# ---- spectro_code_decoder ----
Figure 1. Local utilization (spectro_code_decoder).
Drawn at 2 px/micron. The die is cut into 15 by 15 equal tiles; dark purple is low, yellow is high, 0 to 100% covered.
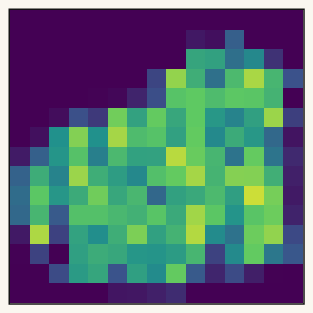

===== src/rtl/spectro_pkg.sv =====
// spectro_pkg: shared constants, FSM state and code/one-hot mapping for the spectro channel-code path.
package spectro_pkg;
  localparam int N_CH = 7;
  localparam int CODE_W = 3;
  typedef enum logic {IDLE, DUMP} state_t;
  function automatic logic [N_CH-1:0] code_to_onehot(input logic [CODE_W-1:0] code);
    return (code == '0) ? '0 : N_CH'(1) << (code - 1'b1);
  endfunction
endpackage


===== src/rtl/spectro_hist_bank.sv =====
// spectro_hist_bank: live and shadow banks of saturating per-channel hit counters.
module spectro_hist_bank
  import spectro_pkg::*;
#(
  parameter int CNT_W = 8
) (
  input  logic              clk,
  input  logic              rst_n,
  input  logic              i_inc,
  input  logic [CODE_W-1:0] i_idx,
  input  logic              i_clr,
  input  logic              i_snap,
  input  logic [CODE_W-1:0] i_rd_idx,
  output logic [CNT_W-1:0]  o_rd_cnt
);
  logic [CNT_W-1:0] r_live   [N_CH];
  logic [CNT_W-1:0] r_shadow [N_CH];
  logic [CNT_W-1:0] w_next   [N_CH];
  // Code 0 matches no channel, so silence counts nothing here.
  always_comb
    for (int i = 0; i < N_CH; i++)
      w_next[i] = (i_inc && i_idx == CODE_W'(i + 1) && r_live[i] != '1) ? r_live[i] + 1'b1 : r_live[i];
  // The snapshot takes the next-live value so the closing sample lands in the frame it closes.
  always_ff @(posedge clk or negedge rst_n)
    if (!rst_n) begin
      for (int i = 0; i < N_CH; i++) begin
        r_live[i]   <= '0;
        r_shadow[i] <= '0;
      end
    end else begin
      for (int i = 0; i < N_CH; i++) begin
        r_live[i] <= i_clr ? '0 : w_next[i];
        if (i_snap) r_shadow[i] <= w_next[i];
      end
    end
  assign o_rd_cnt = r_shadow[i_rd_idx - 1'b1];
endmodule


===== src/rtl/spectro_code_decoder.sv =====
// spectro_code_decoder: decodes channel codes to one-hot, histograms them per frame
// and unloads each frame's histogram over valid/ready.
module spectro_code_decoder
  import spectro_pkg::*;
#(
  parameter int FRAME_LEN = 256,
  parameter int CNT_W     = 8
) (
  input  logic              clk,
  input  logic              rst_n,
  input  logic [CODE_W-1:0] code_in,
  input  logic              code_valid,
  output logic [N_CH-1:0]   onehot_out,
  output logic              frame_done,
  output logic              out_valid,
  input  logic              out_ready,
  output logic [CODE_W-1:0] out_ch,
  output logic [CNT_W-1:0]  out_cnt,
  output logic              overrun
);
  localparam int SMP_W = $clog2(FRAME_LEN);
  state_t            r_state, w_state_nxt;
  logic [SMP_W-1:0]  r_smp;
  logic [CODE_W-1:0] r_ch;
  logic [N_CH-1:0]   r_onehot;
  logic              r_done, r_ovr;
  logic              w_close, w_xfer, w_last, w_snap;
  assign w_close = code_valid && r_smp == SMP_W'(FRAME_LEN - 1);
  assign w_xfer  = out_valid && out_ready;
  assign w_last  = w_xfer && r_ch == CODE_W'(N_CH);
  // A close coinciding with the final transfer is a clean hand-off, not an overrun.
  assign w_snap  = w_close && (r_state == IDLE || w_last);
  spectro_hist_bank #(.CNT_W(CNT_W)) u_bank (
    .clk      (clk),
    .rst_n    (rst_n),
    .i_inc    (code_valid),
    .i_idx    (code_in),
    .i_clr    (w_close),
    .i_snap   (w_snap),
    .i_rd_idx (r_ch),
    .o_rd_cnt (out_cnt)
  );
  always_ff @(posedge clk or negedge rst_n)
    if (!rst_n) r_state <= IDLE;
    else r_state <= w_state_nxt;
  always_comb w_state_nxt = w_snap ? DUMP : w_last ? IDLE : r_state;
  always_comb out_valid = r_state == DUMP;
  always_ff @(posedge clk or negedge rst_n)
    if (!rst_n) begin
      r_smp    <= '0;
      r_ch     <= CODE_W'(1);
      r_onehot <= '0;
      r_done   <= 1'b0;
      r_ovr    <= 1'b0;
    end else begin
      r_smp    <= code_valid ? (w_close ? '0 : r_smp + 1'b1) : r_smp;
      r_ch     <= w_xfer ? (w_last ? CODE_W'(1) : r_ch + 1'b1) : r_ch;
      r_onehot <= code_valid ? code_to_onehot(code_in) : r_onehot;
      r_done   <= w_close;
      r_ovr    <= r_ovr || (w_close && !w_snap);
    end
  assign onehot_out = r_onehot;
  assign frame_done = r_done;
  assign out_ch     = r_ch;
  assign overrun    = r_ovr;
endmodule


===== config.mk =====
export PLATFORM = sky130hd
export DESIGN_NAME = spectro_code_decoder
export DESIGN_NICKNAME = d
export VERILOG_FILES = /design/src/rtl/spectro_pkg.sv /design/src/rtl/spectro_hist_bank.sv /design/src/rtl/spectro_code_decoder.sv
export SDC_FILE = /design/constraint.sdc
export NUM_CORES = 1
export LEC_CHECK = 0
export CORE_MARGIN = 5
export CORE_UTILIZATION = 35
export CTS_CLUSTER_SIZE = 30
export DETAILED_ROUTE_END_ITERATION = 6
export SLEW_MARGIN = 20
export SYNTH_ARGS = -nofsm -noshare
export SYNTH_HDL_FRONTEND = slang
export SYNTH_HIERARCHICAL = 1
export SYNTH_SLANG_ARGS = --single-unit

===== constraint.sdc =====
create_clock -name clk -period 2.2 [get_ports clk]
set_input_delay 0.22 -clock clk [delete_from_list [all_inputs] [get_ports clk]]
set_output_delay 0.22 -clock clk [all_outputs]
set_load 0.005 [all_outputs]

# ---- uart_fifo_tx_engine ----
$ cat src/rtl/uart_fifo_tx_engine.sv
// UART transmit engine: reads one byte at a time from the TX FIFO and sends it
// as start bit, 7 or 8 data bits (LSB first), optional parity bit and one stop bit.
// Bit timing comes from a one-clock baud_en strobe at OVERSAMPLE x the baud rate.
module uart_fifo_tx_engine #(
  parameter int OVERSAMPLE = 16,
  parameter int FIFO_WIDTH = 8
) (
  input  logic                  clock,
  input  logic                  reset_n,
  input  logic                  baud_en,
  input  logic                  fifo_empty,
  input  logic [FIFO_WIDTH-1:0] fifo_data,
  output logic                  fifo_read_n,
  input  logic                  bit8,
  input  logic                  parity_en,
  input  logic                  odd_n_even,
  output logic                  tx,
  output logic                  tx_busy
);

  localparam int TW = (OVERSAMPLE > 1) ? $clog2(OVERSAMPLE) : 1;
  localparam logic [TW-1:0] TICK_LAST = TW'(OVERSAMPLE - 1);

  localparam logic [2:0] ST_IDLE   = 3'd0;
  localparam logic [2:0] ST_READ   = 3'd1;
  localparam logic [2:0] ST_WAIT   = 3'd2;
  localparam logic [2:0] ST_LOAD   = 3'd3;
  localparam logic [2:0] ST_START  = 3'd4;
  localparam logic [2:0] ST_DATA   = 3'd5;
  localparam logic [2:0] ST_PARITY = 3'd6;
  localparam logic [2:0] ST_STOP   = 3'd7;

  logic [2:0]    state_r;
  logic [TW-1:0] tick_cnt_r;
  logic [2:0]    bit_cnt_r;
  logic [7:0]    shreg_r;
  logic          parity_r;
  logic          cfg_bit8_r;
  logic          cfg_parity_en_r;
  logic          tx_r;
  logic          read_n_r;
  logic          busy_r;

  logic          counting_s;
  logic          bit_end_s;
  logic [2:0]    bit_last_s;

  // Parity over the bits that actually go on the line; bit 7 only counts in 8-bit mode.
  function automatic logic calc_parity(input logic [7:0] data, input logic use_bit7,
                                       input logic odd);
    calc_parity = (^data[6:0]) ^ (use_bit7 & data[7]) ^ odd;
  endfunction

  assign tx          = tx_r;
  assign fifo_read_n = read_n_r;
  assign tx_busy     = busy_r;

  // Decode whether baud ticks are being counted and whether this tick closes a bit.
  always_comb begin
    counting_s = 1'b0;
    case (state_r)
      ST_START, ST_DATA, ST_PARITY, ST_STOP: counting_s = 1'b1;
      default:                               counting_s = 1'b0;
    endcase
    bit_end_s  = counting_s & baud_en & (tick_cnt_r == TICK_LAST);
    if (cfg_bit8_r) begin
      bit_last_s = 3'd7;
    end else begin
      bit_last_s = 3'd6;
    end
  end

  // Oversample tick counter: cleared on load, advances on baud_en while on the line.
  always_ff @(posedge clock or negedge reset_n) begin
    if (!reset_n) begin
      tick_cnt_r <= {TW{1'b0}};
    end else if (state_r == ST_LOAD) begin
      tick_cnt_r <= {TW{1'b0}};
    end else if (counting_s && baud_en) begin
      tick_cnt_r <= bit_end_s ? {TW{1'b0}} : (tick_cnt_r + TW'(1));
    end else begin
      tick_cnt_r <= tick_cnt_r;
    end
  end

  // Frame sequencer: FIFO handshake, byte/config capture and serial bit output.
  always_ff @(posedge clock or negedge reset_n) begin
    if (!reset_n) begin
      state_r         <= ST_IDLE;
      bit_cnt_r       <= 3'd0;
      shreg_r         <= 8'd0;
      parity_r        <= 1'b0;
      cfg_bit8_r      <= 1'b0;
      cfg_parity_en_r <= 1'b0;
      tx_r            <= 1'b1;
      read_n_r        <= 1'b1;
      busy_r          <= 1'b0;
    end else begin
      case (state_r)
        ST_IDLE: begin
          if (!fifo_empty) begin
            read_n_r <= 1'b0;
            busy_r   <= 1'b1;
            state_r  <= ST_READ;
          end else begin
            state_r  <= ST_IDLE;
          end
        end
        ST_READ: begin
          read_n_r <= 1'b1;
          state_r  <= ST_WAIT;
        end
        ST_WAIT: begin
          // FIFO output register needs this extra clock before the byte is valid.
          state_r <= ST_LOAD;
        end
        ST_LOAD: begin
          shreg_r         <= fifo_data[7:0];
          cfg_bit8_r      <= bit8;
          cfg_parity_en_r <= parity_en;
          parity_r        <= calc_parity(fifo_data[7:0], bit8, odd_n_even);
          tx_r            <= 1'b0;
          state_r         <= ST_START;
        end
        ST_START: begin
          if (bit_end_s) begin
            tx_r      <= shreg_r[0];
            bit_cnt_r <= 3'd0;
            state_r   <= ST_DATA;
          end
        end
        ST_DATA: begin
          if (bit_end_s) begin
            if (bit_cnt_r < bit_last_s) begin
              shreg_r   <= {1'b0, shreg_r[7:1]};
              tx_r      <= shreg_r[1];
              bit_cnt_r <= bit_cnt_r + 3'd1;
            end else if (cfg_parity_en_r) begin
              tx_r    <= parity_r;
              state_r <= ST_PARITY;
            end else begin
              tx_r    <= 1'b1;
              state_r <= ST_STOP;
            end
          end
        end
        ST_PARITY: begin
          if (bit_end_s) begin
            tx_r    <= 1'b1;
            state_r <= ST_STOP;
          end
        end
        ST_STOP: begin
          if (bit_end_s) begin
            busy_r  <= 1'b0;
            state_r <= ST_IDLE;
          end
        end
        default: begin
          tx_r     <= 1'b1;
          read_n_r <= 1'b1;
          busy_r   <= 1'b0;
          state_r  <= ST_IDLE;
        end
      endcase
    end
  end

endmodule

$ cat config.mk
export PLATFORM = sky130hd
export DESIGN_NAME = uart_fifo_tx_engine
export DESIGN_NICKNAME = d
export VERILOG_FILES = /design/src/rtl/uart_fifo_tx_engine.sv
export SDC_FILE = /design/constraint.sdc
export NUM_CORES = 1
export LEC_CHECK = 0
export CORE_MARGIN = 4
export CORE_UTILIZATION = 45
export DETAILED_ROUTE_END_ITERATION = 10
export HOLD_SLACK_MARGIN = 0.12
export PLACE_DENSITY = 0.67
export SLEW_MARGIN = 15
export SYNTH_ARGS = -nofsm -noshare
export SYNTH_HDL_FRONTEND = slang
export SYNTH_SLANG_ARGS = --single-unit
$ cat constraint.sdc
create_clock -name clock -period 2.2 [get_ports clock]
set_clock_uncertainty 0.1 [all_clocks]
set_input_delay 0.33 -clock clock [delete_from_list [all_inputs] [get_ports clock]]
set_output_delay 0.33 -clock clock [all_outputs]
set_load 0.005 [all_outputs]
Figure 2. Clock wiring as the flow saved it (spectro_code_decoder).
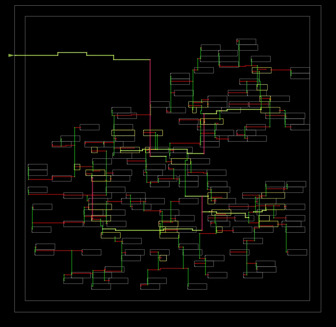
total number of clock tree sinks: 133
clkbuf count: 20

## Picture notes: Figure 1
emptiest ninth of the die: top left
nearly empty tiles: 32%
fullest tile: 92%
densest ninth of the die: middle

==> notes.org, spectro_code_decoder <==
#+TITLE: Flow metrics

** Critical path
- For flop-to-flop paths, the worst setup slack is 60 ps.
- Critical path required time :: 1980 ps
- Launching element type of the critical path :: flip-flop
- Critical Setup Path Class :: reg -> out
- The script reports the combined buffer and inverter count of the critical path as 3.
- CP max-delay cell :: dfstp_2

** Detailed routing
- Total met3 wirelength after detailed routing :: 717 microns
- Number of nets with antenna violations after detailed routing :: 0
- Top Metal Used :: met4
- For this run, design rule violations remaining after detail routing come to 0.

** Floorplanning
- Number of cell rows :: 50
- The chip occupies 0.0215 sq mm.
- The flow inserted 234 tap cells.
- 28 I/O pins were placed.

** Placement
- Global placer's final weighted congestion :: 0.860
- Counting tap cells, the placed design contains a total of 902 instances.
- The buffer_ports step reported a buffer count of 27.

** Run status
- The final reports fail on setup timing.
- Status :: complete, but fails checks

** Timing
- In the final report, the number of hold violations comes to 0.
- Post-Route Setup TNS :: -454 ps
- Measured against its own limit, the worst slew margin works out to 66.7%.
- Slack of the critical path :: -75.1 ps
- The final timing report counts setup violations totalling 8.

** Synthesis
- Flops & latches, synth :: 133
- Fraction of synthesized area in multiplexers :: 8.66%
- Count of flip-flops with a built-in enable after synthesis :: 0
- The synthesized netlist occupies a cell area of 0.00653 sq mm.

** Power
- Power attributed to combinational cells is 0.000884 W.
- The internal power of the cells totals 0.00500 W.
- Leakage power summed over all cells :: 3.44 nW

** Clock network
- CTS tree :: done
- Buffers inserted to repair hold after CTS numbered 1.
- H-tree depth reported by CTS :: 4

** Final layout
- Buffers excl. clock :: 57
- Clock network area share :: 7.84%
- Registers represent a cell area share of 42.1%.
- Sequential cell count :: 133
- In the layout the tool counted multi-input logic cells amounting to 469.
- Multi-input combinational area share :: 38.5%
- By area, flip-flops and latches come first.

** GRT
- Met3 usage :: 3.88%
- Initial antenna violation count :: 0
## spectro_code_decoder: worst max-delay path by stage
| stage | start | cells after the start | end |
|---|---|---|---|
| finish | out_ch[0]$_DFFE_PN1P_ | 7 | out_cnt[7] |
| global route | out_ch[0]$_DFFE_PN1P_ | 8 | out_cnt[6] |
| CTS | out_ch[0]$_DFFE_PN1P_ | 8 | out_cnt[6] |
| detailed placement | out_ch[0]$_DFFE_PN1P_ | 8 | out_cnt[6] |
| global placement | out_ch[0]$_DFFE_PN1P_ | 8 | out_cnt[6] |
| floorplan | out_ch[0]$_DFFE_PN1P_ | 8 | out_cnt[2] |
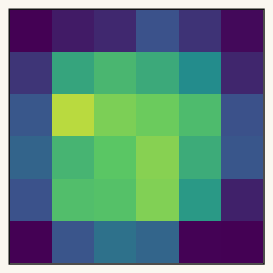
Figure 3: uart_fifo_tx_engine, local utilization.
Drawn at 4 px/micron. The die is cut into 6 by 6 equal tiles; dark purple is low, yellow is high, 0 to 100% covered.
mean over tiles: 40%
nearly empty tiles: 11%
densest ninth of the die: middle
tiles over 75% full: 14%

==> notes.org, uart_fifo_tx_engine <==
#+TITLE: Flow metrics

** Run status
- The run finished with clean final reports.

** Timing
- After layout, the minimum clock period comes to 1990 ps.
- The worst path meets setup with 206 ps of slack.
- Setup repair after global routing left no endpoint under its margin.
- The final timing report counts setup violations totalling 0.
- F_max :: 0.502 GHz
- Final hold slack :: 223 ps
- Final hold violation count :: 0

** Placement
- Global placer's final weighted congestion :: 0.744
- Once detailed placement completed, the half-perimeter wirelength came to 1990 microns.
- Detailed placement reports a standard cell area of 0.00161 sq mm.

** Critical path
- Ordered list of cells on the worst path :: nand2_2 > or2_1 > a2bb2oi_4 > mux2_4
- Critical path required time :: 2320 ps
- Broken down by cell family, the worst path's largest delay share belongs to flip-flops.
- The critical path is of the reg -> reg type.
- Cell depth of the worst flop-to-flop path :: 4
- In this run the critical register-to-register path is launched from state_r[2]$_DFFE_PN0P_.

** Power
- The flow reports that combinational logic draws 19.1% of the design power.
- Power attributed to sequential cells is 0.000522 W.
- Power in the clock group :: 0.000234 W
- The design draws 0.000934 W.
- In the power breakdown, the internal column shows 0.000671 W.

** Floorplanning
- Core utilization before placement :: 48.7%
- Core footprint :: 0.00283 sq mm
- In this run the vertical extent of the chip is 63.3 microns.

** Detailed routing
- Ratio of routed vias to standard cells :: 5.57
- Total wire length :: 2550 microns
- Nets still carrying antenna violations after routing amount to 0.

** Clock network
- The registers of the reported paths see a clock transition of 130 ps.
- Root buffer cell :: clkbuf_4
- TritonCTS built the clock tree.
- The clock passes through at most 2 buffers.

** Synthesis
- Unique masters post-synth :: 39
- The number of nets in the synthesized netlist is 138.
- Dividing the synthesized area by the synthesized cell count gives 11.4 sq um.
- Fraction of synthesized cell area taken by the top area cell type :: 40.0%
- Syn Inst Count :: 121
- Sequential elements use 43.8% of the synthesized area.
- In this run, synthesis inferred 0 flip-flops with an integrated enable.

** Final layout
- # diodes :: 0
- The finished layout holds 174 standard cells, fillers aside.
- Regs by FF count :: shreg_r (8), tick_cnt_r (4)

** Job
- Summing over the stages, the warning tally comes to 26.
- Max-capacitance violation count :: 0

** GRT
- Pin count of the biggest net entering global routing :: 16
- Number of global-route vias before repair :: 989
- The initial antenna violation count came to 0.
[uart_fifo_tx_engine: final cells by class]
class | instances | share of cell area, %
sequential | 24 | 36.7
inverter | 2 | 0.457
multi-input combinational | 90 | 45.1
timing repair buffer | 23 | 13.1
tap | 31 | 2.36
clock buffer | 4 | 2.21
[uart_fifo_tx_engine: metal layers]
metal / global-route usage (%) / part of all wire [%] / vias to the layer above
met1: 18.6 / 47 / 471
li1: - / - / 487
met2: 23.3 / 49 / 9
met3: 3.91 / 3.1 / 3
met4: 1.62 / 0.39 / 0
met5: 0 / 0 / -

==> layout pictures side by side <==
Sequential cells grouped by signal name.
panel A
Drawn at 6 px/micron. Other sequential cells in the stronger gray, the rest of the logic in the fainter gray.
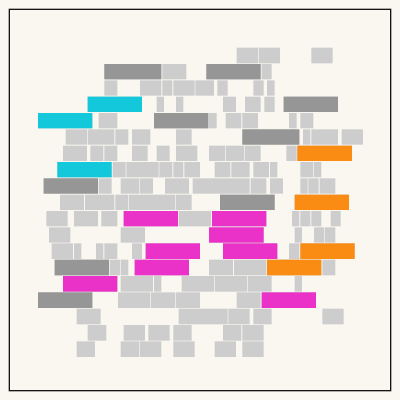
panel B
Drawn at 2 px/micron. Other sequential cells in the stronger gray, the rest of the logic in the fainter gray.
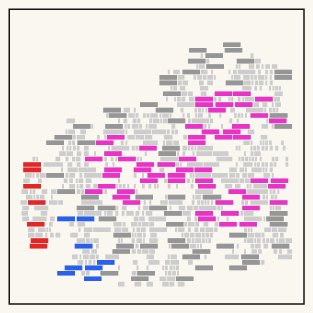
Of these, most cells: panel B
Of these, largest die: panel B
For spectro_code_decoder, see panel B.
For uart_fifo_tx_engine, see panel A.

Key to panel B:
[red] `onehot_out` | sequential cells: 7
[blue] `r_smp` | sequential cells: 8 | where: bottom left
[magenta] `u_bank/r_shadow` | sequential cells: 56


# ---- sccb_slave_regs ----
Figure 4. Local utilization (sccb_slave_regs).
Drawn at 1.5 px/micron. The die is cut into 16 by 16 equal tiles; dark purple is low, yellow is high, 0 to 100% covered.
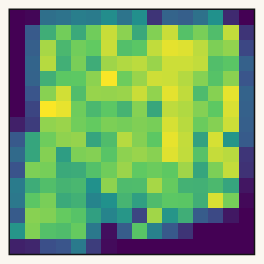

### config.mk
export PLATFORM = sky130hd
export DESIGN_NAME = sccb_slave_regs
export DESIGN_NICKNAME = d
export VERILOG_FILES = /design/src/rtl/sccb_pkg.sv /design/src/rtl/sccb_line_sync.sv /design/src/rtl/sccb_slave_regs.sv
export SDC_FILE = /design/constraint.sdc
export NUM_CORES = 1
export LEC_CHECK = 0
export CAP_MARGIN = 20
export CORE_MARGIN = 3
export CORE_UTILIZATION = 56
export CTS_CLUSTER_DIAMETER = 120
export DETAILED_ROUTE_END_ITERATION = 6
export PLACE_DENSITY = 0.77
export SETUP_SLACK_MARGIN = 0.05
export SYNTH_ARGS = -nofsm -noshare
export SYNTH_HDL_FRONTEND = slang
export SYNTH_SLANG_ARGS = --single-unit
### constraint.sdc
create_clock -name clk -period 2.2 [get_ports clk]
set_input_delay 0.22 -clock clk [delete_from_list [all_inputs] [get_ports clk]]
set_output_delay 0.22 -clock clk [all_outputs]
set_load 0.02 [all_outputs]
### src/rtl/sccb_pkg.sv
// Shared types and constants for the SCCB/I2C register-file responder.
// Holds the protocol state encoding, default device addresses and bus-level constants.
package sccb_pkg;

    typedef enum logic [3:0] {
        ST_IDLE,
        ST_DEV,
        ST_DEV_ACK,
        ST_SUB,
        ST_SUB_ACK,
        ST_DATA,
        ST_DATA_ACK,
        ST_RD,
        ST_RD_ACK,
        ST_IGNORE
    } sccb_state_e;

    localparam logic [7:0] WM8731_ADDR = 8'h34;
    localparam logic [7:0] OV2640_ADDR = 8'h60;
    localparam int         BIT_CNT_W   = 3;
    localparam logic       SDA_ACK     = 1'b0;
    localparam logic       SDA_NACK    = 1'b1;

endpackage

### src/rtl/sccb_line_sync.sv
// Brings the asynchronous SCL/SDA pads into the clk domain and derives
// SCL edges plus START/STOP conditions from the synchronized copies.
module sccb_line_sync (
    input  logic clk,
    input  logic scl,
    input  logic sda_in,
    output logic scl_rise,
    output logic scl_fall,
    output logic sda_s,
    output logic start_det,
    output logic stop_det
);

    logic scl_p0, scl_p1, scl_p2;
    logic sda_p0, sda_p1, sda_p2;

    // p0/p1: two-flop synchronizer, p2: one-cycle history for edge detection
    always_ff @(posedge clk) begin
        scl_p0 <= scl;
        scl_p1 <= scl_p0;
        scl_p2 <= scl_p1;
        sda_p0 <= sda_in;
        sda_p1 <= sda_p0;
        sda_p2 <= sda_p1;
    end

    assign scl_rise  = scl_p1 & ~scl_p2;
    assign scl_fall  = ~scl_p1 & scl_p2;
    assign sda_s     = sda_p1;
    // SCL must be stable high across both samples, so a coincident SCL edge counts as a data change
    assign start_det = scl_p1 & scl_p2 & ~sda_p1 & sda_p2;
    assign stop_det  = scl_p1 & scl_p2 & sda_p1 & ~sda_p2;

endmodule

### src/rtl/sccb_slave_regs.sv
// SCCB/I2C write responder storing (sub-address, value) pairs in a register file.
// Define SCCB_SLAVE_READ_EN to also answer DEV_ADDR|1 with reads from the register file.
module sccb_slave_regs
    import sccb_pkg::*;
#(
    parameter logic [7:0] DEV_ADDR = WM8731_ADDR,
    parameter int         NUM_REGS = 32,
    parameter int         AW       = $clog2(NUM_REGS)
) (
    input  logic          clk,
    input  logic          rst_n,
    input  logic          scl,
    input  logic          sda_in,
    output logic          sda_oe,
    output logic          wr_strobe,
    output logic [7:0]    wr_addr,
    output logic [7:0]    wr_data,
    input  logic [AW-1:0] dbg_addr,
    output logic [7:0]    dbg_data,
    output logic          busy
);

    localparam logic [8:0] NUM_REGS_9 = 9'(NUM_REGS);

    sccb_state_e          state, state_d;
    logic [BIT_CNT_W-1:0] bit_cnt, bit_cnt_d;
    logic [6:0]           shift, shift_d;
    logic [7:0]           sub, sub_d;
    logic [7:0]           byte_in;
    logic                 oe_d, strobe_d, sub_ok;
    logic                 scl_rise, scl_fall, sda_s, start_det, stop_det;
    logic [7:0]           regs [NUM_REGS];
`ifdef SCCB_SLAVE_READ_EN
    logic                 rd_dir, rd_dir_d;
    logic [6:0]           tx, tx_d;
    logic [7:0]           rd_byte;
`endif

    sccb_line_sync u_sync (
        .clk       (clk),
        .scl       (scl),
        .sda_in    (sda_in),
        .scl_rise  (scl_rise),
        .scl_fall  (scl_fall),
        .sda_s     (sda_s),
        .start_det (start_det),
        .stop_det  (stop_det)
    );

    assign byte_in = {shift, sda_s};
    assign sub_ok  = ({1'b0, sub} < NUM_REGS_9);
`ifdef SCCB_SLAVE_READ_EN
    assign rd_byte = sub_ok ? regs[sub[AW-1:0]] : 8'h00;
`endif

    always_comb begin
        state_d   = state;
        bit_cnt_d = bit_cnt;
        shift_d   = shift;
        sub_d     = sub;
        oe_d      = sda_oe;
        strobe_d  = 1'b0;
`ifdef SCCB_SLAVE_READ_EN
        rd_dir_d  = rd_dir;
        tx_d      = tx;
`endif
        if (stop_det) begin
            state_d = ST_IDLE;
            oe_d    = 1'b0;
        end else if (start_det) begin
            state_d   = ST_DEV;
            bit_cnt_d = '0;
            oe_d      = 1'b0;
        end else begin
            case (state)
                ST_DEV, ST_SUB, ST_DATA: if (scl_rise) begin
                    shift_d   = byte_in[6:0];
                    bit_cnt_d = bit_cnt + 1'b1;
                    if (&bit_cnt) begin
                        if (state == ST_DEV) begin
                            state_d = (byte_in == DEV_ADDR) ? ST_DEV_ACK : ST_IGNORE;
`ifdef SCCB_SLAVE_READ_EN
                            rd_dir_d = (byte_in == (DEV_ADDR | 8'h01));
                            if (rd_dir_d) state_d = ST_DEV_ACK;
`endif
                        end else if (state == ST_SUB) begin
                            sub_d   = byte_in;
                            state_d = ST_SUB_ACK;
                        end else begin
                            strobe_d = sub_ok;
                            state_d  = ST_DATA_ACK;
                        end
                    end
                end
                // First falling edge pulls SDA low, the second one ends the ACK slot
                ST_DEV_ACK, ST_SUB_ACK, ST_DATA_ACK: if (scl_fall) begin
                    oe_d = ~sda_oe;
                    if (sda_oe) begin
                        bit_cnt_d = '0;
                        case (state)
                            ST_DEV_ACK: begin
                                state_d = ST_SUB;
`ifdef SCCB_SLAVE_READ_EN
                                if (rd_dir) begin
                                    state_d = ST_RD;
                                    tx_d    = rd_byte[6:0];
                                    oe_d    = ~rd_byte[7];
                                end
`endif
                            end
                            ST_SUB_ACK: state_d = ST_DATA;
                            default: begin
                                state_d = ST_DATA;
                                sub_d   = sub + 8'd1;
                            end
                        endcase
                    end
                end
`ifdef SCCB_SLAVE_READ_EN
                ST_RD: begin
                    if (scl_rise) begin
                        bit_cnt_d = bit_cnt + 1'b1;
                        if (&bit_cnt) state_d = ST_RD_ACK;
                    end else if (scl_fall) begin
                        if (bit_cnt == '0) begin
                            tx_d = rd_byte[6:0];
                            oe_d = ~rd_byte[7];
                        end else begin
                            tx_d = {tx[5:0], 1'b0};
                            oe_d = ~tx[6];
                        end
                    end
                end
                ST_RD_ACK: begin
                    if (scl_fall) begin
                        oe_d = 1'b0;
                    end else if (scl_rise) begin
                        if (sda_s == SDA_ACK) begin
                            sub_d     = sub + 8'd1;
                            bit_cnt_d = '0;
                            state_d   = ST_RD;
                        end else begin
                            state_d = ST_IGNORE;
                        end
                    end
                end
`endif
                default: ;
            endcase
        end
    end

    always_ff @(posedge clk) begin
        if (!rst_n) begin
            state     <= ST_IDLE;
            bit_cnt   <= '0;
            shift     <= '0;
            sub       <= 8'h00;
            sda_oe    <= 1'b0;
            wr_strobe <= 1'b0;
            wr_addr   <= 8'h00;
            wr_data   <= 8'h00;
`ifdef SCCB_SLAVE_READ_EN
            rd_dir    <= 1'b0;
            tx        <= '0;
`endif
        end else begin
            state     <= state_d;
            bit_cnt   <= bit_cnt_d;
            shift     <= shift_d;
            sub       <= sub_d;
            sda_oe    <= oe_d;
            wr_strobe <= strobe_d;
            if (strobe_d) begin
                wr_addr <= sub;
                wr_data <= byte_in;
            end
`ifdef SCCB_SLAVE_READ_EN
            rd_dir    <= rd_dir_d;
            tx        <= tx_d;
`endif
        end
    end

    // Register file commits from the strobe registers, so dbg_data follows one cycle after wr_strobe
    always_ff @(posedge clk) begin
        if (!rst_n) begin
            for (int i = 0; i < NUM_REGS; i++) regs[i] <= 8'h00;
        end else if (wr_strobe) begin
            regs[wr_addr[AW-1:0]] <= wr_data;
        end
    end

    assign dbg_data = regs[dbg_addr];
    assign busy     = (state != ST_IDLE);

endmodule

# ---- round_key_add ----
[src/rtl/round_key_add.sv]
// round_key_add: AES-128 AddRoundKey stage with an on-the-fly key schedule.
//   clk        rising-edge clock
//   rst_n      synchronous active-low reset
//   start      begin a block (sampled only in IDLE)
//   message    plaintext, byte 0 in bits [127:120], column-major
//   key        cipher key, same byte order, sampled with start
//   fb_valid   fb_state valid for the next round (sampled only in WAIT)
//   fb_state   state returned from MixColumns (rounds 1-9) or ShiftRows (round 10)
//   crypte     registered state ^ round key, feeds SubBytes
//   out_valid  one-cycle pulse: crypte holds a new round result
//   round      round index of the current crypte, 0..10
//   last       pulses with out_valid on round 10
//   busy       high while waiting for feedback
module round_key_add (
   input  logic         clk,
   input  logic         rst_n,
   input  logic         start,
   input  logic [127:0] message,
   input  logic [127:0] key,
   input  logic         fb_valid,
   input  logic [127:0] fb_state,
   output logic [127:0] crypte,
   output logic         out_valid,
   output logic [3:0]   round,
   output logic         last,
   output logic         busy
);
   typedef enum logic {IDLE, WAIT} state_t;
   // Entry b of a byte table packed MSB-first sits at [{~b,3'b111} -: 8].
   localparam logic [2047:0] SBOX = {
      128'h637c777bf26b6fc53001672bfed7ab76, 128'hca82c97dfa5947f0add4a2af9ca472c0,
      128'hb7fd9326363ff7cc34a5e5f171d83115, 128'h04c723c31896059a071280e2eb27b275,
      128'h09832c1a1b6e5aa0523bd6b329e32f84, 128'h53d100ed20fcb15b6acbbe394a4c58cf,
      128'hd0efaafb434d338545f9027f503c9fa8, 128'h51a3408f929d38f5bcb6da2110fff3d2,
      128'hcd0c13ec5f974417c4a77e3d645d1973, 128'h60814fdc222a908846eeb814de5e0bdb,
      128'he0323a0a4906245cc2d3ac629195e479, 128'he7c8376d8dd54ea96c56f4ea657aae08,
      128'hba78252e1ca6b4c6e8dd741f4bbd8b8a, 128'h703eb5664803f60e613557b986c11d9e,
      128'he1f8981169d98e949b1e87e9ce5528df, 128'h8ca1890dbfe6426841992d0fb054bb16};
   // rcon[round+1] indexed by the round currently held in the register.
   localparam logic [127:0] RCON = 128'h01020408102040801b36000000000000;
   state_t state;
   logic [127:0] rk_reg, rk_next;
   logic [31:0]  rot, t, w0, w1, w2, w3;
   logic [7:0]   rc;
   function automatic logic [7:0] sbox(input logic [7:0] b);
      return SBOX[{~b, 3'b111} -: 8];
   endfunction
   always_comb begin
      rc  = RCON[{~round, 3'b111} -: 8];
      rot = {rk_reg[23:0], rk_reg[31:24]};
      t   = {sbox(rot[31:24]) ^ rc, sbox(rot[23:16]), sbox(rot[15:8]), sbox(rot[7:0])};
      w0  = rk_reg[127:96] ^ t;
      w1  = rk_reg[95:64] ^ w0;
      w2  = rk_reg[63:32] ^ w1;
      w3  = rk_reg[31:0] ^ w2;
      rk_next = {w0, w1, w2, w3};
   end
   always_ff @(posedge clk) begin
      if (!rst_n) begin
         state     <= IDLE;
         crypte    <= '0;
         rk_reg    <= '0;
         round     <= '0;
         out_valid <= 1'b0;
         last      <= 1'b0;
         busy      <= 1'b0;
      end else begin
         out_valid <= 1'b0;
         last      <= 1'b0;
         if (state == IDLE) begin
            if (start) begin
               crypte    <= message ^ key;
               rk_reg    <= key;
               round     <= 4'd0;
               out_valid <= 1'b1;
               busy      <= 1'b1;
               state     <= WAIT;
            end
         end else if (fb_valid) begin
            crypte    <= fb_state ^ rk_next;
            rk_reg    <= rk_next;
            round     <= round + 4'd1;
            out_valid <= 1'b1;
            if (round == 4'd9) begin
               last  <= 1'b1;
               busy  <= 1'b0;
               state <= IDLE;
            end
         end
      end
   end
endmodule

[config.mk]
export PLATFORM = sky130hd
export DESIGN_NAME = round_key_add
export DESIGN_NICKNAME = d
export VERILOG_FILES = /design/src/rtl/round_key_add.sv
export SDC_FILE = /design/constraint.sdc
export NUM_CORES = 2
export LEC_CHECK = 0
export ABC_AREA = 1
export CAP_MARGIN = 40
export CORE_MARGIN = 3
export CORE_UTILIZATION = 40
export CTS_BUF_LIST = sky130_fd_sc_hd__clkbuf_8
export CTS_CLUSTER_DIAMETER = 60
export DETAILED_ROUTE_END_ITERATION = 8
export PLACE_DENSITY = 0.64
export SLEW_MARGIN = 10
export SYNTH_ARGS = -nofsm -noshare
export SYNTH_HDL_FRONTEND = slang
export SYNTH_SLANG_ARGS = --single-unit
[constraint.sdc]
create_clock -name clk -period 4.2 [get_ports clk]
set_input_delay 0.63 -clock clk [delete_from_list [all_inputs] [get_ports clk]]
set_output_delay 0.63 -clock clk [all_outputs]
set_load 0.02 [all_outputs]
Figure 5. Local utilization (round_key_add).
Drawn at 1 px/micron. The die is cut into 27 by 27 equal tiles; dark purple is low, yellow is high, 0 to 100% covered.
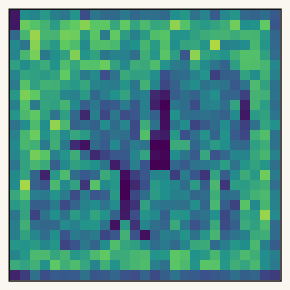
mean over tiles: 46%
nearly empty tiles: 1.1%
tiles over 75% full: 3.7%
fullest tile: 88%
core occupancy in the finished layout: 50.5%
core footprint: 0.0688 sq mm
core utilization before placement: 40.5%

==> notes.org, round_key_add <==
#+TITLE: Flow metrics

** Power
- Per the power-grid run, VDD falls by no more than 0.000233 V.
- Power per standard cell area :: 384 mW/mm^2

** Detailed routing
- Met2 WL post-DR :: 63,800 microns
- TritonRoute output was used to compute an average wire per cell of 23.0 microns.
- Per the detail_route log, the uppermost layer with routed signals is met5.
- Number of design-rule violations left by the first detailed-router iteration :: 5,177
- Total wire length :: 146,000 microns

** Critical path
- The required time at the worst endpoint is listed as 4750 ps.
- Setup crit end :: crypte[25]$_SDFFE_PN0P_
- Cell depth of the worst setup path :: 23
- Per the post-run analysis, buffers plus inverters along the critical path come to 3.
- Critical Setup Path Class :: reg -> reg
- Per the timing report, the most critical flop-to-flop path originates at rk_reg[17]$_SDFFE_PN0P_.

** GRT
- Total Routing Usage GR :: 37.9%
- First-pass GRT wire length :: 218,000 microns
- For met2 alone, demand over resource in global routing was 59.2%.
- For met3 alone, demand over resource in global routing was 7.68%.
- The number of global-route vias before repair came to 35,100.

** Timing
- The end-of-flow timing check tallies setup violations at 0.
- Slack of the critical path :: 151 ps
- Period minus WS final :: 4050 ps
- After routing, the total negative slack on setup checks comes to 0 ps.

** Final layout
- Of the total standard cell area in the layout, the sequential portion is 15.2%.
- Of the cells placed in the final design, the portion with a size suffix greater than 1 is 4.00%.
- Multi-input combinational area share :: 57.9%
- The multi-input combinational cells in the finished layout cover a total of 0.0201 sq mm.

** Synthesis
- Synth Area in XOR/XNOR :: 5.05%
- Unique masters post-synth :: 37
- The main area contributors are nand2_1 (23%), nand3_1 (22%), dfxtp_1 (19%).
- Number of cells in Yosys stat :: 5,036

** Run status
- Status :: completed

** Placement
- Post-detail-place hpwl :: 107,000 microns
- Number of I/O port buffers :: 522

** Floorplanning
- In this run the core area contains 96 standard-cell rows.
- Die extent in x :: 270 microns
- For this design the top-level I/O count stands at 523.
-- round_key_add: through the flow --
step                utilization, %  area (sq um)  total power [W]  hold WS [ps]  std cells
CTS                           50.5         34800           0.0132           452       6351
detailed placement            49.2         33900           0.0107           439       6271
finish                        50.5         34800           0.0134           448       6354
global placement              49.2         33900           0.0108           436       6269
global route                  50.5         34800           0.0142           458       6353
floorplan                        -         27900          0.00793           459       5036
-- round_key_add: power by group --
| group | internal (W) | switching (W) |
|---|---|---|
| Sequential | 0.00281 | 0.000207 |
| Clock | 0.00122 | 0.00121 |
| Combinational | 0.00257 | 0.00535 |
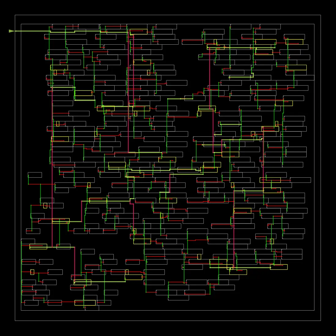
Figure 6: sccb_slave_regs, clock wiring as the flow saved it.
TritonCTS Buffers: 30
clk latency late pin: 550 ps
sequential cell count: 302

About Figure 4:
emptiest ninth of the die: bottom right
nearly empty tiles: 9.0%
mean over tiles: 59%
tiles over 75% full: 42%
core utilization before placement: 57.8%
core footprint: 0.0238 sq mm
core occupancy in the finished layout: 67.5%

==> notes.org, sccb_slave_regs <==
#+TITLE: Flow metrics

** GRT
- After global routing, the most crowded layer is met2.
- Entering global routing, the biggest net connects 41 pins.
- For met2 alone, demand over resource in global routing was 40.9%.

** Power
- Per report_power, the top consumer among the power groups is registers.
- The script extracted a total leakage power of 5.60 nW.
- Power share of the sequential group :: 52.0%
- The script extracted a net switching power of 0.00263 W.

** Detailed routing
- Top Metal Used :: met4
- Vias post-DR :: 8,343

** Placement
- The number of placed instances, taps included, is 1,336.

** Critical path
- The critical path ends at dbg_data[6].
- CP endpoint kind :: output pin
- Biggest fanout along the worst timing path :: 1
- Largest stage delay on the critical path :: 560 ps

** Synthesis
- Leading post-synthesis cells by instance count :: and2_1 (258), edfxtp_1 (256), mux4_2 (64)

** Final layout
- The repair_antennas step left the layout with diodes totalling 0.
- After the last flow step, the layout net total stands at 1,060.
- Cell class with the largest area share :: flip-flops and latches
- Clock network area share :: 6.11%
- Relative to the synthesized area, the layout overhead comes to 16.8%.

** Timing
- Post-Route Setup TNS :: 0 ps
- Final period utilization :: 99.4%
- On the final layout, the worst hold slack is 118 ps.
- Endpoints failing hold in the final report were tallied at 0.

** Clock network
- Root buffer cell :: clkbuf_16

** Run status
- Status :: completed

** Worst hold path
- The launch point of the worst min-delay path is recorded as scl.
- The endpoint of the worst hold path is reported as u_sync.scl_p0$_DFF_P_.

** Floorplanning
- Number of cell rows :: 56
- The die covers 0.0264 sq mm.
-- sccb_slave_regs: worst register-to-register path: stages (launching register included) --
cell	delay, ps
dfxtp_1	380
o21ai_1	860
nand2_1	150
o31a_1	140
o32ai_1	270
-- sccb_slave_regs: layout by cell type, fill, tap and decap left out, types with 10 or more instances in the layout --
cell type	count
a21oi_1	19
and2_1	258
buf_4	68
clkbuf_16	31
clkdlybuf4s50_1	22
dfxtp_1	45
edfxtp_1	256
mux2i_1	15
mux4_2	64
nand2_1	33
nor2_1	48
nor2_2	10
o21ai_0	32
o22ai_2	25

==> screenshots <==
Sequential cells grouped by signal name.
(a)
Drawn at 1.5 px/micron. Other sequential cells in the stronger gray, the rest of the logic in the fainter gray.
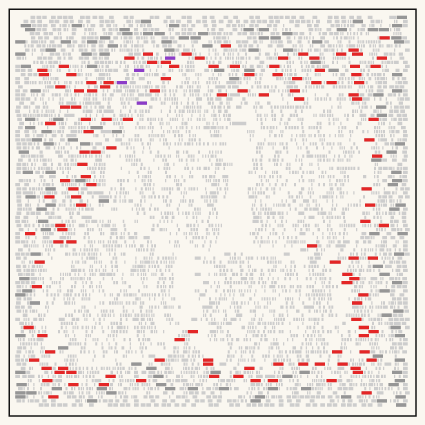
(b)
Drawn at 2 px/micron. Other sequential cells in the stronger gray, the rest of the logic in the fainter gray.
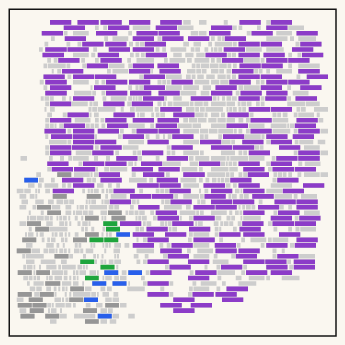
- sccb_slave_regs = (b)
- round_key_add = (a)
Of these, largest die: (a)
Of these, most cells: (a)

Key to (b):
[purple] `regs` | sequential cells: 256 | where: all over the die
[blue] `wr_data` | sequential cells: 8
[green] `shift` | sequential cells: 7
not colored: 31


# ---- ext_irq_arbiter_flat ----
Figure 7. Local utilization (ext_irq_arbiter_flat).
Drawn at 2 px/micron. The die is cut into 12 by 12 equal tiles; dark purple is low, yellow is high, 0 to 100% covered.
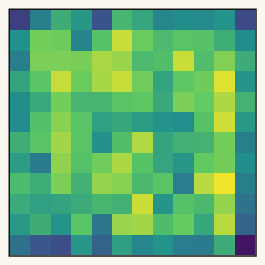

<file path="src/rtl/ext_irq_arbiter_if.sv">
// Data-memory bus port into the external-interrupt arbiter register window.
// The CPU side drives the master modport; the arbiter uses the slave modport.
`ifndef ISA__XLEN
`define ISA__XLEN 32
`endif

interface ext_irq_arbiter_if #(
    parameter int XLEN = `ISA__XLEN
) ();
    logic [XLEN-1:0] bus_addr;
    logic [XLEN-1:0] bus_wdata;
    logic            bus_we;
    logic            bus_re;
    logic            bus_sel;
    logic [XLEN-1:0] bus_rdata;

    modport master (
        output bus_addr, bus_wdata, bus_we, bus_re,
        input  bus_sel, bus_rdata
    );

    modport slave (
        input  bus_addr, bus_wdata, bus_we, bus_re,
        output bus_sel, bus_rdata
    );
endinterface

</file>
<file path="src/rtl/ext_irq_arbiter.sv">
// Gates, prioritises and hands out N_SRC interrupt sources through a claim/complete window.
// Defining EXT_IRQ_ARBITER_EDGE_EN adds the EDGE register and per-source rising-edge requests.
`ifndef ISA__XLEN
`define ISA__XLEN 32
`endif

module ext_irq_arbiter #(
    parameter int                    N_SRC     = 31,
    parameter logic [`ISA__XLEN-1:0] BASE_ADDR = '0
) (
    input  logic               clk,
    input  logic               rst_n,
    input  logic [N_SRC-1:0]   src_i,
    ext_irq_arbiter_if.slave   bus,
    output logic               exti_o
);
    localparam int XLEN = `ISA__XLEN;

    typedef enum logic [1:0] {
        ST_IDLE  = 2'd0,
        ST_PEND  = 2'd1,
        ST_INSVC = 2'd2
    } src_st_e;

    src_st_e          st_q [N_SRC];
    src_st_e          st_d [N_SRC];
    logic [N_SRC-1:0] en_q, en_d;
    logic [N_SRC-1:0] pend_s, insvc_s, req_s, again_s;
    logic [4:0]       win_idx_s;
    logic             win_valid_s;
    logic [XLEN-1:0]  rdata_q, rdata_d;
    logic             exti_q;
    logic             sel_s, rd_s, wr_s;
    logic [2:0]       reg_s;
    logic             unused_s;

    assign sel_s    = (bus.bus_addr[XLEN-1:5] == BASE_ADDR[XLEN-1:5]);
    assign reg_s    = bus.bus_addr[4:2];
    assign rd_s     = bus.bus_re & sel_s;
    assign wr_s     = bus.bus_we & sel_s;
    assign unused_s = ^{bus.bus_addr[1:0], bus.bus_wdata};

`ifdef EXT_IRQ_ARBITER_EDGE_EN
    logic [N_SRC-1:0] edge_q, edge_d, prev_q, again_q, again_d, rise_s;

    assign rise_s  = edge_q & src_i & ~prev_q;
    assign req_s   = rise_s | (~edge_q & src_i);
    assign again_s = again_q;

    // Remember one extra edge per source while it is already queued or being serviced.
    always_comb begin
        edge_d = (wr_s && (reg_s == 3'd4)) ? bus.bus_wdata[N_SRC-1:0] : edge_q;
        for (int i = 0; i < N_SRC; i++) begin
            again_d[i] = (st_q[i] == ST_IDLE) ? 1'b0 : (again_q[i] | rise_s[i]);
        end
    end

    // Edge configuration, previous-sample and again flags.
    always_ff @(posedge clk or negedge rst_n) begin
        if (!rst_n) begin
            edge_q  <= '0;
            prev_q  <= '0;
            again_q <= '0;
        end else begin
            edge_q  <= edge_d;
            prev_q  <= src_i;
            again_q <= again_d;
        end
    end
`else
    assign req_s   = src_i;
    assign again_s = '0;
`endif

    // Flatten per-source states into status vectors.
    always_comb begin
        for (int i = 0; i < N_SRC; i++) begin
            pend_s[i]  = (st_q[i] == ST_PEND);
            insvc_s[i] = (st_q[i] == ST_INSVC);
        end
    end

    // Lowest enabled pending index wins; scanning downward lets lower indices overwrite.
    always_comb begin
        win_valid_s = 1'b0;
        win_idx_s   = 5'd0;
        for (int i = N_SRC - 1; i >= 0; i--) begin
            win_valid_s = (pend_s[i] && en_q[i]) ? 1'b1   : win_valid_s;
            win_idx_s   = (pend_s[i] && en_q[i]) ? 5'(i) : win_idx_s;
        end
    end

    // Per-source IDLE/PEND/INSVC transitions and ENABLE write.
    always_comb begin
        en_d = (wr_s && (reg_s == 3'd1)) ? bus.bus_wdata[N_SRC-1:0] : en_q;
        for (int i = 0; i < N_SRC; i++) begin
            st_d[i] = st_q[i];
            case (st_q[i])
                ST_IDLE: begin
                    st_d[i] = (req_s[i] || again_s[i]) ? ST_PEND : ST_IDLE;
                end
                ST_PEND: begin
                    st_d[i] = (rd_s && (reg_s == 3'd2) && win_valid_s && (win_idx_s == 5'(i)))
                              ? ST_INSVC : ST_PEND;
                end
                ST_INSVC: begin
                    // IDs 0 and above N_SRC never match any index, so they fall through.
                    st_d[i] = (wr_s && (reg_s == 3'd2) && (bus.bus_wdata[4:0] == 5'(i + 1)))
                              ? ST_IDLE : ST_INSVC;
                end
                default: begin
                    st_d[i] = ST_IDLE;
                end
            endcase
        end
    end

    // Read mux; reads see pre-edge state, so a same-cycle write is not yet visible.
    always_comb begin
        rdata_d = '0;
        if (rd_s) begin
            case (reg_s)
                3'd0:    rdata_d = XLEN'(pend_s);
                3'd1:    rdata_d = XLEN'(en_q);
                3'd2:    rdata_d = win_valid_s ? XLEN'({1'b0, win_idx_s} + 6'd1) : '0;
                3'd3:    rdata_d = XLEN'(insvc_s);
`ifdef EXT_IRQ_ARBITER_EDGE_EN
                3'd4:    rdata_d = XLEN'(edge_q);
`endif
                default: rdata_d = '0;
            endcase
        end else begin
            rdata_d = '0;
        end
    end

    // Source states, ENABLE, read data and interrupt line.
    always_ff @(posedge clk or negedge rst_n) begin
        if (!rst_n) begin
            st_q    <= '{default: ST_IDLE};
            en_q    <= '0;
            rdata_q <= '0;
            exti_q  <= 1'b0;
        end else begin
            for (int i = 0; i < N_SRC; i++) begin
                st_q[i] <= st_d[i];
            end
            en_q    <= en_d;
            rdata_q <= rdata_d;
            exti_q  <= |(pend_s & en_q);
        end
    end

    assign bus.bus_sel   = sel_s;
    assign bus.bus_rdata = rdata_q;
    assign exti_o        = exti_q;
endmodule

</file>
<file path="src/flat_wrapper.sv">
// flat-port wrapper written by rule: the top's interface ports become plain ports
module ext_irq_arbiter_flat 
#(
    parameter int                    N_SRC     = 31,
    parameter logic [`ISA__XLEN-1:0] BASE_ADDR = '0
)
  (clk, rst_n, src_i, exti_o, bus_bus_addr, bus_bus_wdata, bus_bus_we, bus_bus_re, bus_bus_sel, bus_bus_rdata);
  ext_irq_arbiter_if bus_i ();
  input  logic clk;
  input  logic rst_n;
  input  logic [N_SRC-1:0] src_i;
  output logic exti_o;
  input wire logic [$bits(bus_i.bus_addr)-1:0] bus_bus_addr;
  input wire logic [$bits(bus_i.bus_wdata)-1:0] bus_bus_wdata;
  input wire logic [$bits(bus_i.bus_we)-1:0] bus_bus_we;
  input wire logic [$bits(bus_i.bus_re)-1:0] bus_bus_re;
  output wire logic [$bits(bus_i.bus_sel)-1:0] bus_bus_sel;
  output wire logic [$bits(bus_i.bus_rdata)-1:0] bus_bus_rdata;
  assign bus_i.bus_addr = bus_bus_addr;
  assign bus_i.bus_wdata = bus_bus_wdata;
  assign bus_i.bus_we = bus_bus_we;
  assign bus_i.bus_re = bus_bus_re;
  assign bus_bus_sel = bus_i.bus_sel;
  assign bus_bus_rdata = bus_i.bus_rdata;
  ext_irq_arbiter #(.N_SRC(N_SRC), .BASE_ADDR(BASE_ADDR)) u_core (.clk(clk), .rst_n(rst_n), .src_i(src_i), .bus(bus_i), .exti_o(exti_o));
endmodule
</file>
<file path="config.mk">
export PLATFORM = sky130hd
export DESIGN_NAME = ext_irq_arbiter_flat
export DESIGN_NICKNAME = d
export VERILOG_FILES = /design/src/rtl/ext_irq_arbiter_if.sv /design/src/rtl/ext_irq_arbiter.sv /design/src/flat_wrapper.sv
export SDC_FILE = /design/constraint.sdc
export NUM_CORES = 1
export LEC_CHECK = 0
export CAP_MARGIN = 15
export CORE_MARGIN = 2
export CORE_UTILIZATION = 47
export DETAILED_ROUTE_END_ITERATION = 10
export PLACE_DENSITY_LB_ADDON = 0.05
export SYNTH_ARGS = -nofsm -noshare
export SYNTH_HDL_FRONTEND = slang
export SYNTH_SLANG_ARGS = --single-unit
export TNS_END_PERCENT = 20
</file>
<file path="constraint.sdc">
create_clock -name clk -period 2.7 [get_ports clk]
set_input_delay 0.54 -clock clk [delete_from_list [all_inputs] [get_ports clk]]
set_output_delay 0.54 -clock clk [all_outputs]
set_load 0.05 [all_outputs]
</file>
# ---- jpeg_quantizer_flat ----
`src/rtl/jpeg_quantizer_pkg.sv`:
```
// jpeg_quant_pkg: default reciprocal tables, zigzag-to-raster map and component type.
package jpeg_quant_pkg;
   typedef enum logic [1:0] {Y = 2'd0, CB = 2'd1, CR = 2'd2} comp_t;
   typedef logic [0:63][7:0]  q_tbl_t;
   typedef logic [0:63][12:0] recip_tbl_t;
   typedef logic [0:63][5:0]  zz_tbl_t;
   localparam q_tbl_t LUMA_Q = '{
      16, 11, 10, 16, 24, 40, 51, 61,
      12, 12, 14, 19, 26, 58, 60, 55,
      14, 13, 16, 24, 40, 57, 69, 56,
      14, 17, 22, 29, 51, 87, 80, 62,
      18, 22, 37, 56, 68, 109, 103, 77,
      24, 35, 55, 64, 81, 104, 113, 92,
      49, 64, 78, 87, 103, 121, 120, 101,
      72, 92, 95, 98, 112, 100, 103, 99};
   localparam q_tbl_t CHROMA_Q = '{
      17, 18, 24, 47, 99, 99, 99, 99,
      18, 21, 26, 66, 99, 99, 99, 99,
      24, 26, 56, 99, 99, 99, 99, 99,
      47, 66, 99, 99, 99, 99, 99, 99,
      99, 99, 99, 99, 99, 99, 99, 99,
      99, 99, 99, 99, 99, 99, 99, 99,
      99, 99, 99, 99, 99, 99, 99, 99,
      99, 99, 99, 99, 99, 99, 99, 99};
   localparam zz_tbl_t ZZ_TO_RASTER = '{
      0, 1, 8, 16, 9, 2, 3, 10, 17, 24, 32, 25, 18, 11, 4, 5,
      12, 19, 26, 33, 40, 48, 41, 34, 27, 20, 13, 6, 7, 14, 21, 28,
      35, 42, 49, 56, 57, 50, 43, 36, 29, 22, 15, 23, 30, 37, 44, 51,
      58, 59, 52, 45, 38, 31, 39, 46, 53, 60, 61, 54, 47, 55, 62, 63};
   function automatic recip_tbl_t to_recip(q_tbl_t q);
      recip_tbl_t r;
      for (int i = 0; i < 64; i++) r[i] = 13'(4096 / int'(q[i]));
      return r;
   endfunction
   localparam recip_tbl_t LUMA_RECIP   = to_recip(LUMA_Q);
   localparam recip_tbl_t CHROMA_RECIP = to_recip(CHROMA_Q);
endpackage

```
`src/rtl/jpeg_quantizer_if.sv`:
```
// jpeg_quantizer_if: coefficient stream in, quantized stream out, table config port.
interface jpeg_quantizer_if #(
   parameter int COEF_W  = 11,
   parameter int OUT_W   = 11,
   parameter int RECIP_W = 13
);
   logic                      in_valid, in_ready, in_sob;
   logic signed [COEF_W-1:0]  in_data;
   logic [1:0]                in_comp;
   logic                      out_valid, out_ready, out_sob, out_eob;
   logic signed [OUT_W-1:0]   out_data;
   logic [1:0]                out_comp;
   logic                      cfg_we, cfg_tbl, cfg_err, sync_err;
   logic [5:0]                cfg_addr;
   logic [RECIP_W-1:0]        cfg_data;
   modport master (
      output in_valid, in_data, in_sob, in_comp, out_ready, cfg_we, cfg_tbl, cfg_addr, cfg_data,
      input  in_ready, out_valid, out_data, out_sob, out_eob, out_comp, cfg_err, sync_err
   );
   modport slave (
      input  in_valid, in_data, in_sob, in_comp, out_ready, cfg_we, cfg_tbl, cfg_addr, cfg_data,
      output in_ready, out_valid, out_data, out_sob, out_eob, out_comp, cfg_err, sync_err
   );
endinterface

```
`src/rtl/jpeg_quantizer_recip_table.sv`:
```
// quant_recip_table: luma/chroma reciprocal tables with reset defaults, write port, registered read.
module quant_recip_table
   import jpeg_quant_pkg::*;
#(
   parameter int RECIP_W = 13
) (
   input  logic               clk,
   input  logic               rst,
   input  logic               i_re,
   input  logic               i_rtbl,
   input  logic [5:0]         i_raddr,
   output logic [RECIP_W-1:0] o_recip,
   input  logic               i_we,
   input  logic               i_wtbl,
   input  logic [5:0]         i_waddr,
   input  logic [RECIP_W-1:0] i_wdata
);
   logic [RECIP_W-1:0] r_luma [64];
   logic [RECIP_W-1:0] r_chroma [64];
   logic [RECIP_W-1:0] r_recip;
   always_ff @(posedge clk) begin
      if (!rst) begin
         for (int i = 0; i < 64; i++) begin
            r_luma[i]   <= RECIP_W'(LUMA_RECIP[i]);
            r_chroma[i] <= RECIP_W'(CHROMA_RECIP[i]);
         end
         r_recip <= '0;
      end else begin
         if (i_we & ~i_wtbl) r_luma[i_waddr] <= i_wdata;
         if (i_we & i_wtbl) r_chroma[i_waddr] <= i_wdata;
         if (i_re) r_recip <= i_rtbl ? r_chroma[i_raddr] : r_luma[i_raddr];
      end
   end
   assign o_recip = r_recip;
endmodule

```
`src/rtl/jpeg_quantizer.sv`:
```
// jpeg_quantizer: streaming 3-stage reciprocal-multiply quantizer with round-half-up and saturation.
module jpeg_quantizer
   import jpeg_quant_pkg::*;
#(
   parameter int COEF_W  = 11,
   parameter int OUT_W   = 11,
   parameter int RECIP_W = 13,
   parameter int FRAC    = 12,
   parameter int ZIGZAG  = 0
) (
   input logic             clk,
   input logic             rst,
   jpeg_quantizer_if.slave bus
);
   localparam int PW = COEF_W + RECIP_W + 1;
   localparam int RW = PW - FRAC + 1;
   localparam logic signed [RW-1:0] MAXV = RW'((1 << (OUT_W - 1)) - 1);
   localparam logic signed [RW-1:0] MINV = ~MAXV;
   logic                     w_adv, w_acc, w_cfg_ok;
   logic [5:0]               w_idx, w_pos;
   logic [1:0]               w_comp;
   logic [RECIP_W-1:0]       w_recip;
   logic signed [RW-1:0]     w_r;
   logic signed [OUT_W-1:0]  w_sat;
   logic [5:0]               r_idx;
   logic [1:0]               r_comp, r_comp0, r_comp1, r_ocomp;
   logic                     r_v0, r_sob0, r_eob0, r_v1, r_sob1, r_eob1, r_ov, r_osob, r_oeob;
   logic signed [COEF_W-1:0] r_d0;
   logic signed [PW-1:0]     r_p1;
   logic signed [OUT_W-1:0]  r_odata;
   logic                     r_cfg_err, r_sync_err;
   assign w_adv    = ~r_ov | bus.out_ready;
   assign w_acc    = bus.in_valid & bus.in_ready;
   assign w_idx    = bus.in_sob ? 6'd0 : r_idx;
   assign w_pos    = ZIGZAG != 0 ? ZZ_TO_RASTER[w_idx] : w_idx;
   assign w_comp   = w_idx == 6'd0 ? bus.in_comp : r_comp;
   // tables may only change between blocks, never under an accepted beat
   assign w_cfg_ok = r_idx == 6'd0 & ~w_acc;
   assign w_r      = RW'(r_p1 >>> FRAC) + RW'(r_p1[FRAC-1]);
   assign w_sat    = w_r > MAXV ? OUT_W'(MAXV) : w_r < MINV ? OUT_W'(MINV) : OUT_W'(w_r);
   quant_recip_table #(.RECIP_W(RECIP_W)) u_tbl (
      .clk     (clk),
      .rst     (rst),
      .i_re    (w_acc),
      .i_rtbl  (w_comp != Y),
      .i_raddr (w_pos),
      .o_recip (w_recip),
      .i_we    (bus.cfg_we & w_cfg_ok),
      .i_wtbl  (bus.cfg_tbl),
      .i_waddr (bus.cfg_addr),
      .i_wdata (bus.cfg_data)
   );
   always_ff @(posedge clk) begin
      if (!rst) begin
         r_idx <= '0; r_comp <= '0;
         r_v0 <= 1'b0; r_d0 <= '0; r_sob0 <= 1'b0; r_eob0 <= 1'b0; r_comp0 <= '0;
         r_v1 <= 1'b0; r_p1 <= '0; r_sob1 <= 1'b0; r_eob1 <= 1'b0; r_comp1 <= '0;
         r_ov <= 1'b0; r_odata <= '0; r_osob <= 1'b0; r_oeob <= 1'b0; r_ocomp <= '0;
         r_cfg_err <= 1'b0; r_sync_err <= 1'b0;
      end else begin
         r_cfg_err  <= bus.cfg_we & ~w_cfg_ok;
         r_sync_err <= w_acc & bus.in_sob & (r_idx != 6'd0);
         if (w_acc) begin
            r_idx  <= w_idx + 6'd1;
            r_comp <= w_comp;
         end
         if (w_adv) begin
            r_v0    <= w_acc;
            r_d0    <= bus.in_data;
            r_sob0  <= w_idx == 6'd0;
            r_eob0  <= w_idx == 6'd63;
            r_comp0 <= w_comp;
            r_v1    <= r_v0;
            r_p1    <= PW'(r_d0) * PW'($signed({1'b0, w_recip}));
            r_sob1  <= r_sob0;
            r_eob1  <= r_eob0;
            r_comp1 <= r_comp0;
            r_ov    <= r_v1;
            r_odata <= w_sat;
            r_osob  <= r_v1 & r_sob1;
            r_oeob  <= r_v1 & r_eob1;
            r_ocomp <= r_comp1;
         end
      end
   end
   assign bus.in_ready  = rst & w_adv;
   assign bus.out_valid = r_ov;
   assign bus.out_data  = r_odata;
   assign bus.out_sob   = r_osob;
   assign bus.out_eob   = r_oeob;
   assign bus.out_comp  = r_ocomp;
   assign bus.cfg_err   = r_cfg_err;
   assign bus.sync_err  = r_sync_err;
endmodule

```
`src/flat_wrapper.sv`:
```
// flat-port wrapper written by rule: the top's interface ports become plain ports
module jpeg_quantizer_flat import jpeg_quant_pkg::*;
#(
   parameter int COEF_W  = 11,
   parameter int OUT_W   = 11,
   parameter int RECIP_W = 13,
   parameter int FRAC    = 12,
   parameter int ZIGZAG  = 0
)
  (clk, rst, bus_in_valid, bus_in_data, bus_in_sob, bus_in_comp, bus_out_ready, bus_cfg_we, bus_cfg_tbl, bus_cfg_addr, bus_cfg_data, bus_in_ready, bus_out_valid, bus_out_data, bus_out_sob, bus_out_eob, bus_out_comp, bus_cfg_err, bus_sync_err);
  jpeg_quantizer_if #(.COEF_W(COEF_W), .OUT_W(OUT_W), .RECIP_W(RECIP_W)) bus_i ();
  input logic clk;
  input logic rst;
  input wire logic [$bits(bus_i.in_valid)-1:0] bus_in_valid;
  input wire logic [$bits(bus_i.in_data)-1:0] bus_in_data;
  input wire logic [$bits(bus_i.in_sob)-1:0] bus_in_sob;
  input wire logic [$bits(bus_i.in_comp)-1:0] bus_in_comp;
  input wire logic [$bits(bus_i.out_ready)-1:0] bus_out_ready;
  input wire logic [$bits(bus_i.cfg_we)-1:0] bus_cfg_we;
  input wire logic [$bits(bus_i.cfg_tbl)-1:0] bus_cfg_tbl;
  input wire logic [$bits(bus_i.cfg_addr)-1:0] bus_cfg_addr;
  input wire logic [$bits(bus_i.cfg_data)-1:0] bus_cfg_data;
  output wire logic [$bits(bus_i.in_ready)-1:0] bus_in_ready;
  output wire logic [$bits(bus_i.out_valid)-1:0] bus_out_valid;
  output wire logic [$bits(bus_i.out_data)-1:0] bus_out_data;
  output wire logic [$bits(bus_i.out_sob)-1:0] bus_out_sob;
  output wire logic [$bits(bus_i.out_eob)-1:0] bus_out_eob;
  output wire logic [$bits(bus_i.out_comp)-1:0] bus_out_comp;
  output wire logic [$bits(bus_i.cfg_err)-1:0] bus_cfg_err;
  output wire logic [$bits(bus_i.sync_err)-1:0] bus_sync_err;
  assign bus_i.in_valid = bus_in_valid;
  assign bus_i.in_data = bus_in_data;
  assign bus_i.in_sob = bus_in_sob;
  assign bus_i.in_comp = bus_in_comp;
  assign bus_i.out_ready = bus_out_ready;
  assign bus_i.cfg_we = bus_cfg_we;
  assign bus_i.cfg_tbl = bus_cfg_tbl;
  assign bus_i.cfg_addr = bus_cfg_addr;
  assign bus_i.cfg_data = bus_cfg_data;
  assign bus_in_ready = bus_i.in_ready;
  assign bus_out_valid = bus_i.out_valid;
  assign bus_out_data = bus_i.out_data;
  assign bus_out_sob = bus_i.out_sob;
  assign bus_out_eob = bus_i.out_eob;
  assign bus_out_comp = bus_i.out_comp;
  assign bus_cfg_err = bus_i.cfg_err;
  assign bus_sync_err = bus_i.sync_err;
  jpeg_quantizer #(.COEF_W(COEF_W), .OUT_W(OUT_W), .RECIP_W(RECIP_W), .FRAC(FRAC), .ZIGZAG(ZIGZAG)) u_core (.clk(clk), .rst(rst), .bus(bus_i));
endmodule
```
`config.mk`:
```
export PLATFORM = sky130hd
export DESIGN_NAME = jpeg_quantizer_flat
export DESIGN_NICKNAME = d
export VERILOG_FILES = /design/src/rtl/jpeg_quantizer_pkg.sv /design/src/rtl/jpeg_quantizer_if.sv /design/src/rtl/jpeg_quantizer_recip_table.sv /design/src/rtl/jpeg_quantizer.sv /design/src/flat_wrapper.sv
export SDC_FILE = /design/constraint.sdc
export NUM_CORES = 2
export LEC_CHECK = 0
export CELL_PAD_IN_SITES_DETAIL_PLACEMENT = 0
export CELL_PAD_IN_SITES_GLOBAL_PLACEMENT = 1
export CORE_MARGIN = 3
export CORE_UTILIZATION = 25
export CTS_CLUSTER_DIAMETER = 150
export DETAILED_ROUTE_END_ITERATION = 7
export PLACE_DENSITY_LB_ADDON = 0.15
export SLEW_MARGIN = 20
export SYNTH_ARGS = -nofsm -noshare
export SYNTH_HDL_FRONTEND = slang
export SYNTH_HIERARCHICAL = 1
export SYNTH_SLANG_ARGS = --single-unit
export TNS_END_PERCENT = 100
```
`constraint.sdc`:
```
create_clock -name clk -period 10 [get_ports clk]
set_clock_uncertainty 0.2 [all_clocks]
set_input_delay 2 -clock clk [delete_from_list [all_inputs] [get_ports clk]]
set_output_delay 2 -clock clk [all_outputs]
set_load 0.02 [all_outputs]
```

## Gallery

Wires at chosen ports, followed through buffers.
shot_01.png
Drawn at 3 px/micron.
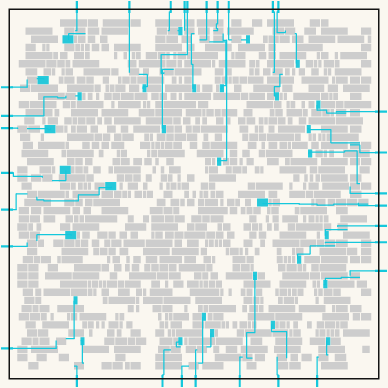
shot_02.png
Drawn at 1 px/micron.
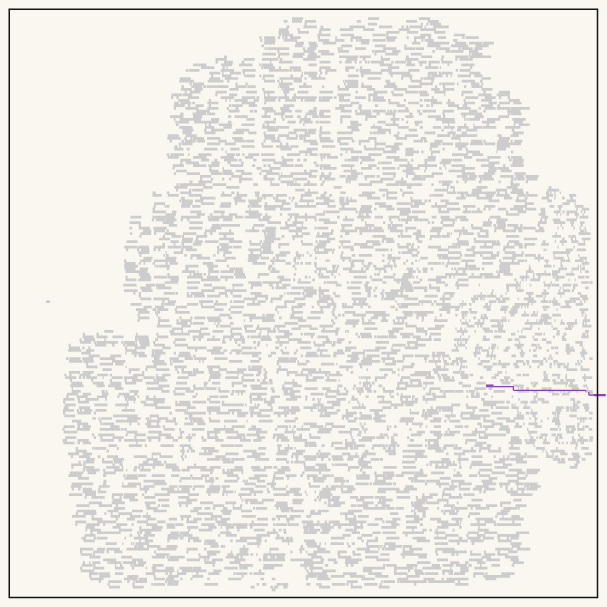
| from | picture |
|---|---|
| ext_irq_arbiter_flat | shot_01.png |
| jpeg_quantizer_flat | shot_02.png |

Key to shot_01.png:
[cyan] `src_i` | direction: input | end cells: 31 | wire: 816 microns

Figure 8. Local utilization (jpeg_quantizer_flat).
Drawn at 0.5 px/micron. The die is cut into 29 by 29 equal tiles; dark purple is low, yellow is high, 0 to 100% covered.
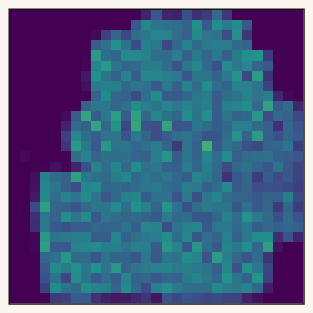
fullest tile: 64%
nearly empty tiles: 24%
mean over tiles: 26%
emptiest ninth of the die: top left
core utilization before placement: 25.2%
core footprint: 0.334 sq mm
core occupancy in the finished layout: 28.9%

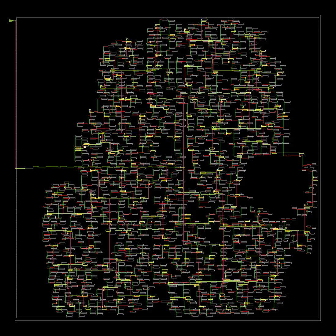
Figure 9: jpeg_quantizer_flat, clock wiring as the flow saved it.
clk latency late pin: 880 ps
total number of clock tree sinks: 1,738
clkbuf count: 257
sequential cell count: 1,738

==> notes.org, jpeg_quantizer_flat <==
#+TITLE: Flow metrics

** Run status
- The run finished with clean final reports.

** Synthesis
- Most common reg cell :: edfxtp_1
- Combined area of all synthesized cells :: 0.0843 sq mm
- Syn Inst Count :: 5,904
- After Yosys synthesis, XOR and XNOR cells account for 0.114% of the synthesized area.
- Mapped Avg Cell Area :: 14.3 sq um
- Fraction of synthesized area in multiplexers :: 12.4%
- The main area contributors are edfxtp_1 (59%), mux4_2 (11%), and2_1 (9.1%).
- In this run, synthesis produced a sequential element count of 1,738.
- Unique masters post-synth :: 75
- By instance count, the leading cell after synthesis is edfxtp_1.
- The synthesized design contains 1,664 enable-type register cells.
- Number of nets at floorplan :: 6,117
- For reference, full adder, half adder and majority cells occupy 3.45% of the area reported after synthesis.

** Placement
- Global placer's final weighted congestion :: 0.772
- Placed Cells :: 10,100
- Per the post-place timing report, worst setup slack is 2280 ps.

** Detailed routing
- In the per-layer breakdown of the detailed-route log, met1 shows 128,000 microns.
- Total met3 wirelength after detailed routing :: 12,500 microns
- Met2 WL post-DR :: 137,000 microns
- For this run, the detailed router's first-pass iteration total came to 5.

** GRT
- Entering global routing, the biggest net connects 88 pins.
- The layer flagged by global routing as most heavily used is met2.
- The initial antenna violation count is 30.

** Clock network
- H-tree depth reported by CTS :: 4
- On the worst setup and hold paths after CTS, the clock-pin slew comes to 60 ps.
- Number of buffers inserted to repair setup after CTS :: 0

** Final layout
- Number of multi-input combinational cells in the layout :: 3,459
- Leaving out fill and tap cells, the most frequent cell in the layout is edfxtp_1.
- In the final design database the tool counted 6,003 nets.
- Post-layout instance count excluding filler cells :: 10,500
- Of the cells placed in the final design, the portion with a size suffix greater than 1 is 17.2%.

** Floorplanning
- Die Footprint :: 0.344 sq mm
- Tapcells :: 4,494

** Critical path
- The worst setup path is launched from an input pin.
- CP Launch Point :: bus_in_sob
- The cell that appears most often on the critical path is nor3_1.
- Worst reg-to-reg setup slack :: 3890 ps
- The critical path in this run is classified as in -> reg.
- Kind of cell adding the most delay to the critical path :: buffers and inverters

** Worst hold path
- Looking at hold timing, the worst path starts from u_core/bus.out_comp[0]$_SDFFE_PN0N_.

** Power
- The power report attributes to the clock group a share of 43.6%.
- Net Switching :: 0.00412 W
- Combinational share of power :: 7.4%
- Total power :: 0.0170 W

** Timing
- The smallest clock period supported by the final layout is computed as 6890 ps.
- Across all setup checks in the final design, the least slack found is 3110 ps.
- Unrepaired setup endpoints after global routing :: no
==> jpeg_quantizer_flat: power groups by stage <==
| stage | Clock [W] | Combinational (W) | Sequential [W] |
|---|---|---|---|
| 3_3_place_gp | 0 | 0.00130 | 0.00850 |
| 4_1_cts | 0.00766 | 0.00131 | 0.00835 |
| 5_1_grt | 0.00791 | 0.00138 | 0.00837 |
| 3_5_place_dp | 0 | 0.00130 | 0.00850 |
| 6_report | 0.00743 | 0.00127 | 0.00835 |
| 2_1_floorplan | 0 | 0.000741 | 0.00844 |
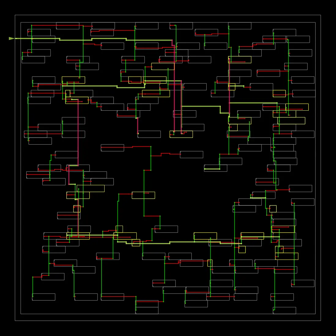
Figure 10: ext_irq_arbiter_flat, clock wiring as the flow saved it.
skew final: 16.6 ps
sequential cell count: 125

## Picture notes: Figure 7
mean over tiles: 64%
tiles over 75% full: 30%
fullest tile: 98%

==> notes.org, ext_irq_arbiter_flat <==
#+TITLE: Flow metrics

** Run status
- Status :: complete, but fails checks
- Violated checks :: setup timing

** Final layout
- Buffer share of cell area :: 22.7%
- Post-layout nets :: 1,034
- Post-layout instance count excluding filler cells :: 1,123

** GRT
- Initial antenna violation count :: 0
- Number of global-route vias before repair :: 6,499
- Overflow left after global routing :: 0
- Total Routing Usage GR :: 29.9%
- Entering global routing, the biggest net connects 43 pins.

** Placement
- Post-detail-place hpwl :: 15,500 microns

** Detailed routing
- In the routed layout, each cell is associated on average with a via count of 5.84.
- Pre-Repair DR Iteration Count :: 5
- Met1 Wirelength :: 9410 microns

** Synthesis
- Counting flops with a built-in enable in the synthesized netlist gives 0.
- Per the synth stats, the flop cell with the highest instance count is dfrtp_1.
- The number of nets handed over by synthesis was 802.
- Synth area leader :: dfrtp_1

** Timing
- Number of endpoints failing setup at the final stage :: 13
- The routed design could run at a clock period as short as 2810 ps.
- Looking at the max-slew report, the worst-margin pin has a slew of 710 ps.
- Unrepaired setup endpoints after global routing :: yes
- Slack of the critical path :: -110 ps

** Power
- The leakage power in the latest report is 4.22 nW.
- Worst voltage drop across the vdd grid :: 0.000443 V
- Power in the clock group :: 0.00241 W
- Relative contribution of the clock network to total power :: 52.3%
- Comb pwr :: 0.000329 W
- Power per standard cell area :: 467 mW/mm^2

** Critical path
- Critical path required time :: 3050 ps
- Kind of cell adding the most delay to the critical path :: AND-OR/OR-AND gates
- STA reports a reg2reg setup slack of -110 ps.
- Cell depth of the worst flop-to-flop path :: 14

** Floorplanning
- Core footprint :: 0.0138 sq mm
- The floorplan has 43 rows.
-- ext_irq_arbiter_flat: kinds of logic (layout without fill, tap and decap cells) --
group / Yosys count / count (layout) / synth area share (%)
simple gates: 279 / 279 / 22.2
fa+ha+maj: 5 / 5 / 0.946
flops: 125 / 125 / 47.3
other cells: 1 / 1 / 0.0567
xor+xnor: 1 / 1 / 0.132
mux: 31 / 31 / 5.26
buf+inv: 73 / 318 / 4.54
compound gates: 183 / 183 / 19.6

# ---- mode_switch_controller ----
Figure 11. Local utilization (mode_switch_controller).
Drawn at 6 px/micron. The die is cut into 10 by 10 equal tiles; dark purple is low, yellow is high, 0 to 100% covered.
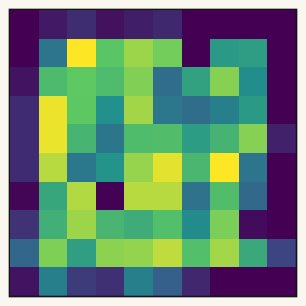

**src/rtl/mode_switch_controller.sv**
```systemverilog
// mode_switch_controller
// Arbitrates host and trigger mode-change requests. For each accepted switch it
// quiesces the trace/debug datapath, waits for the datapath to drain, applies the
// new 2-bit mode, holds quiesce through a settle window, then acks the winner.
// Optional build macro: MODE_SWITCH_TIMEOUT_EN adds a QUIESCE timeout that forces
// the switch through and raises a sticky timeout_err.
//
// state    | meaning
// ---------+------------------------------------------------------------
// IDLE     | no switch in progress; arbitrate (trigger has priority)
// QUIESCE  | datapath told to stop; waiting for idle (or timeout)
// APPLY    | one cycle; new mode written on the exiting edge
// SETTLE   | mode stable but datapath still held off for SETTLE_CYCLES
// ACK      | one cycle; ack pulse to the captured requester

module mode_switch_controller #(
    parameter int         SETTLE_CYCLES  = 4,
    parameter int         TIMEOUT_CYCLES = 1024,
    parameter logic [1:0] RESET_MODE     = 2'b00
) (
    input  logic       clk,
    input  logic       reset,
    input  logic       host_req,
    input  logic [1:0] host_mode,
    output logic       host_ack,
    input  logic       trig_req,
    input  logic [1:0] trig_mode,
    output logic       trig_ack,
    output logic       quiesce,
    input  logic       idle,
    output logic [1:0] mode,
    output logic       mode_valid,
    output logic       busy,
    output logic       timeout_err
);

    localparam int SW = (SETTLE_CYCLES > 1) ? $clog2(SETTLE_CYCLES) : 1;

    typedef enum logic [2:0] {
        S_IDLE    = 3'd0,
        S_QUIESCE = 3'd1,
        S_APPLY   = 3'd2,
        S_SETTLE  = 3'd3,
        S_ACK     = 3'd4
    } state_t;

    state_t          state;
    state_t          state_nxt;
    logic [1:0]      pend_mode;
    logic            src_trig;
    logic [SW-1:0]   settle_cnt;
    logic [1:0]      sel_mode;
    logic            force_apply;

    // Both counters need at least one cycle to mean anything.
    generate
        if (SETTLE_CYCLES < 1 || TIMEOUT_CYCLES < 1) begin : g_param_check
            $error("mode_switch_controller: SETTLE_CYCLES and TIMEOUT_CYCLES must be >= 1");
        end
    endgenerate

    // Trigger wins whenever both requesters are up in the same cycle.
    assign sel_mode = trig_req ? trig_mode : host_mode;

`ifdef MODE_SWITCH_TIMEOUT_EN
    localparam int TW = $clog2(TIMEOUT_CYCLES) + 1;

    logic [TW-1:0] tmo_cnt;
    logic          tmo_err_q;

    // Counter expires after TIMEOUT_CYCLES edges spent in QUIESCE without idle.
    assign force_apply = (state == S_QUIESCE) && !idle && (tmo_cnt == '0);
    assign timeout_err = tmo_err_q;

    // Timeout down-counter, reloaded whenever we are outside QUIESCE; sticky error flag.
    always_ff @(posedge clk or posedge reset) begin
        if (reset) begin
            tmo_cnt   <= TW'(TIMEOUT_CYCLES - 1);
            tmo_err_q <= 1'b0;
        end else begin
            if (state != S_QUIESCE) begin
                tmo_cnt <= TW'(TIMEOUT_CYCLES - 1);
            end else if (tmo_cnt != '0) begin
                tmo_cnt <= tmo_cnt - TW'(1);
            end
            if (force_apply) begin
                tmo_err_q <= 1'b1;
            end
        end
    end
`else
    assign force_apply = 1'b0;
    assign timeout_err = 1'b0;
`endif

    // State register.
    always_ff @(posedge clk or posedge reset) begin
        if (reset) begin
            state <= S_IDLE;
        end else begin
            state <= state_nxt;
        end
    end

    // Next-state logic and state-decoded outputs.
    always_comb begin
        state_nxt  = state;
        quiesce    = 1'b0;
        mode_valid = 1'b1;
        busy       = 1'b1;
        host_ack   = 1'b0;
        trig_ack   = 1'b0;
        case (state)
            S_IDLE: begin
                busy = 1'b0;
                if (trig_req || host_req) begin
                    // A request for the mode already in force skips the quiesce entirely.
                    state_nxt = (sel_mode == mode) ? S_ACK : S_QUIESCE;
                end
            end
            S_QUIESCE: begin
                quiesce    = 1'b1;
                mode_valid = 1'b0;
                if (idle || force_apply) begin
                    state_nxt = S_APPLY;
                end
            end
            S_APPLY: begin
                quiesce    = 1'b1;
                mode_valid = 1'b0;
                state_nxt  = S_SETTLE;
            end
            S_SETTLE: begin
                quiesce    = 1'b1;
                mode_valid = 1'b0;
                if (settle_cnt == '0) begin
                    state_nxt = S_ACK;
                end
            end
            S_ACK: begin
                host_ack  = !src_trig;
                trig_ack  = src_trig;
                state_nxt = S_IDLE;
            end
            default: begin
                state_nxt = S_IDLE;
            end
        endcase
    end

    // Request capture, mode update and settle down-counter.
    always_ff @(posedge clk or posedge reset) begin
        if (reset) begin
            pend_mode  <= 2'b00;
            src_trig   <= 1'b0;
            mode       <= RESET_MODE;
            settle_cnt <= '0;
        end else begin
            case (state)
                S_IDLE: begin
                    if (trig_req || host_req) begin
                        pend_mode <= sel_mode;
                        src_trig  <= trig_req;
                    end
                end
                S_APPLY: begin
                    mode       <= pend_mode;
                    settle_cnt <= SW'(SETTLE_CYCLES - 1);
                end
                S_SETTLE: begin
                    if (settle_cnt != '0) begin
                        settle_cnt <= settle_cnt - SW'(1);
                    end
                end
                default: begin
                end
            endcase
        end
    end

endmodule

```
**config.mk**
```make
export PLATFORM = sky130hd
export DESIGN_NAME = mode_switch_controller
export DESIGN_NICKNAME = d
export VERILOG_FILES = /design/src/rtl/mode_switch_controller.sv
export SDC_FILE = /design/constraint.sdc
export NUM_CORES = 1
export LEC_CHECK = 0
export CAP_MARGIN = 20
export CORE_MARGIN = 2
export CORE_UTILIZATION = 32
export CTS_BUF_LIST = sky130_fd_sc_hd__clkbuf_4 sky130_fd_sc_hd__clkbuf_8
export DETAILED_ROUTE_END_ITERATION = 10
export PLACE_DENSITY_LB_ADDON = 0.05
export SYNTH_ARGS = -nofsm -noshare
export SYNTH_HDL_FRONTEND = slang
export SYNTH_SLANG_ARGS = --single-unit
```
**constraint.sdc**
```tcl
create_clock -name clk -period 1.2 [get_ports clk]
set_input_delay 0.24 -clock clk [delete_from_list [all_inputs] [get_ports clk]]
set_output_delay 0.24 -clock clk [all_outputs]
set_load 0.1 [all_outputs]
```
# ---- score4_state_fsm_flat ----
### src/rtl/score4_pkg.sv
// -----------------------------------------------------------------------------
// score4_pkg
// Shared types and default geometry for the score4 (connect-four) game block.
//   cell_t      : board cell code (EMPTY / RED / GREEN)
//   state_t     : game FSM states
//   DEF_COLS, DEF_ROWS, DEF_WIN_LEN : default board size and winning run length
// -----------------------------------------------------------------------------
package score4_pkg;

    localparam int DEF_COLS    = 7;
    localparam int DEF_ROWS    = 6;
    localparam int DEF_WIN_LEN = 4;

    typedef enum logic [1:0] {
        EMPTY = 2'b00,
        RED   = 2'b01,
        GREEN = 2'b10
    } cell_t;

    typedef enum logic [1:0] {
        IDLE  = 2'b00,
        FALL  = 2'b01,
        CHECK = 2'b10,
        DONE  = 2'b11
    } state_t;

endpackage

### src/rtl/score4_state_fsm_if.sv
// -----------------------------------------------------------------------------
// score4_state_fsm_if
// Observation port for the game FSM so checkers can bind to the state.
//   state : current FSM state (driven by the master = score4_state_fsm)
// Modports: master (drives), slave (observes).
// There is no handshake on this port: state is a plain level, valid every
// cycle, with no ready/back-pressure.
// -----------------------------------------------------------------------------
interface score4_state_fsm_if;
    import score4_pkg::*;

    state_t state;

    modport master (output state);
    modport slave  (input  state);

endinterface

### src/rtl/score4_win_detect.sv
// -----------------------------------------------------------------------------
// score4_win_detect
// Combinational check for a WIN_LEN run of `colour` through the cell
// (col, row) in any of the four directions: horizontal, vertical and both
// diagonals.
// Ports:
//   board  : full board, [col][row][code]
//   col    : column of the piece just landed
//   row    : row of the piece just landed
//   colour : cell code of the piece just landed
//   win    : high when a run of at least WIN_LEN passes through (col, row)
// -----------------------------------------------------------------------------
module score4_win_detect
    import score4_pkg::*;
#(
    parameter int COLS    = DEF_COLS,
    parameter int ROWS    = DEF_ROWS,
    parameter int WIN_LEN = DEF_WIN_LEN,
    parameter int CW      = $clog2(COLS),
    parameter int RW      = $clog2(ROWS)
) (
    input  logic [COLS-1:0][ROWS-1:0][1:0] board,
    input  logic [CW-1:0]                  col,
    input  logic [RW-1:0]                  row,
    input  logic [1:0]                     colour,
    output logic                           win
);

    int   dc, dr, run, c, r;
    logic go_p, go_n;

    always_comb begin
        win  = 1'b0;
        dc   = 0;
        dr   = 0;
        run  = 0;
        c    = 0;
        r    = 0;
        go_p = 1'b0;
        go_n = 1'b0;
        for (int d = 0; d < 4; d++) begin
            case (d)
                0:       begin dc = 1; dr = 0;  end
                1:       begin dc = 0; dr = 1;  end
                2:       begin dc = 1; dr = 1;  end
                default: begin dc = 1; dr = -1; end
            endcase
            // Count the landed piece plus matching cells walking outward in
            // both senses; each walk stops at the first mismatch or edge.
            run  = 1;
            go_p = 1'b1;
            go_n = 1'b1;
            for (int k = 1; k < WIN_LEN; k++) begin
                c = int'(col) + k * dc;
                r = int'(row) + k * dr;
                if (go_p && c >= 0 && c < COLS && r >= 0 && r < ROWS &&
                    board[CW'(c)][RW'(r)] == colour)
                    run = run + 1;
                else
                    go_p = 1'b0;
                c = int'(col) - k * dc;
                r = int'(row) - k * dr;
                if (go_n && c >= 0 && c < COLS && r >= 0 && r < ROWS &&
                    board[CW'(c)][RW'(r)] == colour)
                    run = run + 1;
                else
                    go_n = 1'b0;
            end
            if (run >= WIN_LEN)
                win = 1'b1;
        end
    end

endmodule

### src/rtl/score4_state_fsm.sv
// -----------------------------------------------------------------------------
// score4_state_fsm
// Connect-four game controller: column selector, piece drop with a one row
// per clock fall animation, end-of-game detection.
// Optional feature macro: SCORE4_WIN_CHECK_EN builds win detection; without
// it winner is tied to 00 and the game ends only when the board is full.
// Ports:
//   clk, rst            : clock, synchronous active-high reset
//   left, right         : one-cycle pulses rotating the selector (wraps)
//   drop                : one-cycle pulse dropping a piece in the selected col
//   new_game            : one-cycle pulse clearing the game (selector kept)
//   panel               : board cell codes [col][row], row 0 is the top
//   play                : one-hot selected column
//   turn                : 0 red to move, 1 green to move
//   busy                : high whenever the FSM is not in IDLE
//   over, winner        : game ended / winning cell code (00 draw or none)
//   reject              : one-cycle pulse on a drop into a full column
//   dbg                 : FSM state observation port
// -----------------------------------------------------------------------------
module score4_state_fsm
    import score4_pkg::*;
#(
    parameter int COLS    = DEF_COLS,
    parameter int ROWS    = DEF_ROWS,
    parameter int WIN_LEN = DEF_WIN_LEN
) (
    input  logic                           clk,
    input  logic                           rst,
    input  logic                           left,
    input  logic                           right,
    input  logic                           drop,
    input  logic                           new_game,
    output logic [COLS-1:0][ROWS-1:0][1:0] panel,
    output logic [COLS-1:0]                play,
    output logic                           turn,
    output logic                           busy,
    output logic                           over,
    output logic [1:0]                     winner,
    output logic                           reject,
    score4_state_fsm_if.master             dbg
);

    localparam int CW = $clog2(COLS);
    localparam int RW = $clog2(ROWS);

    typedef logic [COLS-1:0][ROWS-1:0][1:0] board_t;

    state_t          state_q, state_d;
    board_t          board_q, board_d;
    logic [COLS-1:0] play_q, play_d;
    logic            turn_q, turn_d;
    logic            over_q, over_d;
    logic            reject_q, reject_d;
    logic [CW-1:0]   fall_col_q, fall_col_d, sel_col;
    logic [RW-1:0]   fall_row_q, fall_row_d, fall_below;
    logic [1:0]      turn_colour;
    logic            win, top_full, cmd_single;

`ifdef SCORE4_WIN_CHECK_EN
    logic [1:0] winner_q, winner_d;
    logic [1:0] landed_colour;

    assign landed_colour = board_q[fall_col_q][fall_row_q];

    score4_win_detect #(
        .COLS(COLS), .ROWS(ROWS), .WIN_LEN(WIN_LEN), .CW(CW), .RW(RW)
    ) u_win_detect (
        .board (board_q),
        .col   (fall_col_q),
        .row   (fall_row_q),
        .colour(landed_colour),
        .win   (win)
    );
    assign winner = winner_q;
`else
    assign win    = 1'b0;
    assign winner = 2'b00;
`endif

    // Index of the one-hot selector.
    always_comb begin
        sel_col = '0;
        for (int c = 0; c < COLS; c++)
            if (play_q[c]) sel_col = CW'(c);
    end

    // The board is full exactly when every top cell is occupied.
    always_comb begin
        top_full = 1'b1;
        for (int c = 0; c < COLS; c++)
            if (board_q[c][0] == EMPTY) top_full = 1'b0;
    end

    // Exactly one of left/right/drop; any combination is ignored entirely.
    assign cmd_single  = $onehot({left, right, drop});
    assign turn_colour = turn_q ? GREEN : RED;
    assign fall_below  = fall_row_q + RW'(1);

    always_comb begin
        state_d    = state_q;
        board_d    = board_q;
        play_d     = play_q;
        turn_d     = turn_q;
        over_d     = over_q;
        reject_d   = 1'b0;
        fall_col_d = fall_col_q;
        fall_row_d = fall_row_q;
`ifdef SCORE4_WIN_CHECK_EN
        winner_d   = winner_q;
`endif
        if (new_game) begin
            state_d    = IDLE;
            board_d    = '0;
            turn_d     = 1'b0;
            over_d     = 1'b0;
            fall_col_d = '0;
            fall_row_d = '0;
`ifdef SCORE4_WIN_CHECK_EN
            winner_d   = 2'b00;
`endif
        end else begin
            case (state_q)
                IDLE: begin
                    if (cmd_single) begin
                        if (left)
                            play_d = {play_q[0], play_q[COLS-1:1]};
                        else if (right)
                            play_d = {play_q[COLS-2:0], play_q[COLS-1]};
                        else if (board_q[sel_col][0] == EMPTY) begin
                            board_d[sel_col][0] = turn_colour;
                            fall_col_d          = sel_col;
                            fall_row_d          = '0;
                            state_d             = FALL;
                        end else
                            reject_d = 1'b1;
                    end
                end
                FALL: begin
                    // Move the piece down one row while the cell below is free.
                    if (int'(fall_row_q) < ROWS - 1 &&
                        board_q[fall_col_q][fall_below] == EMPTY) begin
                        board_d[fall_col_q][fall_below] = board_q[fall_col_q][fall_row_q];
                        board_d[fall_col_q][fall_row_q] = EMPTY;
                        fall_row_d                      = fall_below;
                    end else
                        state_d = CHECK;
                end
                CHECK: begin
                    if (win) begin
`ifdef SCORE4_WIN_CHECK_EN
                        winner_d = landed_colour;
`endif
                        over_d  = 1'b1;
                        state_d = DONE;
                    end else if (top_full) begin
                        over_d  = 1'b1;
                        state_d = DONE;
                    end else begin
                        turn_d  = ~turn_q;
                        state_d = IDLE;
                    end
                end
                DONE:    state_d = DONE;
                default: state_d = IDLE;
            endcase
        end
    end

    always_ff @(posedge clk) begin
        if (rst) begin
            state_q    <= IDLE;
            board_q    <= '0;
            play_q     <= COLS'(1);
            turn_q     <= 1'b0;
            over_q     <= 1'b0;
            reject_q   <= 1'b0;
            fall_col_q <= '0;
            fall_row_q <= '0;
`ifdef SCORE4_WIN_CHECK_EN
            winner_q   <= 2'b00;
`endif
        end else begin
            state_q    <= state_d;
            board_q    <= board_d;
            play_q     <= play_d;
            turn_q     <= turn_d;
            over_q     <= over_d;
            reject_q   <= reject_d;
            fall_col_q <= fall_col_d;
            fall_row_q <= fall_row_d;
`ifdef SCORE4_WIN_CHECK_EN
            winner_q   <= winner_d;
`endif
        end
    end

    assign panel     = board_q;
    assign play      = play_q;
    assign turn      = turn_q;
    assign busy      = (state_q != IDLE);
    assign over      = over_q;
    assign reject    = reject_q;
    assign dbg.state = state_q;

endmodule

### src/flat_wrapper.sv
// flat-port wrapper written by rule: the top's interface ports become plain ports
module score4_state_fsm_flat import score4_pkg::*;
#(
    parameter int COLS    = DEF_COLS,
    parameter int ROWS    = DEF_ROWS,
    parameter int WIN_LEN = DEF_WIN_LEN
)
  (clk, rst, left, right, drop, new_game, panel, play, turn, busy, over, winner, reject, dbg_state);
  score4_state_fsm_if dbg_i ();
  input  logic clk;
  input  logic rst;
  input  logic left;
  input  logic right;
  input  logic drop;
  input  logic new_game;
  output logic [COLS-1:0][ROWS-1:0][1:0] panel;
  output logic [COLS-1:0] play;
  output logic turn;
  output logic busy;
  output logic over;
  output logic [1:0] winner;
  output logic reject;
  output wire logic [$bits(dbg_i.state)-1:0] dbg_state;
  assign dbg_state = dbg_i.state;
  score4_state_fsm #(.COLS(COLS), .ROWS(ROWS), .WIN_LEN(WIN_LEN)) u_core (.clk(clk), .rst(rst), .left(left), .right(right), .drop(drop), .new_game(new_game), .panel(panel), .play(play), .turn(turn), .busy(busy), .over(over), .winner(winner), .reject(reject), .dbg(dbg_i));
endmodule
### config.mk
export PLATFORM = sky130hd
export DESIGN_NAME = score4_state_fsm_flat
export DESIGN_NICKNAME = d
export VERILOG_FILES = /design/src/rtl/score4_pkg.sv /design/src/rtl/score4_state_fsm_if.sv /design/src/rtl/score4_win_detect.sv /design/src/rtl/score4_state_fsm.sv /design/src/flat_wrapper.sv
export SDC_FILE = /design/constraint.sdc
export NUM_CORES = 1
export LEC_CHECK = 0
export CORE_MARGIN = 2
export CORE_UTILIZATION = 35
export DETAILED_ROUTE_END_ITERATION = 10
export PLACE_DENSITY = 0.67
export SYNTH_ARGS = -nofsm -noshare
export SYNTH_HDL_FRONTEND = slang
export SYNTH_SLANG_ARGS = --single-unit
export TNS_END_PERCENT = 5
### constraint.sdc
create_clock -name clk -period 7.95 [get_ports clk]
set_input_delay 1.1925 -clock clk [delete_from_list [all_inputs] [get_ports clk]]
set_output_delay 1.1925 -clock clk [all_outputs]
set_load 0.02 [all_outputs]
# ---- fifo_write_arbiter ----
## src/rtl/fifo_arb_pkg.sv

```systemverilog
// Shared definitions for the FIFO write arbiter: FSM encoding, statistics
// counter width and a saturating-increment helper.
package fifo_arb_pkg;

    localparam int unsigned STATS_W = 16;

    typedef enum logic {
        IDLE  = 1'b0,
        BURST = 1'b1
    } arb_state_e;

    // Increment that sticks at all-ones instead of wrapping.
    function automatic logic [STATS_W-1:0] sat_inc(input logic [STATS_W-1:0] v);
        return (v == {STATS_W{1'b1}}) ? v : v + STATS_W'(1);
    endfunction

endpackage

```

## src/rtl/rr_pick.sv

```systemverilog
// Combinational round-robin selector: first asserted request strictly after
// last_owner, wrapping from NUM_REQ-1 back to 0.
module rr_pick #(
    parameter int unsigned NUM_REQ = 4,
    parameter int unsigned IDX_W   = 2
) (
    input  logic [NUM_REQ-1:0] req,
    input  logic [IDX_W-1:0]   last_owner,
    output logic               valid,
    output logic [IDX_W-1:0]   index
);

    logic [IDX_W-1:0] cand;

    // Walk the NUM_REQ positions after last_owner; last_owner itself is visited last.
    always_comb begin
        valid = 1'b0;
        index = '0;
        cand  = '0;
        for (int unsigned i = 1; i <= NUM_REQ; i++) begin
            cand = IDX_W'((32'(last_owner) + i) % NUM_REQ);
            if (!valid && req[cand]) begin
                valid = 1'b1;
                index = cand;
            end
        end
    end

endmodule

```

## src/rtl/fifo_write_arbiter.sv

```systemverilog
// Round-robin burst arbiter sharing one FIFO write port among NUM_REQ requesters.
// Define FIFO_WRITE_ARB_STATS_EN to add the beat_total / stall_cycles counters.
module fifo_write_arbiter
    import fifo_arb_pkg::*;
#(
    parameter int unsigned NUM_REQ    = 4,
    parameter int unsigned DATA_WIDTH = 8,
    parameter int unsigned BURST_LEN  = 4
) (
    input  logic                          write_clk,
    input  logic                          write_reset,
    input  logic [NUM_REQ-1:0]            req,
    input  logic [NUM_REQ*DATA_WIDTH-1:0] req_data,
    output logic [NUM_REQ-1:0]            grant,
    output logic [NUM_REQ-1:0]            ack,
    input  logic                          fifo_full,
    output logic                          fifo_write_en,
    output logic [DATA_WIDTH-1:0]         fifo_write_data
`ifdef FIFO_WRITE_ARB_STATS_EN
    ,
    output logic [STATS_W-1:0]            beat_total,
    output logic [STATS_W-1:0]            stall_cycles
`endif
);

    localparam int unsigned IDX_W = (NUM_REQ > 1) ? $clog2(NUM_REQ) : 1;
    localparam int unsigned CNT_W = $clog2(BURST_LEN + 1);
    localparam logic [CNT_W-1:0] LAST_BEAT = CNT_W'(BURST_LEN - 1);
    localparam logic [IDX_W-1:0] LAST_IDX  = IDX_W'(NUM_REQ - 1);

    arb_state_e       state_q, state_d;
    logic [IDX_W-1:0] owner_q, owner_d;
    logic [IDX_W-1:0] last_q,  last_d;
    logic [CNT_W-1:0] beat_q,  beat_d;
    logic [IDX_W-1:0] data_idx;
    logic             pick_valid;
    logic [IDX_W-1:0] pick_idx;

    logic [DATA_WIDTH-1:0] req_slice [NUM_REQ];

    for (genvar g = 0; g < NUM_REQ; g++) begin : g_slice
        assign req_slice[g] = req_data[g*DATA_WIDTH +: DATA_WIDTH];
    end

    rr_pick #(
        .NUM_REQ (NUM_REQ),
        .IDX_W   (IDX_W)
    ) u_rr_pick (
        .req        (req),
        .last_owner (last_q),
        .valid      (pick_valid),
        .index      (pick_idx)
    );

    // State, owner, beat counter and round-robin pointer.
    always_ff @(posedge write_clk) begin
        if (write_reset) begin
            state_q <= IDLE;
            owner_q <= '0;
            last_q  <= LAST_IDX;
            beat_q  <= '0;
        end else begin
            state_q <= state_d;
            owner_q <= owner_d;
            last_q  <= last_d;
            beat_q  <= beat_d;
        end
    end

    // Next-state and combinational write-port outputs.
    always_comb begin
        state_d       = state_q;
        owner_d       = owner_q;
        last_d        = last_q;
        beat_d        = beat_q;
        grant         = '0;
        ack           = '0;
        fifo_write_en = 1'b0;
        data_idx      = write_reset ? '0 : owner_q;

        unique case (state_q)
            IDLE: begin
                if (pick_valid) begin
                    state_d = BURST;
                    owner_d = pick_idx;
                    beat_d  = '0;
                end
            end
            BURST: begin
                grant[owner_q] = 1'b1;
                if (!req[owner_q]) begin
                    // Requester ran dry: release the port without writing.
                    state_d = IDLE;
                    last_d  = owner_q;
                    beat_d  = '0;
                end else if (!fifo_full) begin
                    ack[owner_q]  = 1'b1;
                    fifo_write_en = 1'b1;
                    beat_d        = beat_q + CNT_W'(1);
                    if (beat_q == LAST_BEAT) begin
                        state_d = IDLE;
                        last_d  = owner_q;
                        beat_d  = '0;
                    end
                end
            end
            default: state_d = IDLE;
        endcase

        // A reset cycle never writes and never shows a grant.
        if (write_reset) begin
            grant         = '0;
            ack           = '0;
            fifo_write_en = 1'b0;
        end
    end

    assign fifo_write_data = req_slice[data_idx];

`ifdef FIFO_WRITE_ARB_STATS_EN
    logic stall_now;

    assign stall_now = (state_q == BURST) && req[owner_q] && fifo_full;

    // Saturating activity counters.
    always_ff @(posedge write_clk) begin
        if (write_reset) begin
            beat_total   <= '0;
            stall_cycles <= '0;
        end else begin
            if (fifo_write_en) begin
                beat_total <= sat_inc(beat_total);
            end
            if (stall_now) begin
                stall_cycles <= sat_inc(stall_cycles);
            end
        end
    end
`endif

endmodule

```

## config.mk

```make
export PLATFORM = sky130hd
export DESIGN_NAME = fifo_write_arbiter
export DESIGN_NICKNAME = d
export VERILOG_FILES = /design/src/rtl/fifo_arb_pkg.sv /design/src/rtl/rr_pick.sv /design/src/rtl/fifo_write_arbiter.sv
export SDC_FILE = /design/constraint.sdc
export NUM_CORES = 1
export LEC_CHECK = 0
export ABC_AREA = 1
export CORE_MARGIN = 2
export CORE_UTILIZATION = 35
export CTS_CLUSTER_SIZE = 40
export DETAILED_ROUTE_END_ITERATION = 16
export PLACE_DENSITY = 0.78
export SYNTH_ARGS = -nofsm -noshare
export SYNTH_HDL_FRONTEND = slang
export SYNTH_SLANG_ARGS = --single-unit
```

## constraint.sdc

```tcl
create_clock -name write_clk -period 4.3 [get_ports write_clk]
set_input_delay 1.29 -clock write_clk [delete_from_list [all_inputs] [get_ports write_clk]]
set_output_delay 1.29 -clock write_clk [all_outputs]
set_load 0.005 [all_outputs]
```


## Gallery

Wires at chosen ports, followed through buffers.
Plate I
Drawn at 8 px/micron.
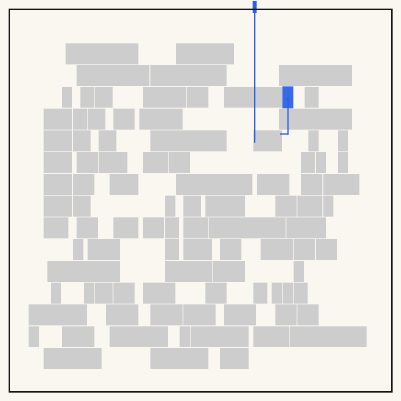
Plate II
Drawn at 6 px/micron.
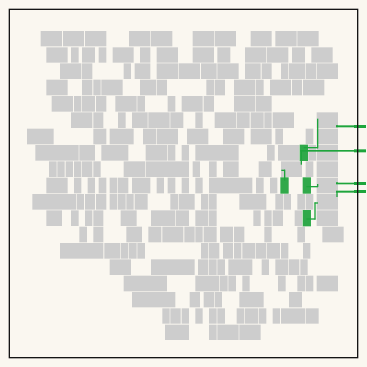
Plate III
Drawn at 3 px/micron.
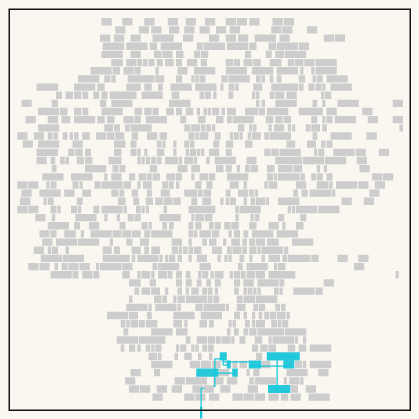
- fewest cells: Plate I
- smallest die: Plate I
Plate III -> score4_state_fsm_flat
Plate II -> fifo_write_arbiter
Plate I -> mode_switch_controller

Figure 12. Local utilization (fifo_write_arbiter).
Drawn at 4 px/micron. The die is cut into 12 by 12 equal tiles; dark purple is low, yellow is high, 0 to 100% covered.
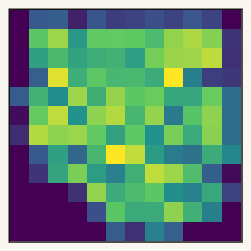
nearly empty tiles: 16%
emptiest ninth of the die: bottom left
tiles over 75% full: 24%
fullest tile: 100%
core utilization before placement: 36.8%
core occupancy in the finished layout: 59.2%
core footprint: 0.00276 sq mm

==> notes.org, fifo_write_arbiter <==
#+TITLE: Flow metrics

** Critical path
- In this design, the largest share of critical-path delay is due to buffers and inverters.
- CP endpoint kind :: output pin
- For reference, the critical path is launched at req[0].
- Per the post-run analysis, buffers plus inverters along the critical path come to 2.
- CP max-delay cell :: clkdlybuf4s50_1

** Synthesis
- Fraction of synthesized cell area taken by the top area cell type :: 15.9%
- The average instance in the mapped netlist occupies 5.86 sq um.
- In the Yosys stats the netlist draws on 25 distinct library cells.
- Area reported by Yosys stat :: 0.00101 sq mm

** Power
- Power in the clock group :: 0.0000590 W

** Run status
- The flow ran to the end, and the final reports show no timing, DRC or antenna violations.

** Detailed routing
- Met1 Wirelength :: 1420 microns
- Number of design-rule violations left by the first detailed-router iteration :: 59

** Clock network
- Per the CTS log, the buffer count on the longest clock path is 2.
- Once the clock tree was built, the resizer swapped 0 gates to a different size.

** Placement
- After detailed placement, the design holds a cell count of 258.

** GRT
- Total Routing Usage GR :: 18.3%
- Initial antenna violation count :: 0
fifo_write_arbiter: final cells by class:
cell class | count | share of cell area [%]
Tap cell | 31 | 2.38
Clock buffer | 3 | 1.38
Inverter | 22 | 5.37
Sequential cell | 8 | 9.82
Multi-Input combinational cell | 138 | 45.3
Timing Repair Buffer | 59 | 35.7
fifo_write_arbiter: logic make-up after synthesis:
family | after synthesis | share of synthesized area, %
compound gates | 29 | 17.4
fa+ha+maj | 1 | 1.23
buf+inv | 27 | 12.0
flops | 8 | 15.8
simple gates | 108 | 53.6
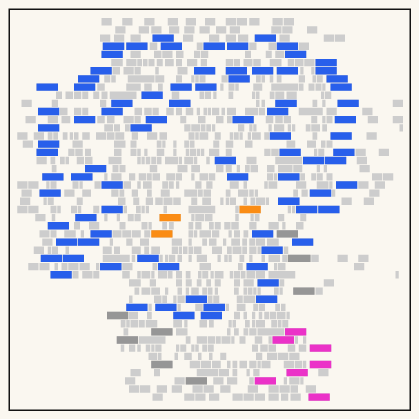
Figure 13: score4_state_fsm_flat, sequential cells grouped by signal name.
Drawn at 3 px/micron. Other sequential cells in the stronger gray, the rest of the logic in the fainter gray.
[orange] `u_core.fall_row_q` | sequential cells: 3
[magenta] `u_core.play` | sequential cells: 7 | where: bottom right
[blue] `u_core.panel` | sequential cells: 84
Sequential cell area: 0.00204 sq mm
Seq. pwr: 0.000520 W
core occupancy in the finished layout: 43.7%

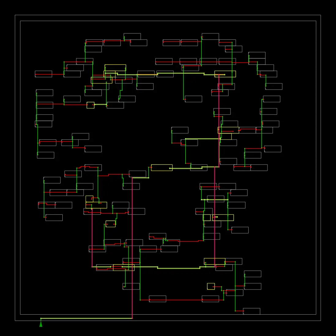
Figure 14: score4_state_fsm_flat, clock wiring as the flow saved it.
clkbuf count: 11
skew final: 8.58 ps
clk latency late pin: 360 ps
TritonCTS Buffers: 9

==> notes.org, score4_state_fsm_flat <==
#+TITLE: Flow metrics

** Run status
- Status :: completed

** Critical path
- Looking at the reg2reg group, the worst path starts from u_core.fall_col_q[1]$_SDFFE_PP0P_.
- Listed in order, past its start point the critical path passes buf_4 > nor3b_2 > buf_4 > a22o_1 > a211oi_1 > o41ai_1 > a211oi_2 > o21a_2 > buf_4 > nand2_1 > o22ai_1.
- Critical Setup Path Class :: reg -> reg
- Walking the critical path from launch to capture passes 11 cell instances.
- CP endpoint kind :: flip-flop
- The timing report gives the biggest stage delay along the critical path as 670 ps.

** Clock network
- According to the CTS report, the clock sink count is 102.
- Longest Clk Path Bufs :: 2
- H-tree depth reported by CTS :: 3
- Root buffer cell :: clkbuf_16

** Detailed routing
- Ratio of routed vias to standard cells :: 6.21
- Per the detail_route report, routed wire per instance is 20.9 microns.
- The first detailed-routing pass took 5 iterations.
- In this run, the number of DRC markers left after iteration 0 of detailed routing was 812.
- The detail route stage leaves a number of antenna-violating nets equal to 0.

** Timing
- Hold is met by 475 ps.
- The max-slew check reports its worst relative slack as 30.9%.
- Final hold violation count :: 0

** Synthesis
- Per the synthesis report, the dominant area consumer among library cells is dfxtp_1.
- The most frequently used library cell after synthesis is dfxtp_1.
- Unique masters post-synth :: 74
- Mapped Avg Cell Area :: 7.97 sq um
- The cell-mix breakdown from Yosys lists the simple-gate area share as 21.7%.
- The stat command in Yosys gives a chip area of 0.00584 sq mm.

** Power
- Summed over the clock group, the power is 0.000455 W.
- Looking at the group totals, the largest power group turns out to be registers.
- Cell-internal power :: 0.000778 W
- The power report puts the net switching power at 0.000279 W.
- Power share of the sequential group :: 49.2%
- The clock network is responsible for 43.0% of the overall power.
- Per report_power, the combinational group accounts for 7.7% of the total.
- Overall power consumption after layout is estimated at 0.00106 W.

** GRT
- Initial antenna violation count :: 0
- Global-route met2 utilization :: 34.7%
- For met1 alone, demand over resource in global routing was 34.6%.
- Most Crowded Layer GR :: met2
- First-pass GRT wire length :: 33,100 microns

** Final layout
- Most frequent logic cell in the layout :: clkdlybuf4s50_1
- The net count of the finished layout is 796.

** Placement
- Cell area after placement :: 0.00689 sq mm
- Once placement completed, the tool counted placed cells totaling 997.

** Floorplanning
- The floorplan report gives the top-level pin count as 105.
## score4_state_fsm_flat: sequential cells by signal, indices dropped and copies added, names as in the netlist
name / count
u_core.dbg.state: 2
u_core.fall_col_q: 3
u_core.fall_row_q: 3
u_core.over: 1
u_core.panel: 84
u_core.play: 7
u_core.reject: 1
u_core.turn: 1
## score4_state_fsm_flat: layout make-up
cell class	count	area (sq um)
fill	1694	9280
multi-input combinational	549	3420
sequential	102	2040
timing repair buffer	113	1100
tap	220	275
clock buffer	11	253
inverter	13	48.8
clock inverter	5	46.3
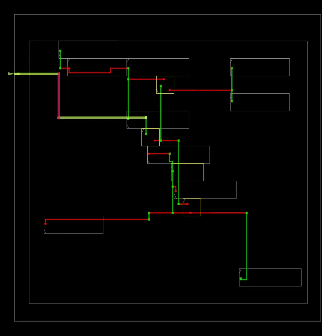
Figure 15: mode_switch_controller, clock wiring as the flow saved it.
power in the clock group: 0.000311 W
skew final: 9.56 ps
total number of clock tree sinks: 10
clk latency late pin: 270 ps
sequential cell count: 10

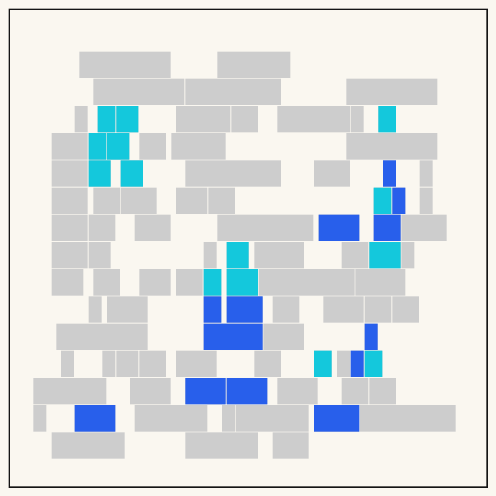
Figure 16: mode_switch_controller, gate families picked out.
Drawn at 10 px/micron.
[cyan] inverting AOI/OAI gates | cells: 14 | most used: a21oi_1
[blue] NOR gates | cells: 13
multi-input combinational area share: 33.1%
post-layout instance count excluding filler cells: 121

About Figure 11:
densest ninth of the die: middle
mean over tiles: 45%
emptiest ninth of the die: top right
nearly empty tiles: 18%
fullest tile: 100%
core utilization before placement: 34.5%
core occupancy in the finished layout: 59.4%
core footprint: 0.00176 sq mm

==> notes.org, mode_switch_controller <==
#+TITLE: Flow metrics

** Run status
- Status :: complete, but fails checks
- The checks that failed: setup timing.

** Timing
- Setup violations remaining at the end of the flow were counted as 12.
- Period minus WS final :: 1500 ps
- Slack of the critical path :: -300 ps

** Critical path
- Source of the worst register-to-register timing path :: state[0]$_DFFE_PP0P_
- CP Launch Point :: state[1]$_DFFE_PP0P_

** Final layout
- Counting flops per register, the top entry is state.
- Clock buffers in the final layout number 4.
- Area delta synth->final :: 71.9%

** Detailed routing
- The highest metal layer carrying signal wires in the routed design is met4.
- Number of nets with antenna violations after detailed routing :: 0
- Total wire length :: 1320 microns
- Summing over every cut layer, the via total after detailed routing is 548.

** Clock network
- Per the repair_timing log after CTS, setup buffers inserted total 6.
- Buffers inserted to repair hold after CTS numbered 0.

** GRT
- After global routing, the most crowded layer is met2.
- Recorded from the global router log, the overflow total was 0.

** Placement
- Input and output buffers added on the ports amount to 15.

** Synthesis
- Fraction of synthesized cell area taken by the top area cell type :: 41.1%
## mode_switch_controller: report_power, final
group	internal [W]	switching, W	leakage, nW	total [W]
logic	0.000970	0.00122	0.343	0.00219
registers	0.000515	0.000202	0.111	0.000717
clock network	0.000184	0.000127	0.0210	0.000311
## mode_switch_controller: stage by stage
stage	power, W	std cells	util (%)	TNS (ps)	hold slack, ps
floorplan	0.00208	65	-	-1350	80.0
global placement	0.00270	112	52.5	-1530	462
detailed placement	0.00272	112	52.5	-1770	467
CTS	0.00325	121	59.3	-1750	280
global route	0.00339	121	59.4	-2660	306
finish	0.00322	121	59.4	-1910	259

# ---- mul_issue_ctrl_flat ----
**src/rtl/mul_issue_ctrl_if.sv**
```systemverilog
// Issue, writeback and multiplier-side signals of the multiply issue controller.
// slave = controller view; master = the surrounding pipeline/multiplier view.
interface mul_issue_ctrl_if;
  logic        flush;
  logic        in_valid;
  logic        in_ready;
  logic [1:0]  in_op;
  logic        in_word;
  logic [63:0] in_src1;
  logic [63:0] in_src2;
  logic [4:0]  in_rd;
  logic        out_valid;
  logic        out_ready;
  logic [63:0] out_result;
  logic [4:0]  out_rd;
  logic        busy;
  logic        m_valid;
  logic [1:0]  m_signed;
  logic        m_word;
  logic [63:0] m_op1;
  logic [63:0] m_op2;
  logic        m_flush;
  logic        m_ready;
  logic        m_out_valid;
  logic [63:0] m_hi;
  logic [63:0] m_lo;

  modport slave (
    input  flush, in_valid, in_op, in_word, in_src1, in_src2, in_rd,
    input  out_ready, m_ready, m_out_valid, m_hi, m_lo,
    output in_ready, out_valid, out_result, out_rd, busy,
    output m_valid, m_signed, m_word, m_op1, m_op2, m_flush
  );

  modport master (
    output flush, in_valid, in_op, in_word, in_src1, in_src2, in_rd,
    output out_ready, m_ready, m_out_valid, m_hi, m_lo,
    input  in_ready, out_valid, out_result, out_rd, busy,
    input  m_valid, m_signed, m_word, m_op1, m_op2, m_flush
  );
endinterface

```
**src/rtl/mul_issue_ctrl.sv**
```systemverilog
// RV64M multiply issue controller: launches the Booth core, selects the result, zero/repeat shortcuts.
// Hit/zero: result 1 cycle after accept; miss: 1 cycle after product. Result held in HOLD until out_ready.
module mul_issue_ctrl (
  input  logic            clk,
  input  logic            rst,
  mul_issue_ctrl_if.slave bus
);

  typedef enum logic [1:0] {IDLE, LAUNCH, WAIT, HOLD} state_t;

  state_t      state;
  logic [1:0]  op_q;
  logic        word_q;
  logic [63:0] src1_q;
  logic [63:0] src2_q;
  logic [4:0]  rd_q;
  logic [1:0]  sgn_q;
  logic [63:0] res_q;

  logic        c_vld;
  logic [63:0] c_src1;
  logic [63:0] c_src2;
  logic [1:0]  c_sgn;
  logic        c_word;
  logic [63:0] c_hi;
  logic [63:0] c_lo;

  logic        accept;
  logic [1:0]  in_sgn;
  logic        in_zero;
  logic        hit;

  function automatic logic [63:0] sel_result(input logic [1:0]  op,
                                             input logic        word,
                                             input logic [63:0] hi,
                                             input logic [63:0] lo);
    if (word)
      return {{32{lo[31]}}, lo[31:0]};
    else if (op == 2'b00)
      return lo;
    else
      return hi;
  endfunction

  assign accept  = (state == IDLE) && bus.in_valid && bus.in_ready;
  // MUL, MULH and MULW are fully signed; MULHSU signs op1 only; MULHU is unsigned.
  assign in_sgn  = (bus.in_word || !bus.in_op[1]) ? 2'b11 : (bus.in_op[0] ? 2'b00 : 2'b01);
  assign in_zero = bus.in_word ? ((bus.in_src1[31:0] == 32'd0) || (bus.in_src2[31:0] == 32'd0))
                               : ((bus.in_src1 == 64'd0) || (bus.in_src2 == 64'd0));
  assign hit     = c_vld && (c_src1 == bus.in_src1) && (c_src2 == bus.in_src2) &&
                   (c_sgn == in_sgn) && (c_word == bus.in_word);

  always_ff @(posedge clk) begin
    if (rst) begin
      state  <= IDLE;
      op_q   <= 2'b00;
      word_q <= 1'b0;
      src1_q <= 64'd0;
      src2_q <= 64'd0;
      rd_q   <= 5'd0;
      sgn_q  <= 2'b00;
      res_q  <= 64'd0;
      c_vld  <= 1'b0;
      c_src1 <= 64'd0;
      c_src2 <= 64'd0;
      c_sgn  <= 2'b00;
      c_word <= 1'b0;
      c_hi   <= 64'd0;
      c_lo   <= 64'd0;
    end else if (bus.flush) begin
      state <= IDLE;
    end else begin
      case (state)
        IDLE: begin
          if (accept) begin
            op_q   <= bus.in_op;
            word_q <= bus.in_word;
            src1_q <= bus.in_src1;
            src2_q <= bus.in_src2;
            rd_q   <= bus.in_rd;
            sgn_q  <= in_sgn;
            if (in_zero) begin
              res_q <= 64'd0;
              state <= HOLD;
            end else if (hit) begin
              res_q <= sel_result(bus.in_op, bus.in_word, c_hi, c_lo);
              state <= HOLD;
            end else begin
              state <= LAUNCH;
            end
          end
        end
        LAUNCH: begin
          if (bus.m_ready)
            state <= WAIT;
        end
        WAIT: begin
          if (bus.m_out_valid) begin
            res_q  <= sel_result(op_q, word_q, bus.m_hi, bus.m_lo);
            c_vld  <= 1'b1;
            c_src1 <= src1_q;
            c_src2 <= src2_q;
            c_sgn  <= sgn_q;
            c_word <= word_q;
            c_hi   <= bus.m_hi;
            c_lo   <= bus.m_lo;
            state  <= HOLD;
          end
        end
        HOLD: begin
          if (bus.out_ready)
            state <= IDLE;
        end
        default: state <= IDLE;
      endcase
    end
  end

  // Flush gates the handshakes combinationally so a killed op never completes.
  assign bus.in_ready   = !rst && (state == IDLE) && !bus.flush;
  assign bus.out_valid  = !rst && (state == HOLD) && !bus.flush;
  assign bus.out_result = bus.out_valid ? res_q : 64'd0;
  assign bus.out_rd     = bus.out_valid ? rd_q : 5'd0;
  assign bus.busy       = !rst && (state != IDLE);
  assign bus.m_valid    = !rst && (state == LAUNCH) && bus.m_ready && !bus.flush;
  assign bus.m_flush    = !rst && bus.flush && ((state == LAUNCH) || (state == WAIT));
  assign bus.m_signed   = sgn_q;
  assign bus.m_word     = word_q;
  assign bus.m_op1      = src1_q;
  assign bus.m_op2      = src2_q;

endmodule

```
**src/flat_wrapper.sv**
```systemverilog
// flat-port wrapper written by rule: the top's interface ports become plain ports
module mul_issue_ctrl_flat 
  (clk, rst, bus_flush, bus_in_valid, bus_in_op, bus_in_word, bus_in_src1, bus_in_src2, bus_in_rd, bus_out_ready, bus_m_ready, bus_m_out_valid, bus_m_hi, bus_m_lo, bus_in_ready, bus_out_valid, bus_out_result, bus_out_rd, bus_busy, bus_m_valid, bus_m_signed, bus_m_word, bus_m_op1, bus_m_op2, bus_m_flush);
  mul_issue_ctrl_if bus_i ();
  input  logic clk;
  input  logic rst;
  input wire logic [$bits(bus_i.flush)-1:0] bus_flush;
  input wire logic [$bits(bus_i.in_valid)-1:0] bus_in_valid;
  input wire logic [$bits(bus_i.in_op)-1:0] bus_in_op;
  input wire logic [$bits(bus_i.in_word)-1:0] bus_in_word;
  input wire logic [$bits(bus_i.in_src1)-1:0] bus_in_src1;
  input wire logic [$bits(bus_i.in_src2)-1:0] bus_in_src2;
  input wire logic [$bits(bus_i.in_rd)-1:0] bus_in_rd;
  input wire logic [$bits(bus_i.out_ready)-1:0] bus_out_ready;
  input wire logic [$bits(bus_i.m_ready)-1:0] bus_m_ready;
  input wire logic [$bits(bus_i.m_out_valid)-1:0] bus_m_out_valid;
  input wire logic [$bits(bus_i.m_hi)-1:0] bus_m_hi;
  input wire logic [$bits(bus_i.m_lo)-1:0] bus_m_lo;
  output wire logic [$bits(bus_i.in_ready)-1:0] bus_in_ready;
  output wire logic [$bits(bus_i.out_valid)-1:0] bus_out_valid;
  output wire logic [$bits(bus_i.out_result)-1:0] bus_out_result;
  output wire logic [$bits(bus_i.out_rd)-1:0] bus_out_rd;
  output wire logic [$bits(bus_i.busy)-1:0] bus_busy;
  output wire logic [$bits(bus_i.m_valid)-1:0] bus_m_valid;
  output wire logic [$bits(bus_i.m_signed)-1:0] bus_m_signed;
  output wire logic [$bits(bus_i.m_word)-1:0] bus_m_word;
  output wire logic [$bits(bus_i.m_op1)-1:0] bus_m_op1;
  output wire logic [$bits(bus_i.m_op2)-1:0] bus_m_op2;
  output wire logic [$bits(bus_i.m_flush)-1:0] bus_m_flush;
  assign bus_i.flush = bus_flush;
  assign bus_i.in_valid = bus_in_valid;
  assign bus_i.in_op = bus_in_op;
  assign bus_i.in_word = bus_in_word;
  assign bus_i.in_src1 = bus_in_src1;
  assign bus_i.in_src2 = bus_in_src2;
  assign bus_i.in_rd = bus_in_rd;
  assign bus_i.out_ready = bus_out_ready;
  assign bus_i.m_ready = bus_m_ready;
  assign bus_i.m_out_valid = bus_m_out_valid;
  assign bus_i.m_hi = bus_m_hi;
  assign bus_i.m_lo = bus_m_lo;
  assign bus_in_ready = bus_i.in_ready;
  assign bus_out_valid = bus_i.out_valid;
  assign bus_out_result = bus_i.out_result;
  assign bus_out_rd = bus_i.out_rd;
  assign bus_busy = bus_i.busy;
  assign bus_m_valid = bus_i.m_valid;
  assign bus_m_signed = bus_i.m_signed;
  assign bus_m_word = bus_i.m_word;
  assign bus_m_op1 = bus_i.m_op1;
  assign bus_m_op2 = bus_i.m_op2;
  assign bus_m_flush = bus_i.m_flush;
  mul_issue_ctrl u_core (.clk(clk), .rst(rst), .bus(bus_i));
endmodule
```
**config.mk**
```make
export PLATFORM = sky130hd
export DESIGN_NAME = mul_issue_ctrl_flat
export DESIGN_NICKNAME = d
export VERILOG_FILES = /design/src/rtl/mul_issue_ctrl_if.sv /design/src/rtl/mul_issue_ctrl.sv /design/src/flat_wrapper.sv
export SDC_FILE = /design/constraint.sdc
export NUM_CORES = 1
export LEC_CHECK = 0
export ABC_AREA = 1
export CAP_MARGIN = 20
export CORE_MARGIN = 2
export CORE_UTILIZATION = 45
export CTS_BUF_LIST = sky130_fd_sc_hd__clkbuf_4 sky130_fd_sc_hd__clkbuf_8 sky130_fd_sc_hd__clkbuf_16
export CTS_CLUSTER_SIZE = 12
export DETAILED_ROUTE_END_ITERATION = 8
export DONT_BUFFER_PORTS = 1
export MAX_ROUTING_LAYER = met4
export PLACE_DENSITY_LB_ADDON = 0.08
export SLEW_MARGIN = 10
export SYNTH_ARGS = -nofsm -noshare
export SYNTH_HDL_FRONTEND = slang
export SYNTH_SLANG_ARGS = --single-unit
```
**constraint.sdc**
```tcl
create_clock -name clk -period 2.65 [get_ports clk]
set_input_delay 0.53 -clock clk [delete_from_list [all_inputs] [get_ports clk]]
set_output_delay 0.53 -clock clk [all_outputs]
set_load 0.005 [all_outputs]
```
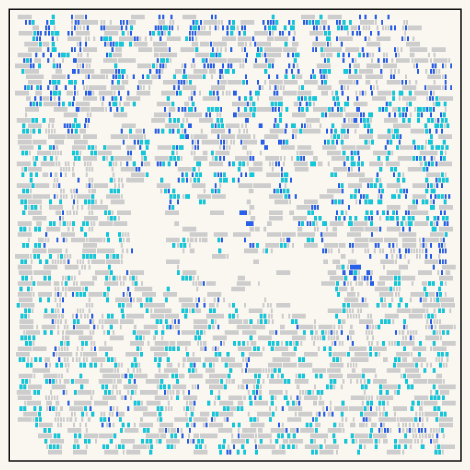
Figure 17: mul_issue_ctrl_flat, gate families picked out.
Drawn at 2 px/micron.
[cyan] inverting AOI/OAI gates | cells: 927 | most used: o21ai_0 | where: all over the die
[blue] NOR gates | cells: 681 | most used: nor2_1 | where: all over the die

[worst register-to-register path, stage by stage, from the launching register on]
cell and delay, ps:
dfxtp_1 350, inv_1 50, nand2_1 70, nand2_1 50, inv_1 50, nand2_1 50, nor2_1 130, nand2_1 150
nor2_1 230, nand3_1 220, nor2_1 190, nand2_1 70, nand2_1 130, nand2_4 150, buf_12 220, nand2_1 110
nand2_1 60, nor2_1 120
[layer usage]
layer	GRT usage, %	vias up
li1	-	10300
met1	34.4	9295
met2	41.0	645
met3	9.23	136
met4	11.2	0
met5	-	-
==> notes.org <==
#+TITLE: Flow metrics

** Critical path
- CP max-delay cell :: dfxtp_1
- Ordered list of cells on the worst path :: ha_1 > inv_1 > nor2_2 > inv_2 > buf_12 > nor2_2
- Among all stages on the critical path, the maximum delay recorded is 400 ps.

** Clock network
- TritonCTS Buffers :: 52
- The clock reaches the later pin of the worst-skew pair after 600 ps.

** Run status
- The flow ran to the end, and the final reports show no timing, DRC or antenna violations.

** Final layout
- For this run, the post-layout net count is 3,493.
- Top logic cells by instance count in the layout :: nor2_1 (655), o21ai_0 (532), nand2_1 (503), dfxtp_1 (464), inv_1 (421)
- Buffers excl. clock :: 40
- Sequential cell count :: 464
- Inverter tally of the final layout excluding the clock network :: 430

** Timing
- Across all setup checks in the final design, the least slack found is 27.2 ps.
- Skew final :: 18.3 ps

** Synthesis
- For reference, full adder, half adder and majority cells occupy 0.227% of the area reported after synthesis.
- The portion of synthesized area spent on multiplexers is 1.46%.
- The synthesis report lists the most area-consuming cells as dfxtp_1 (42%), o21ai_0 (12%), nor2_1 (12%).
- Seq share, synth :: 42.2%
- Flops & latches, synth :: 464

** Floorplanning
- In this run the vertical extent of the chip is 225 microns.

** Detailed routing
- Total met3 wirelength after detailed routing :: 6930 microns
- The DRC violation total left in the routed layout is recorded as 0.

** Worst hold path
- Endpoint, Worst Hold :: u_core.bus.m_signed[1]$_SDFFE_PP0P_

** Power
- Of the total power, registers draw 46.2%.
- In this run, power in flip-flops and latches comes to 0.00740 W.
- Of all power groups, the one with the highest power is registers.


## Gallery

Clock wiring as the flow saved it.
picture 1
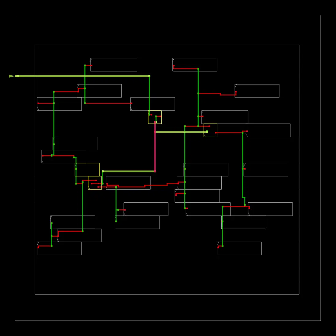
picture 2
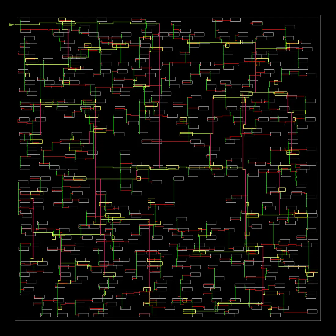
picture 3
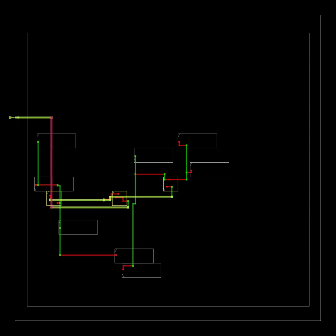
picture 4
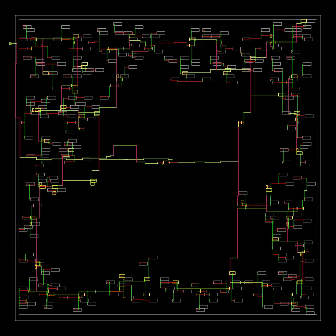
Picture 1 comes from uart_fifo_tx_engine.
Picture 4 comes from round_key_add.
Picture 3 comes from fifo_write_arbiter.
Picture 2 comes from mul_issue_ctrl_flat.
Of these, most clock buffers: picture 2
Of these, most sequential cells: picture 2


==> gallery <==
Sequential cells grouped by signal name.
image #1
Drawn at 3 px/micron. Other sequential cells in the stronger gray, the rest of the logic in the fainter gray.
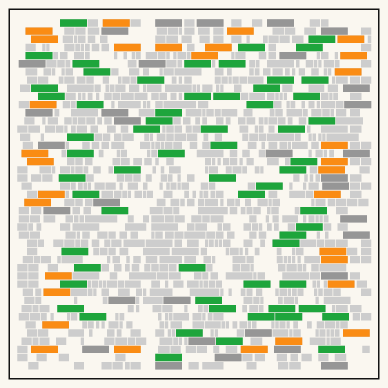
image #2
Drawn at 8 px/micron. Other sequential cells in the stronger gray, the rest of the logic in the fainter gray.
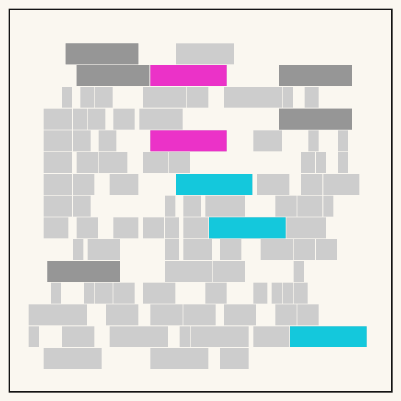
image #3
Drawn at 6 px/micron. Other sequential cells in the stronger gray, the rest of the logic in the fainter gray.
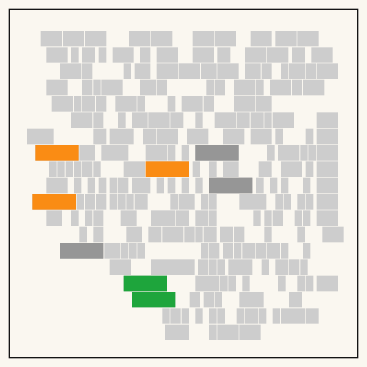
image #4
Drawn at 1 px/micron. Other sequential cells in the stronger gray, the rest of the logic in the fainter gray.
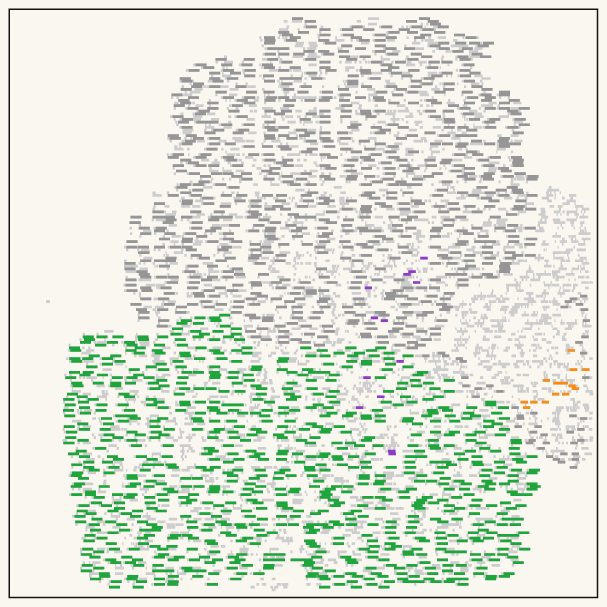
The one with the fewest cells is image #2.
The one with the most cells is image #4.
| picture | from |
|---|---|
| image #2 | mode_switch_controller |
| image #4 | jpeg_quantizer_flat |
| image #1 | ext_irq_arbiter_flat |
| image #3 | fifo_write_arbiter |

Power figures rest on the tool's default switching activity, not on a simulated workload.
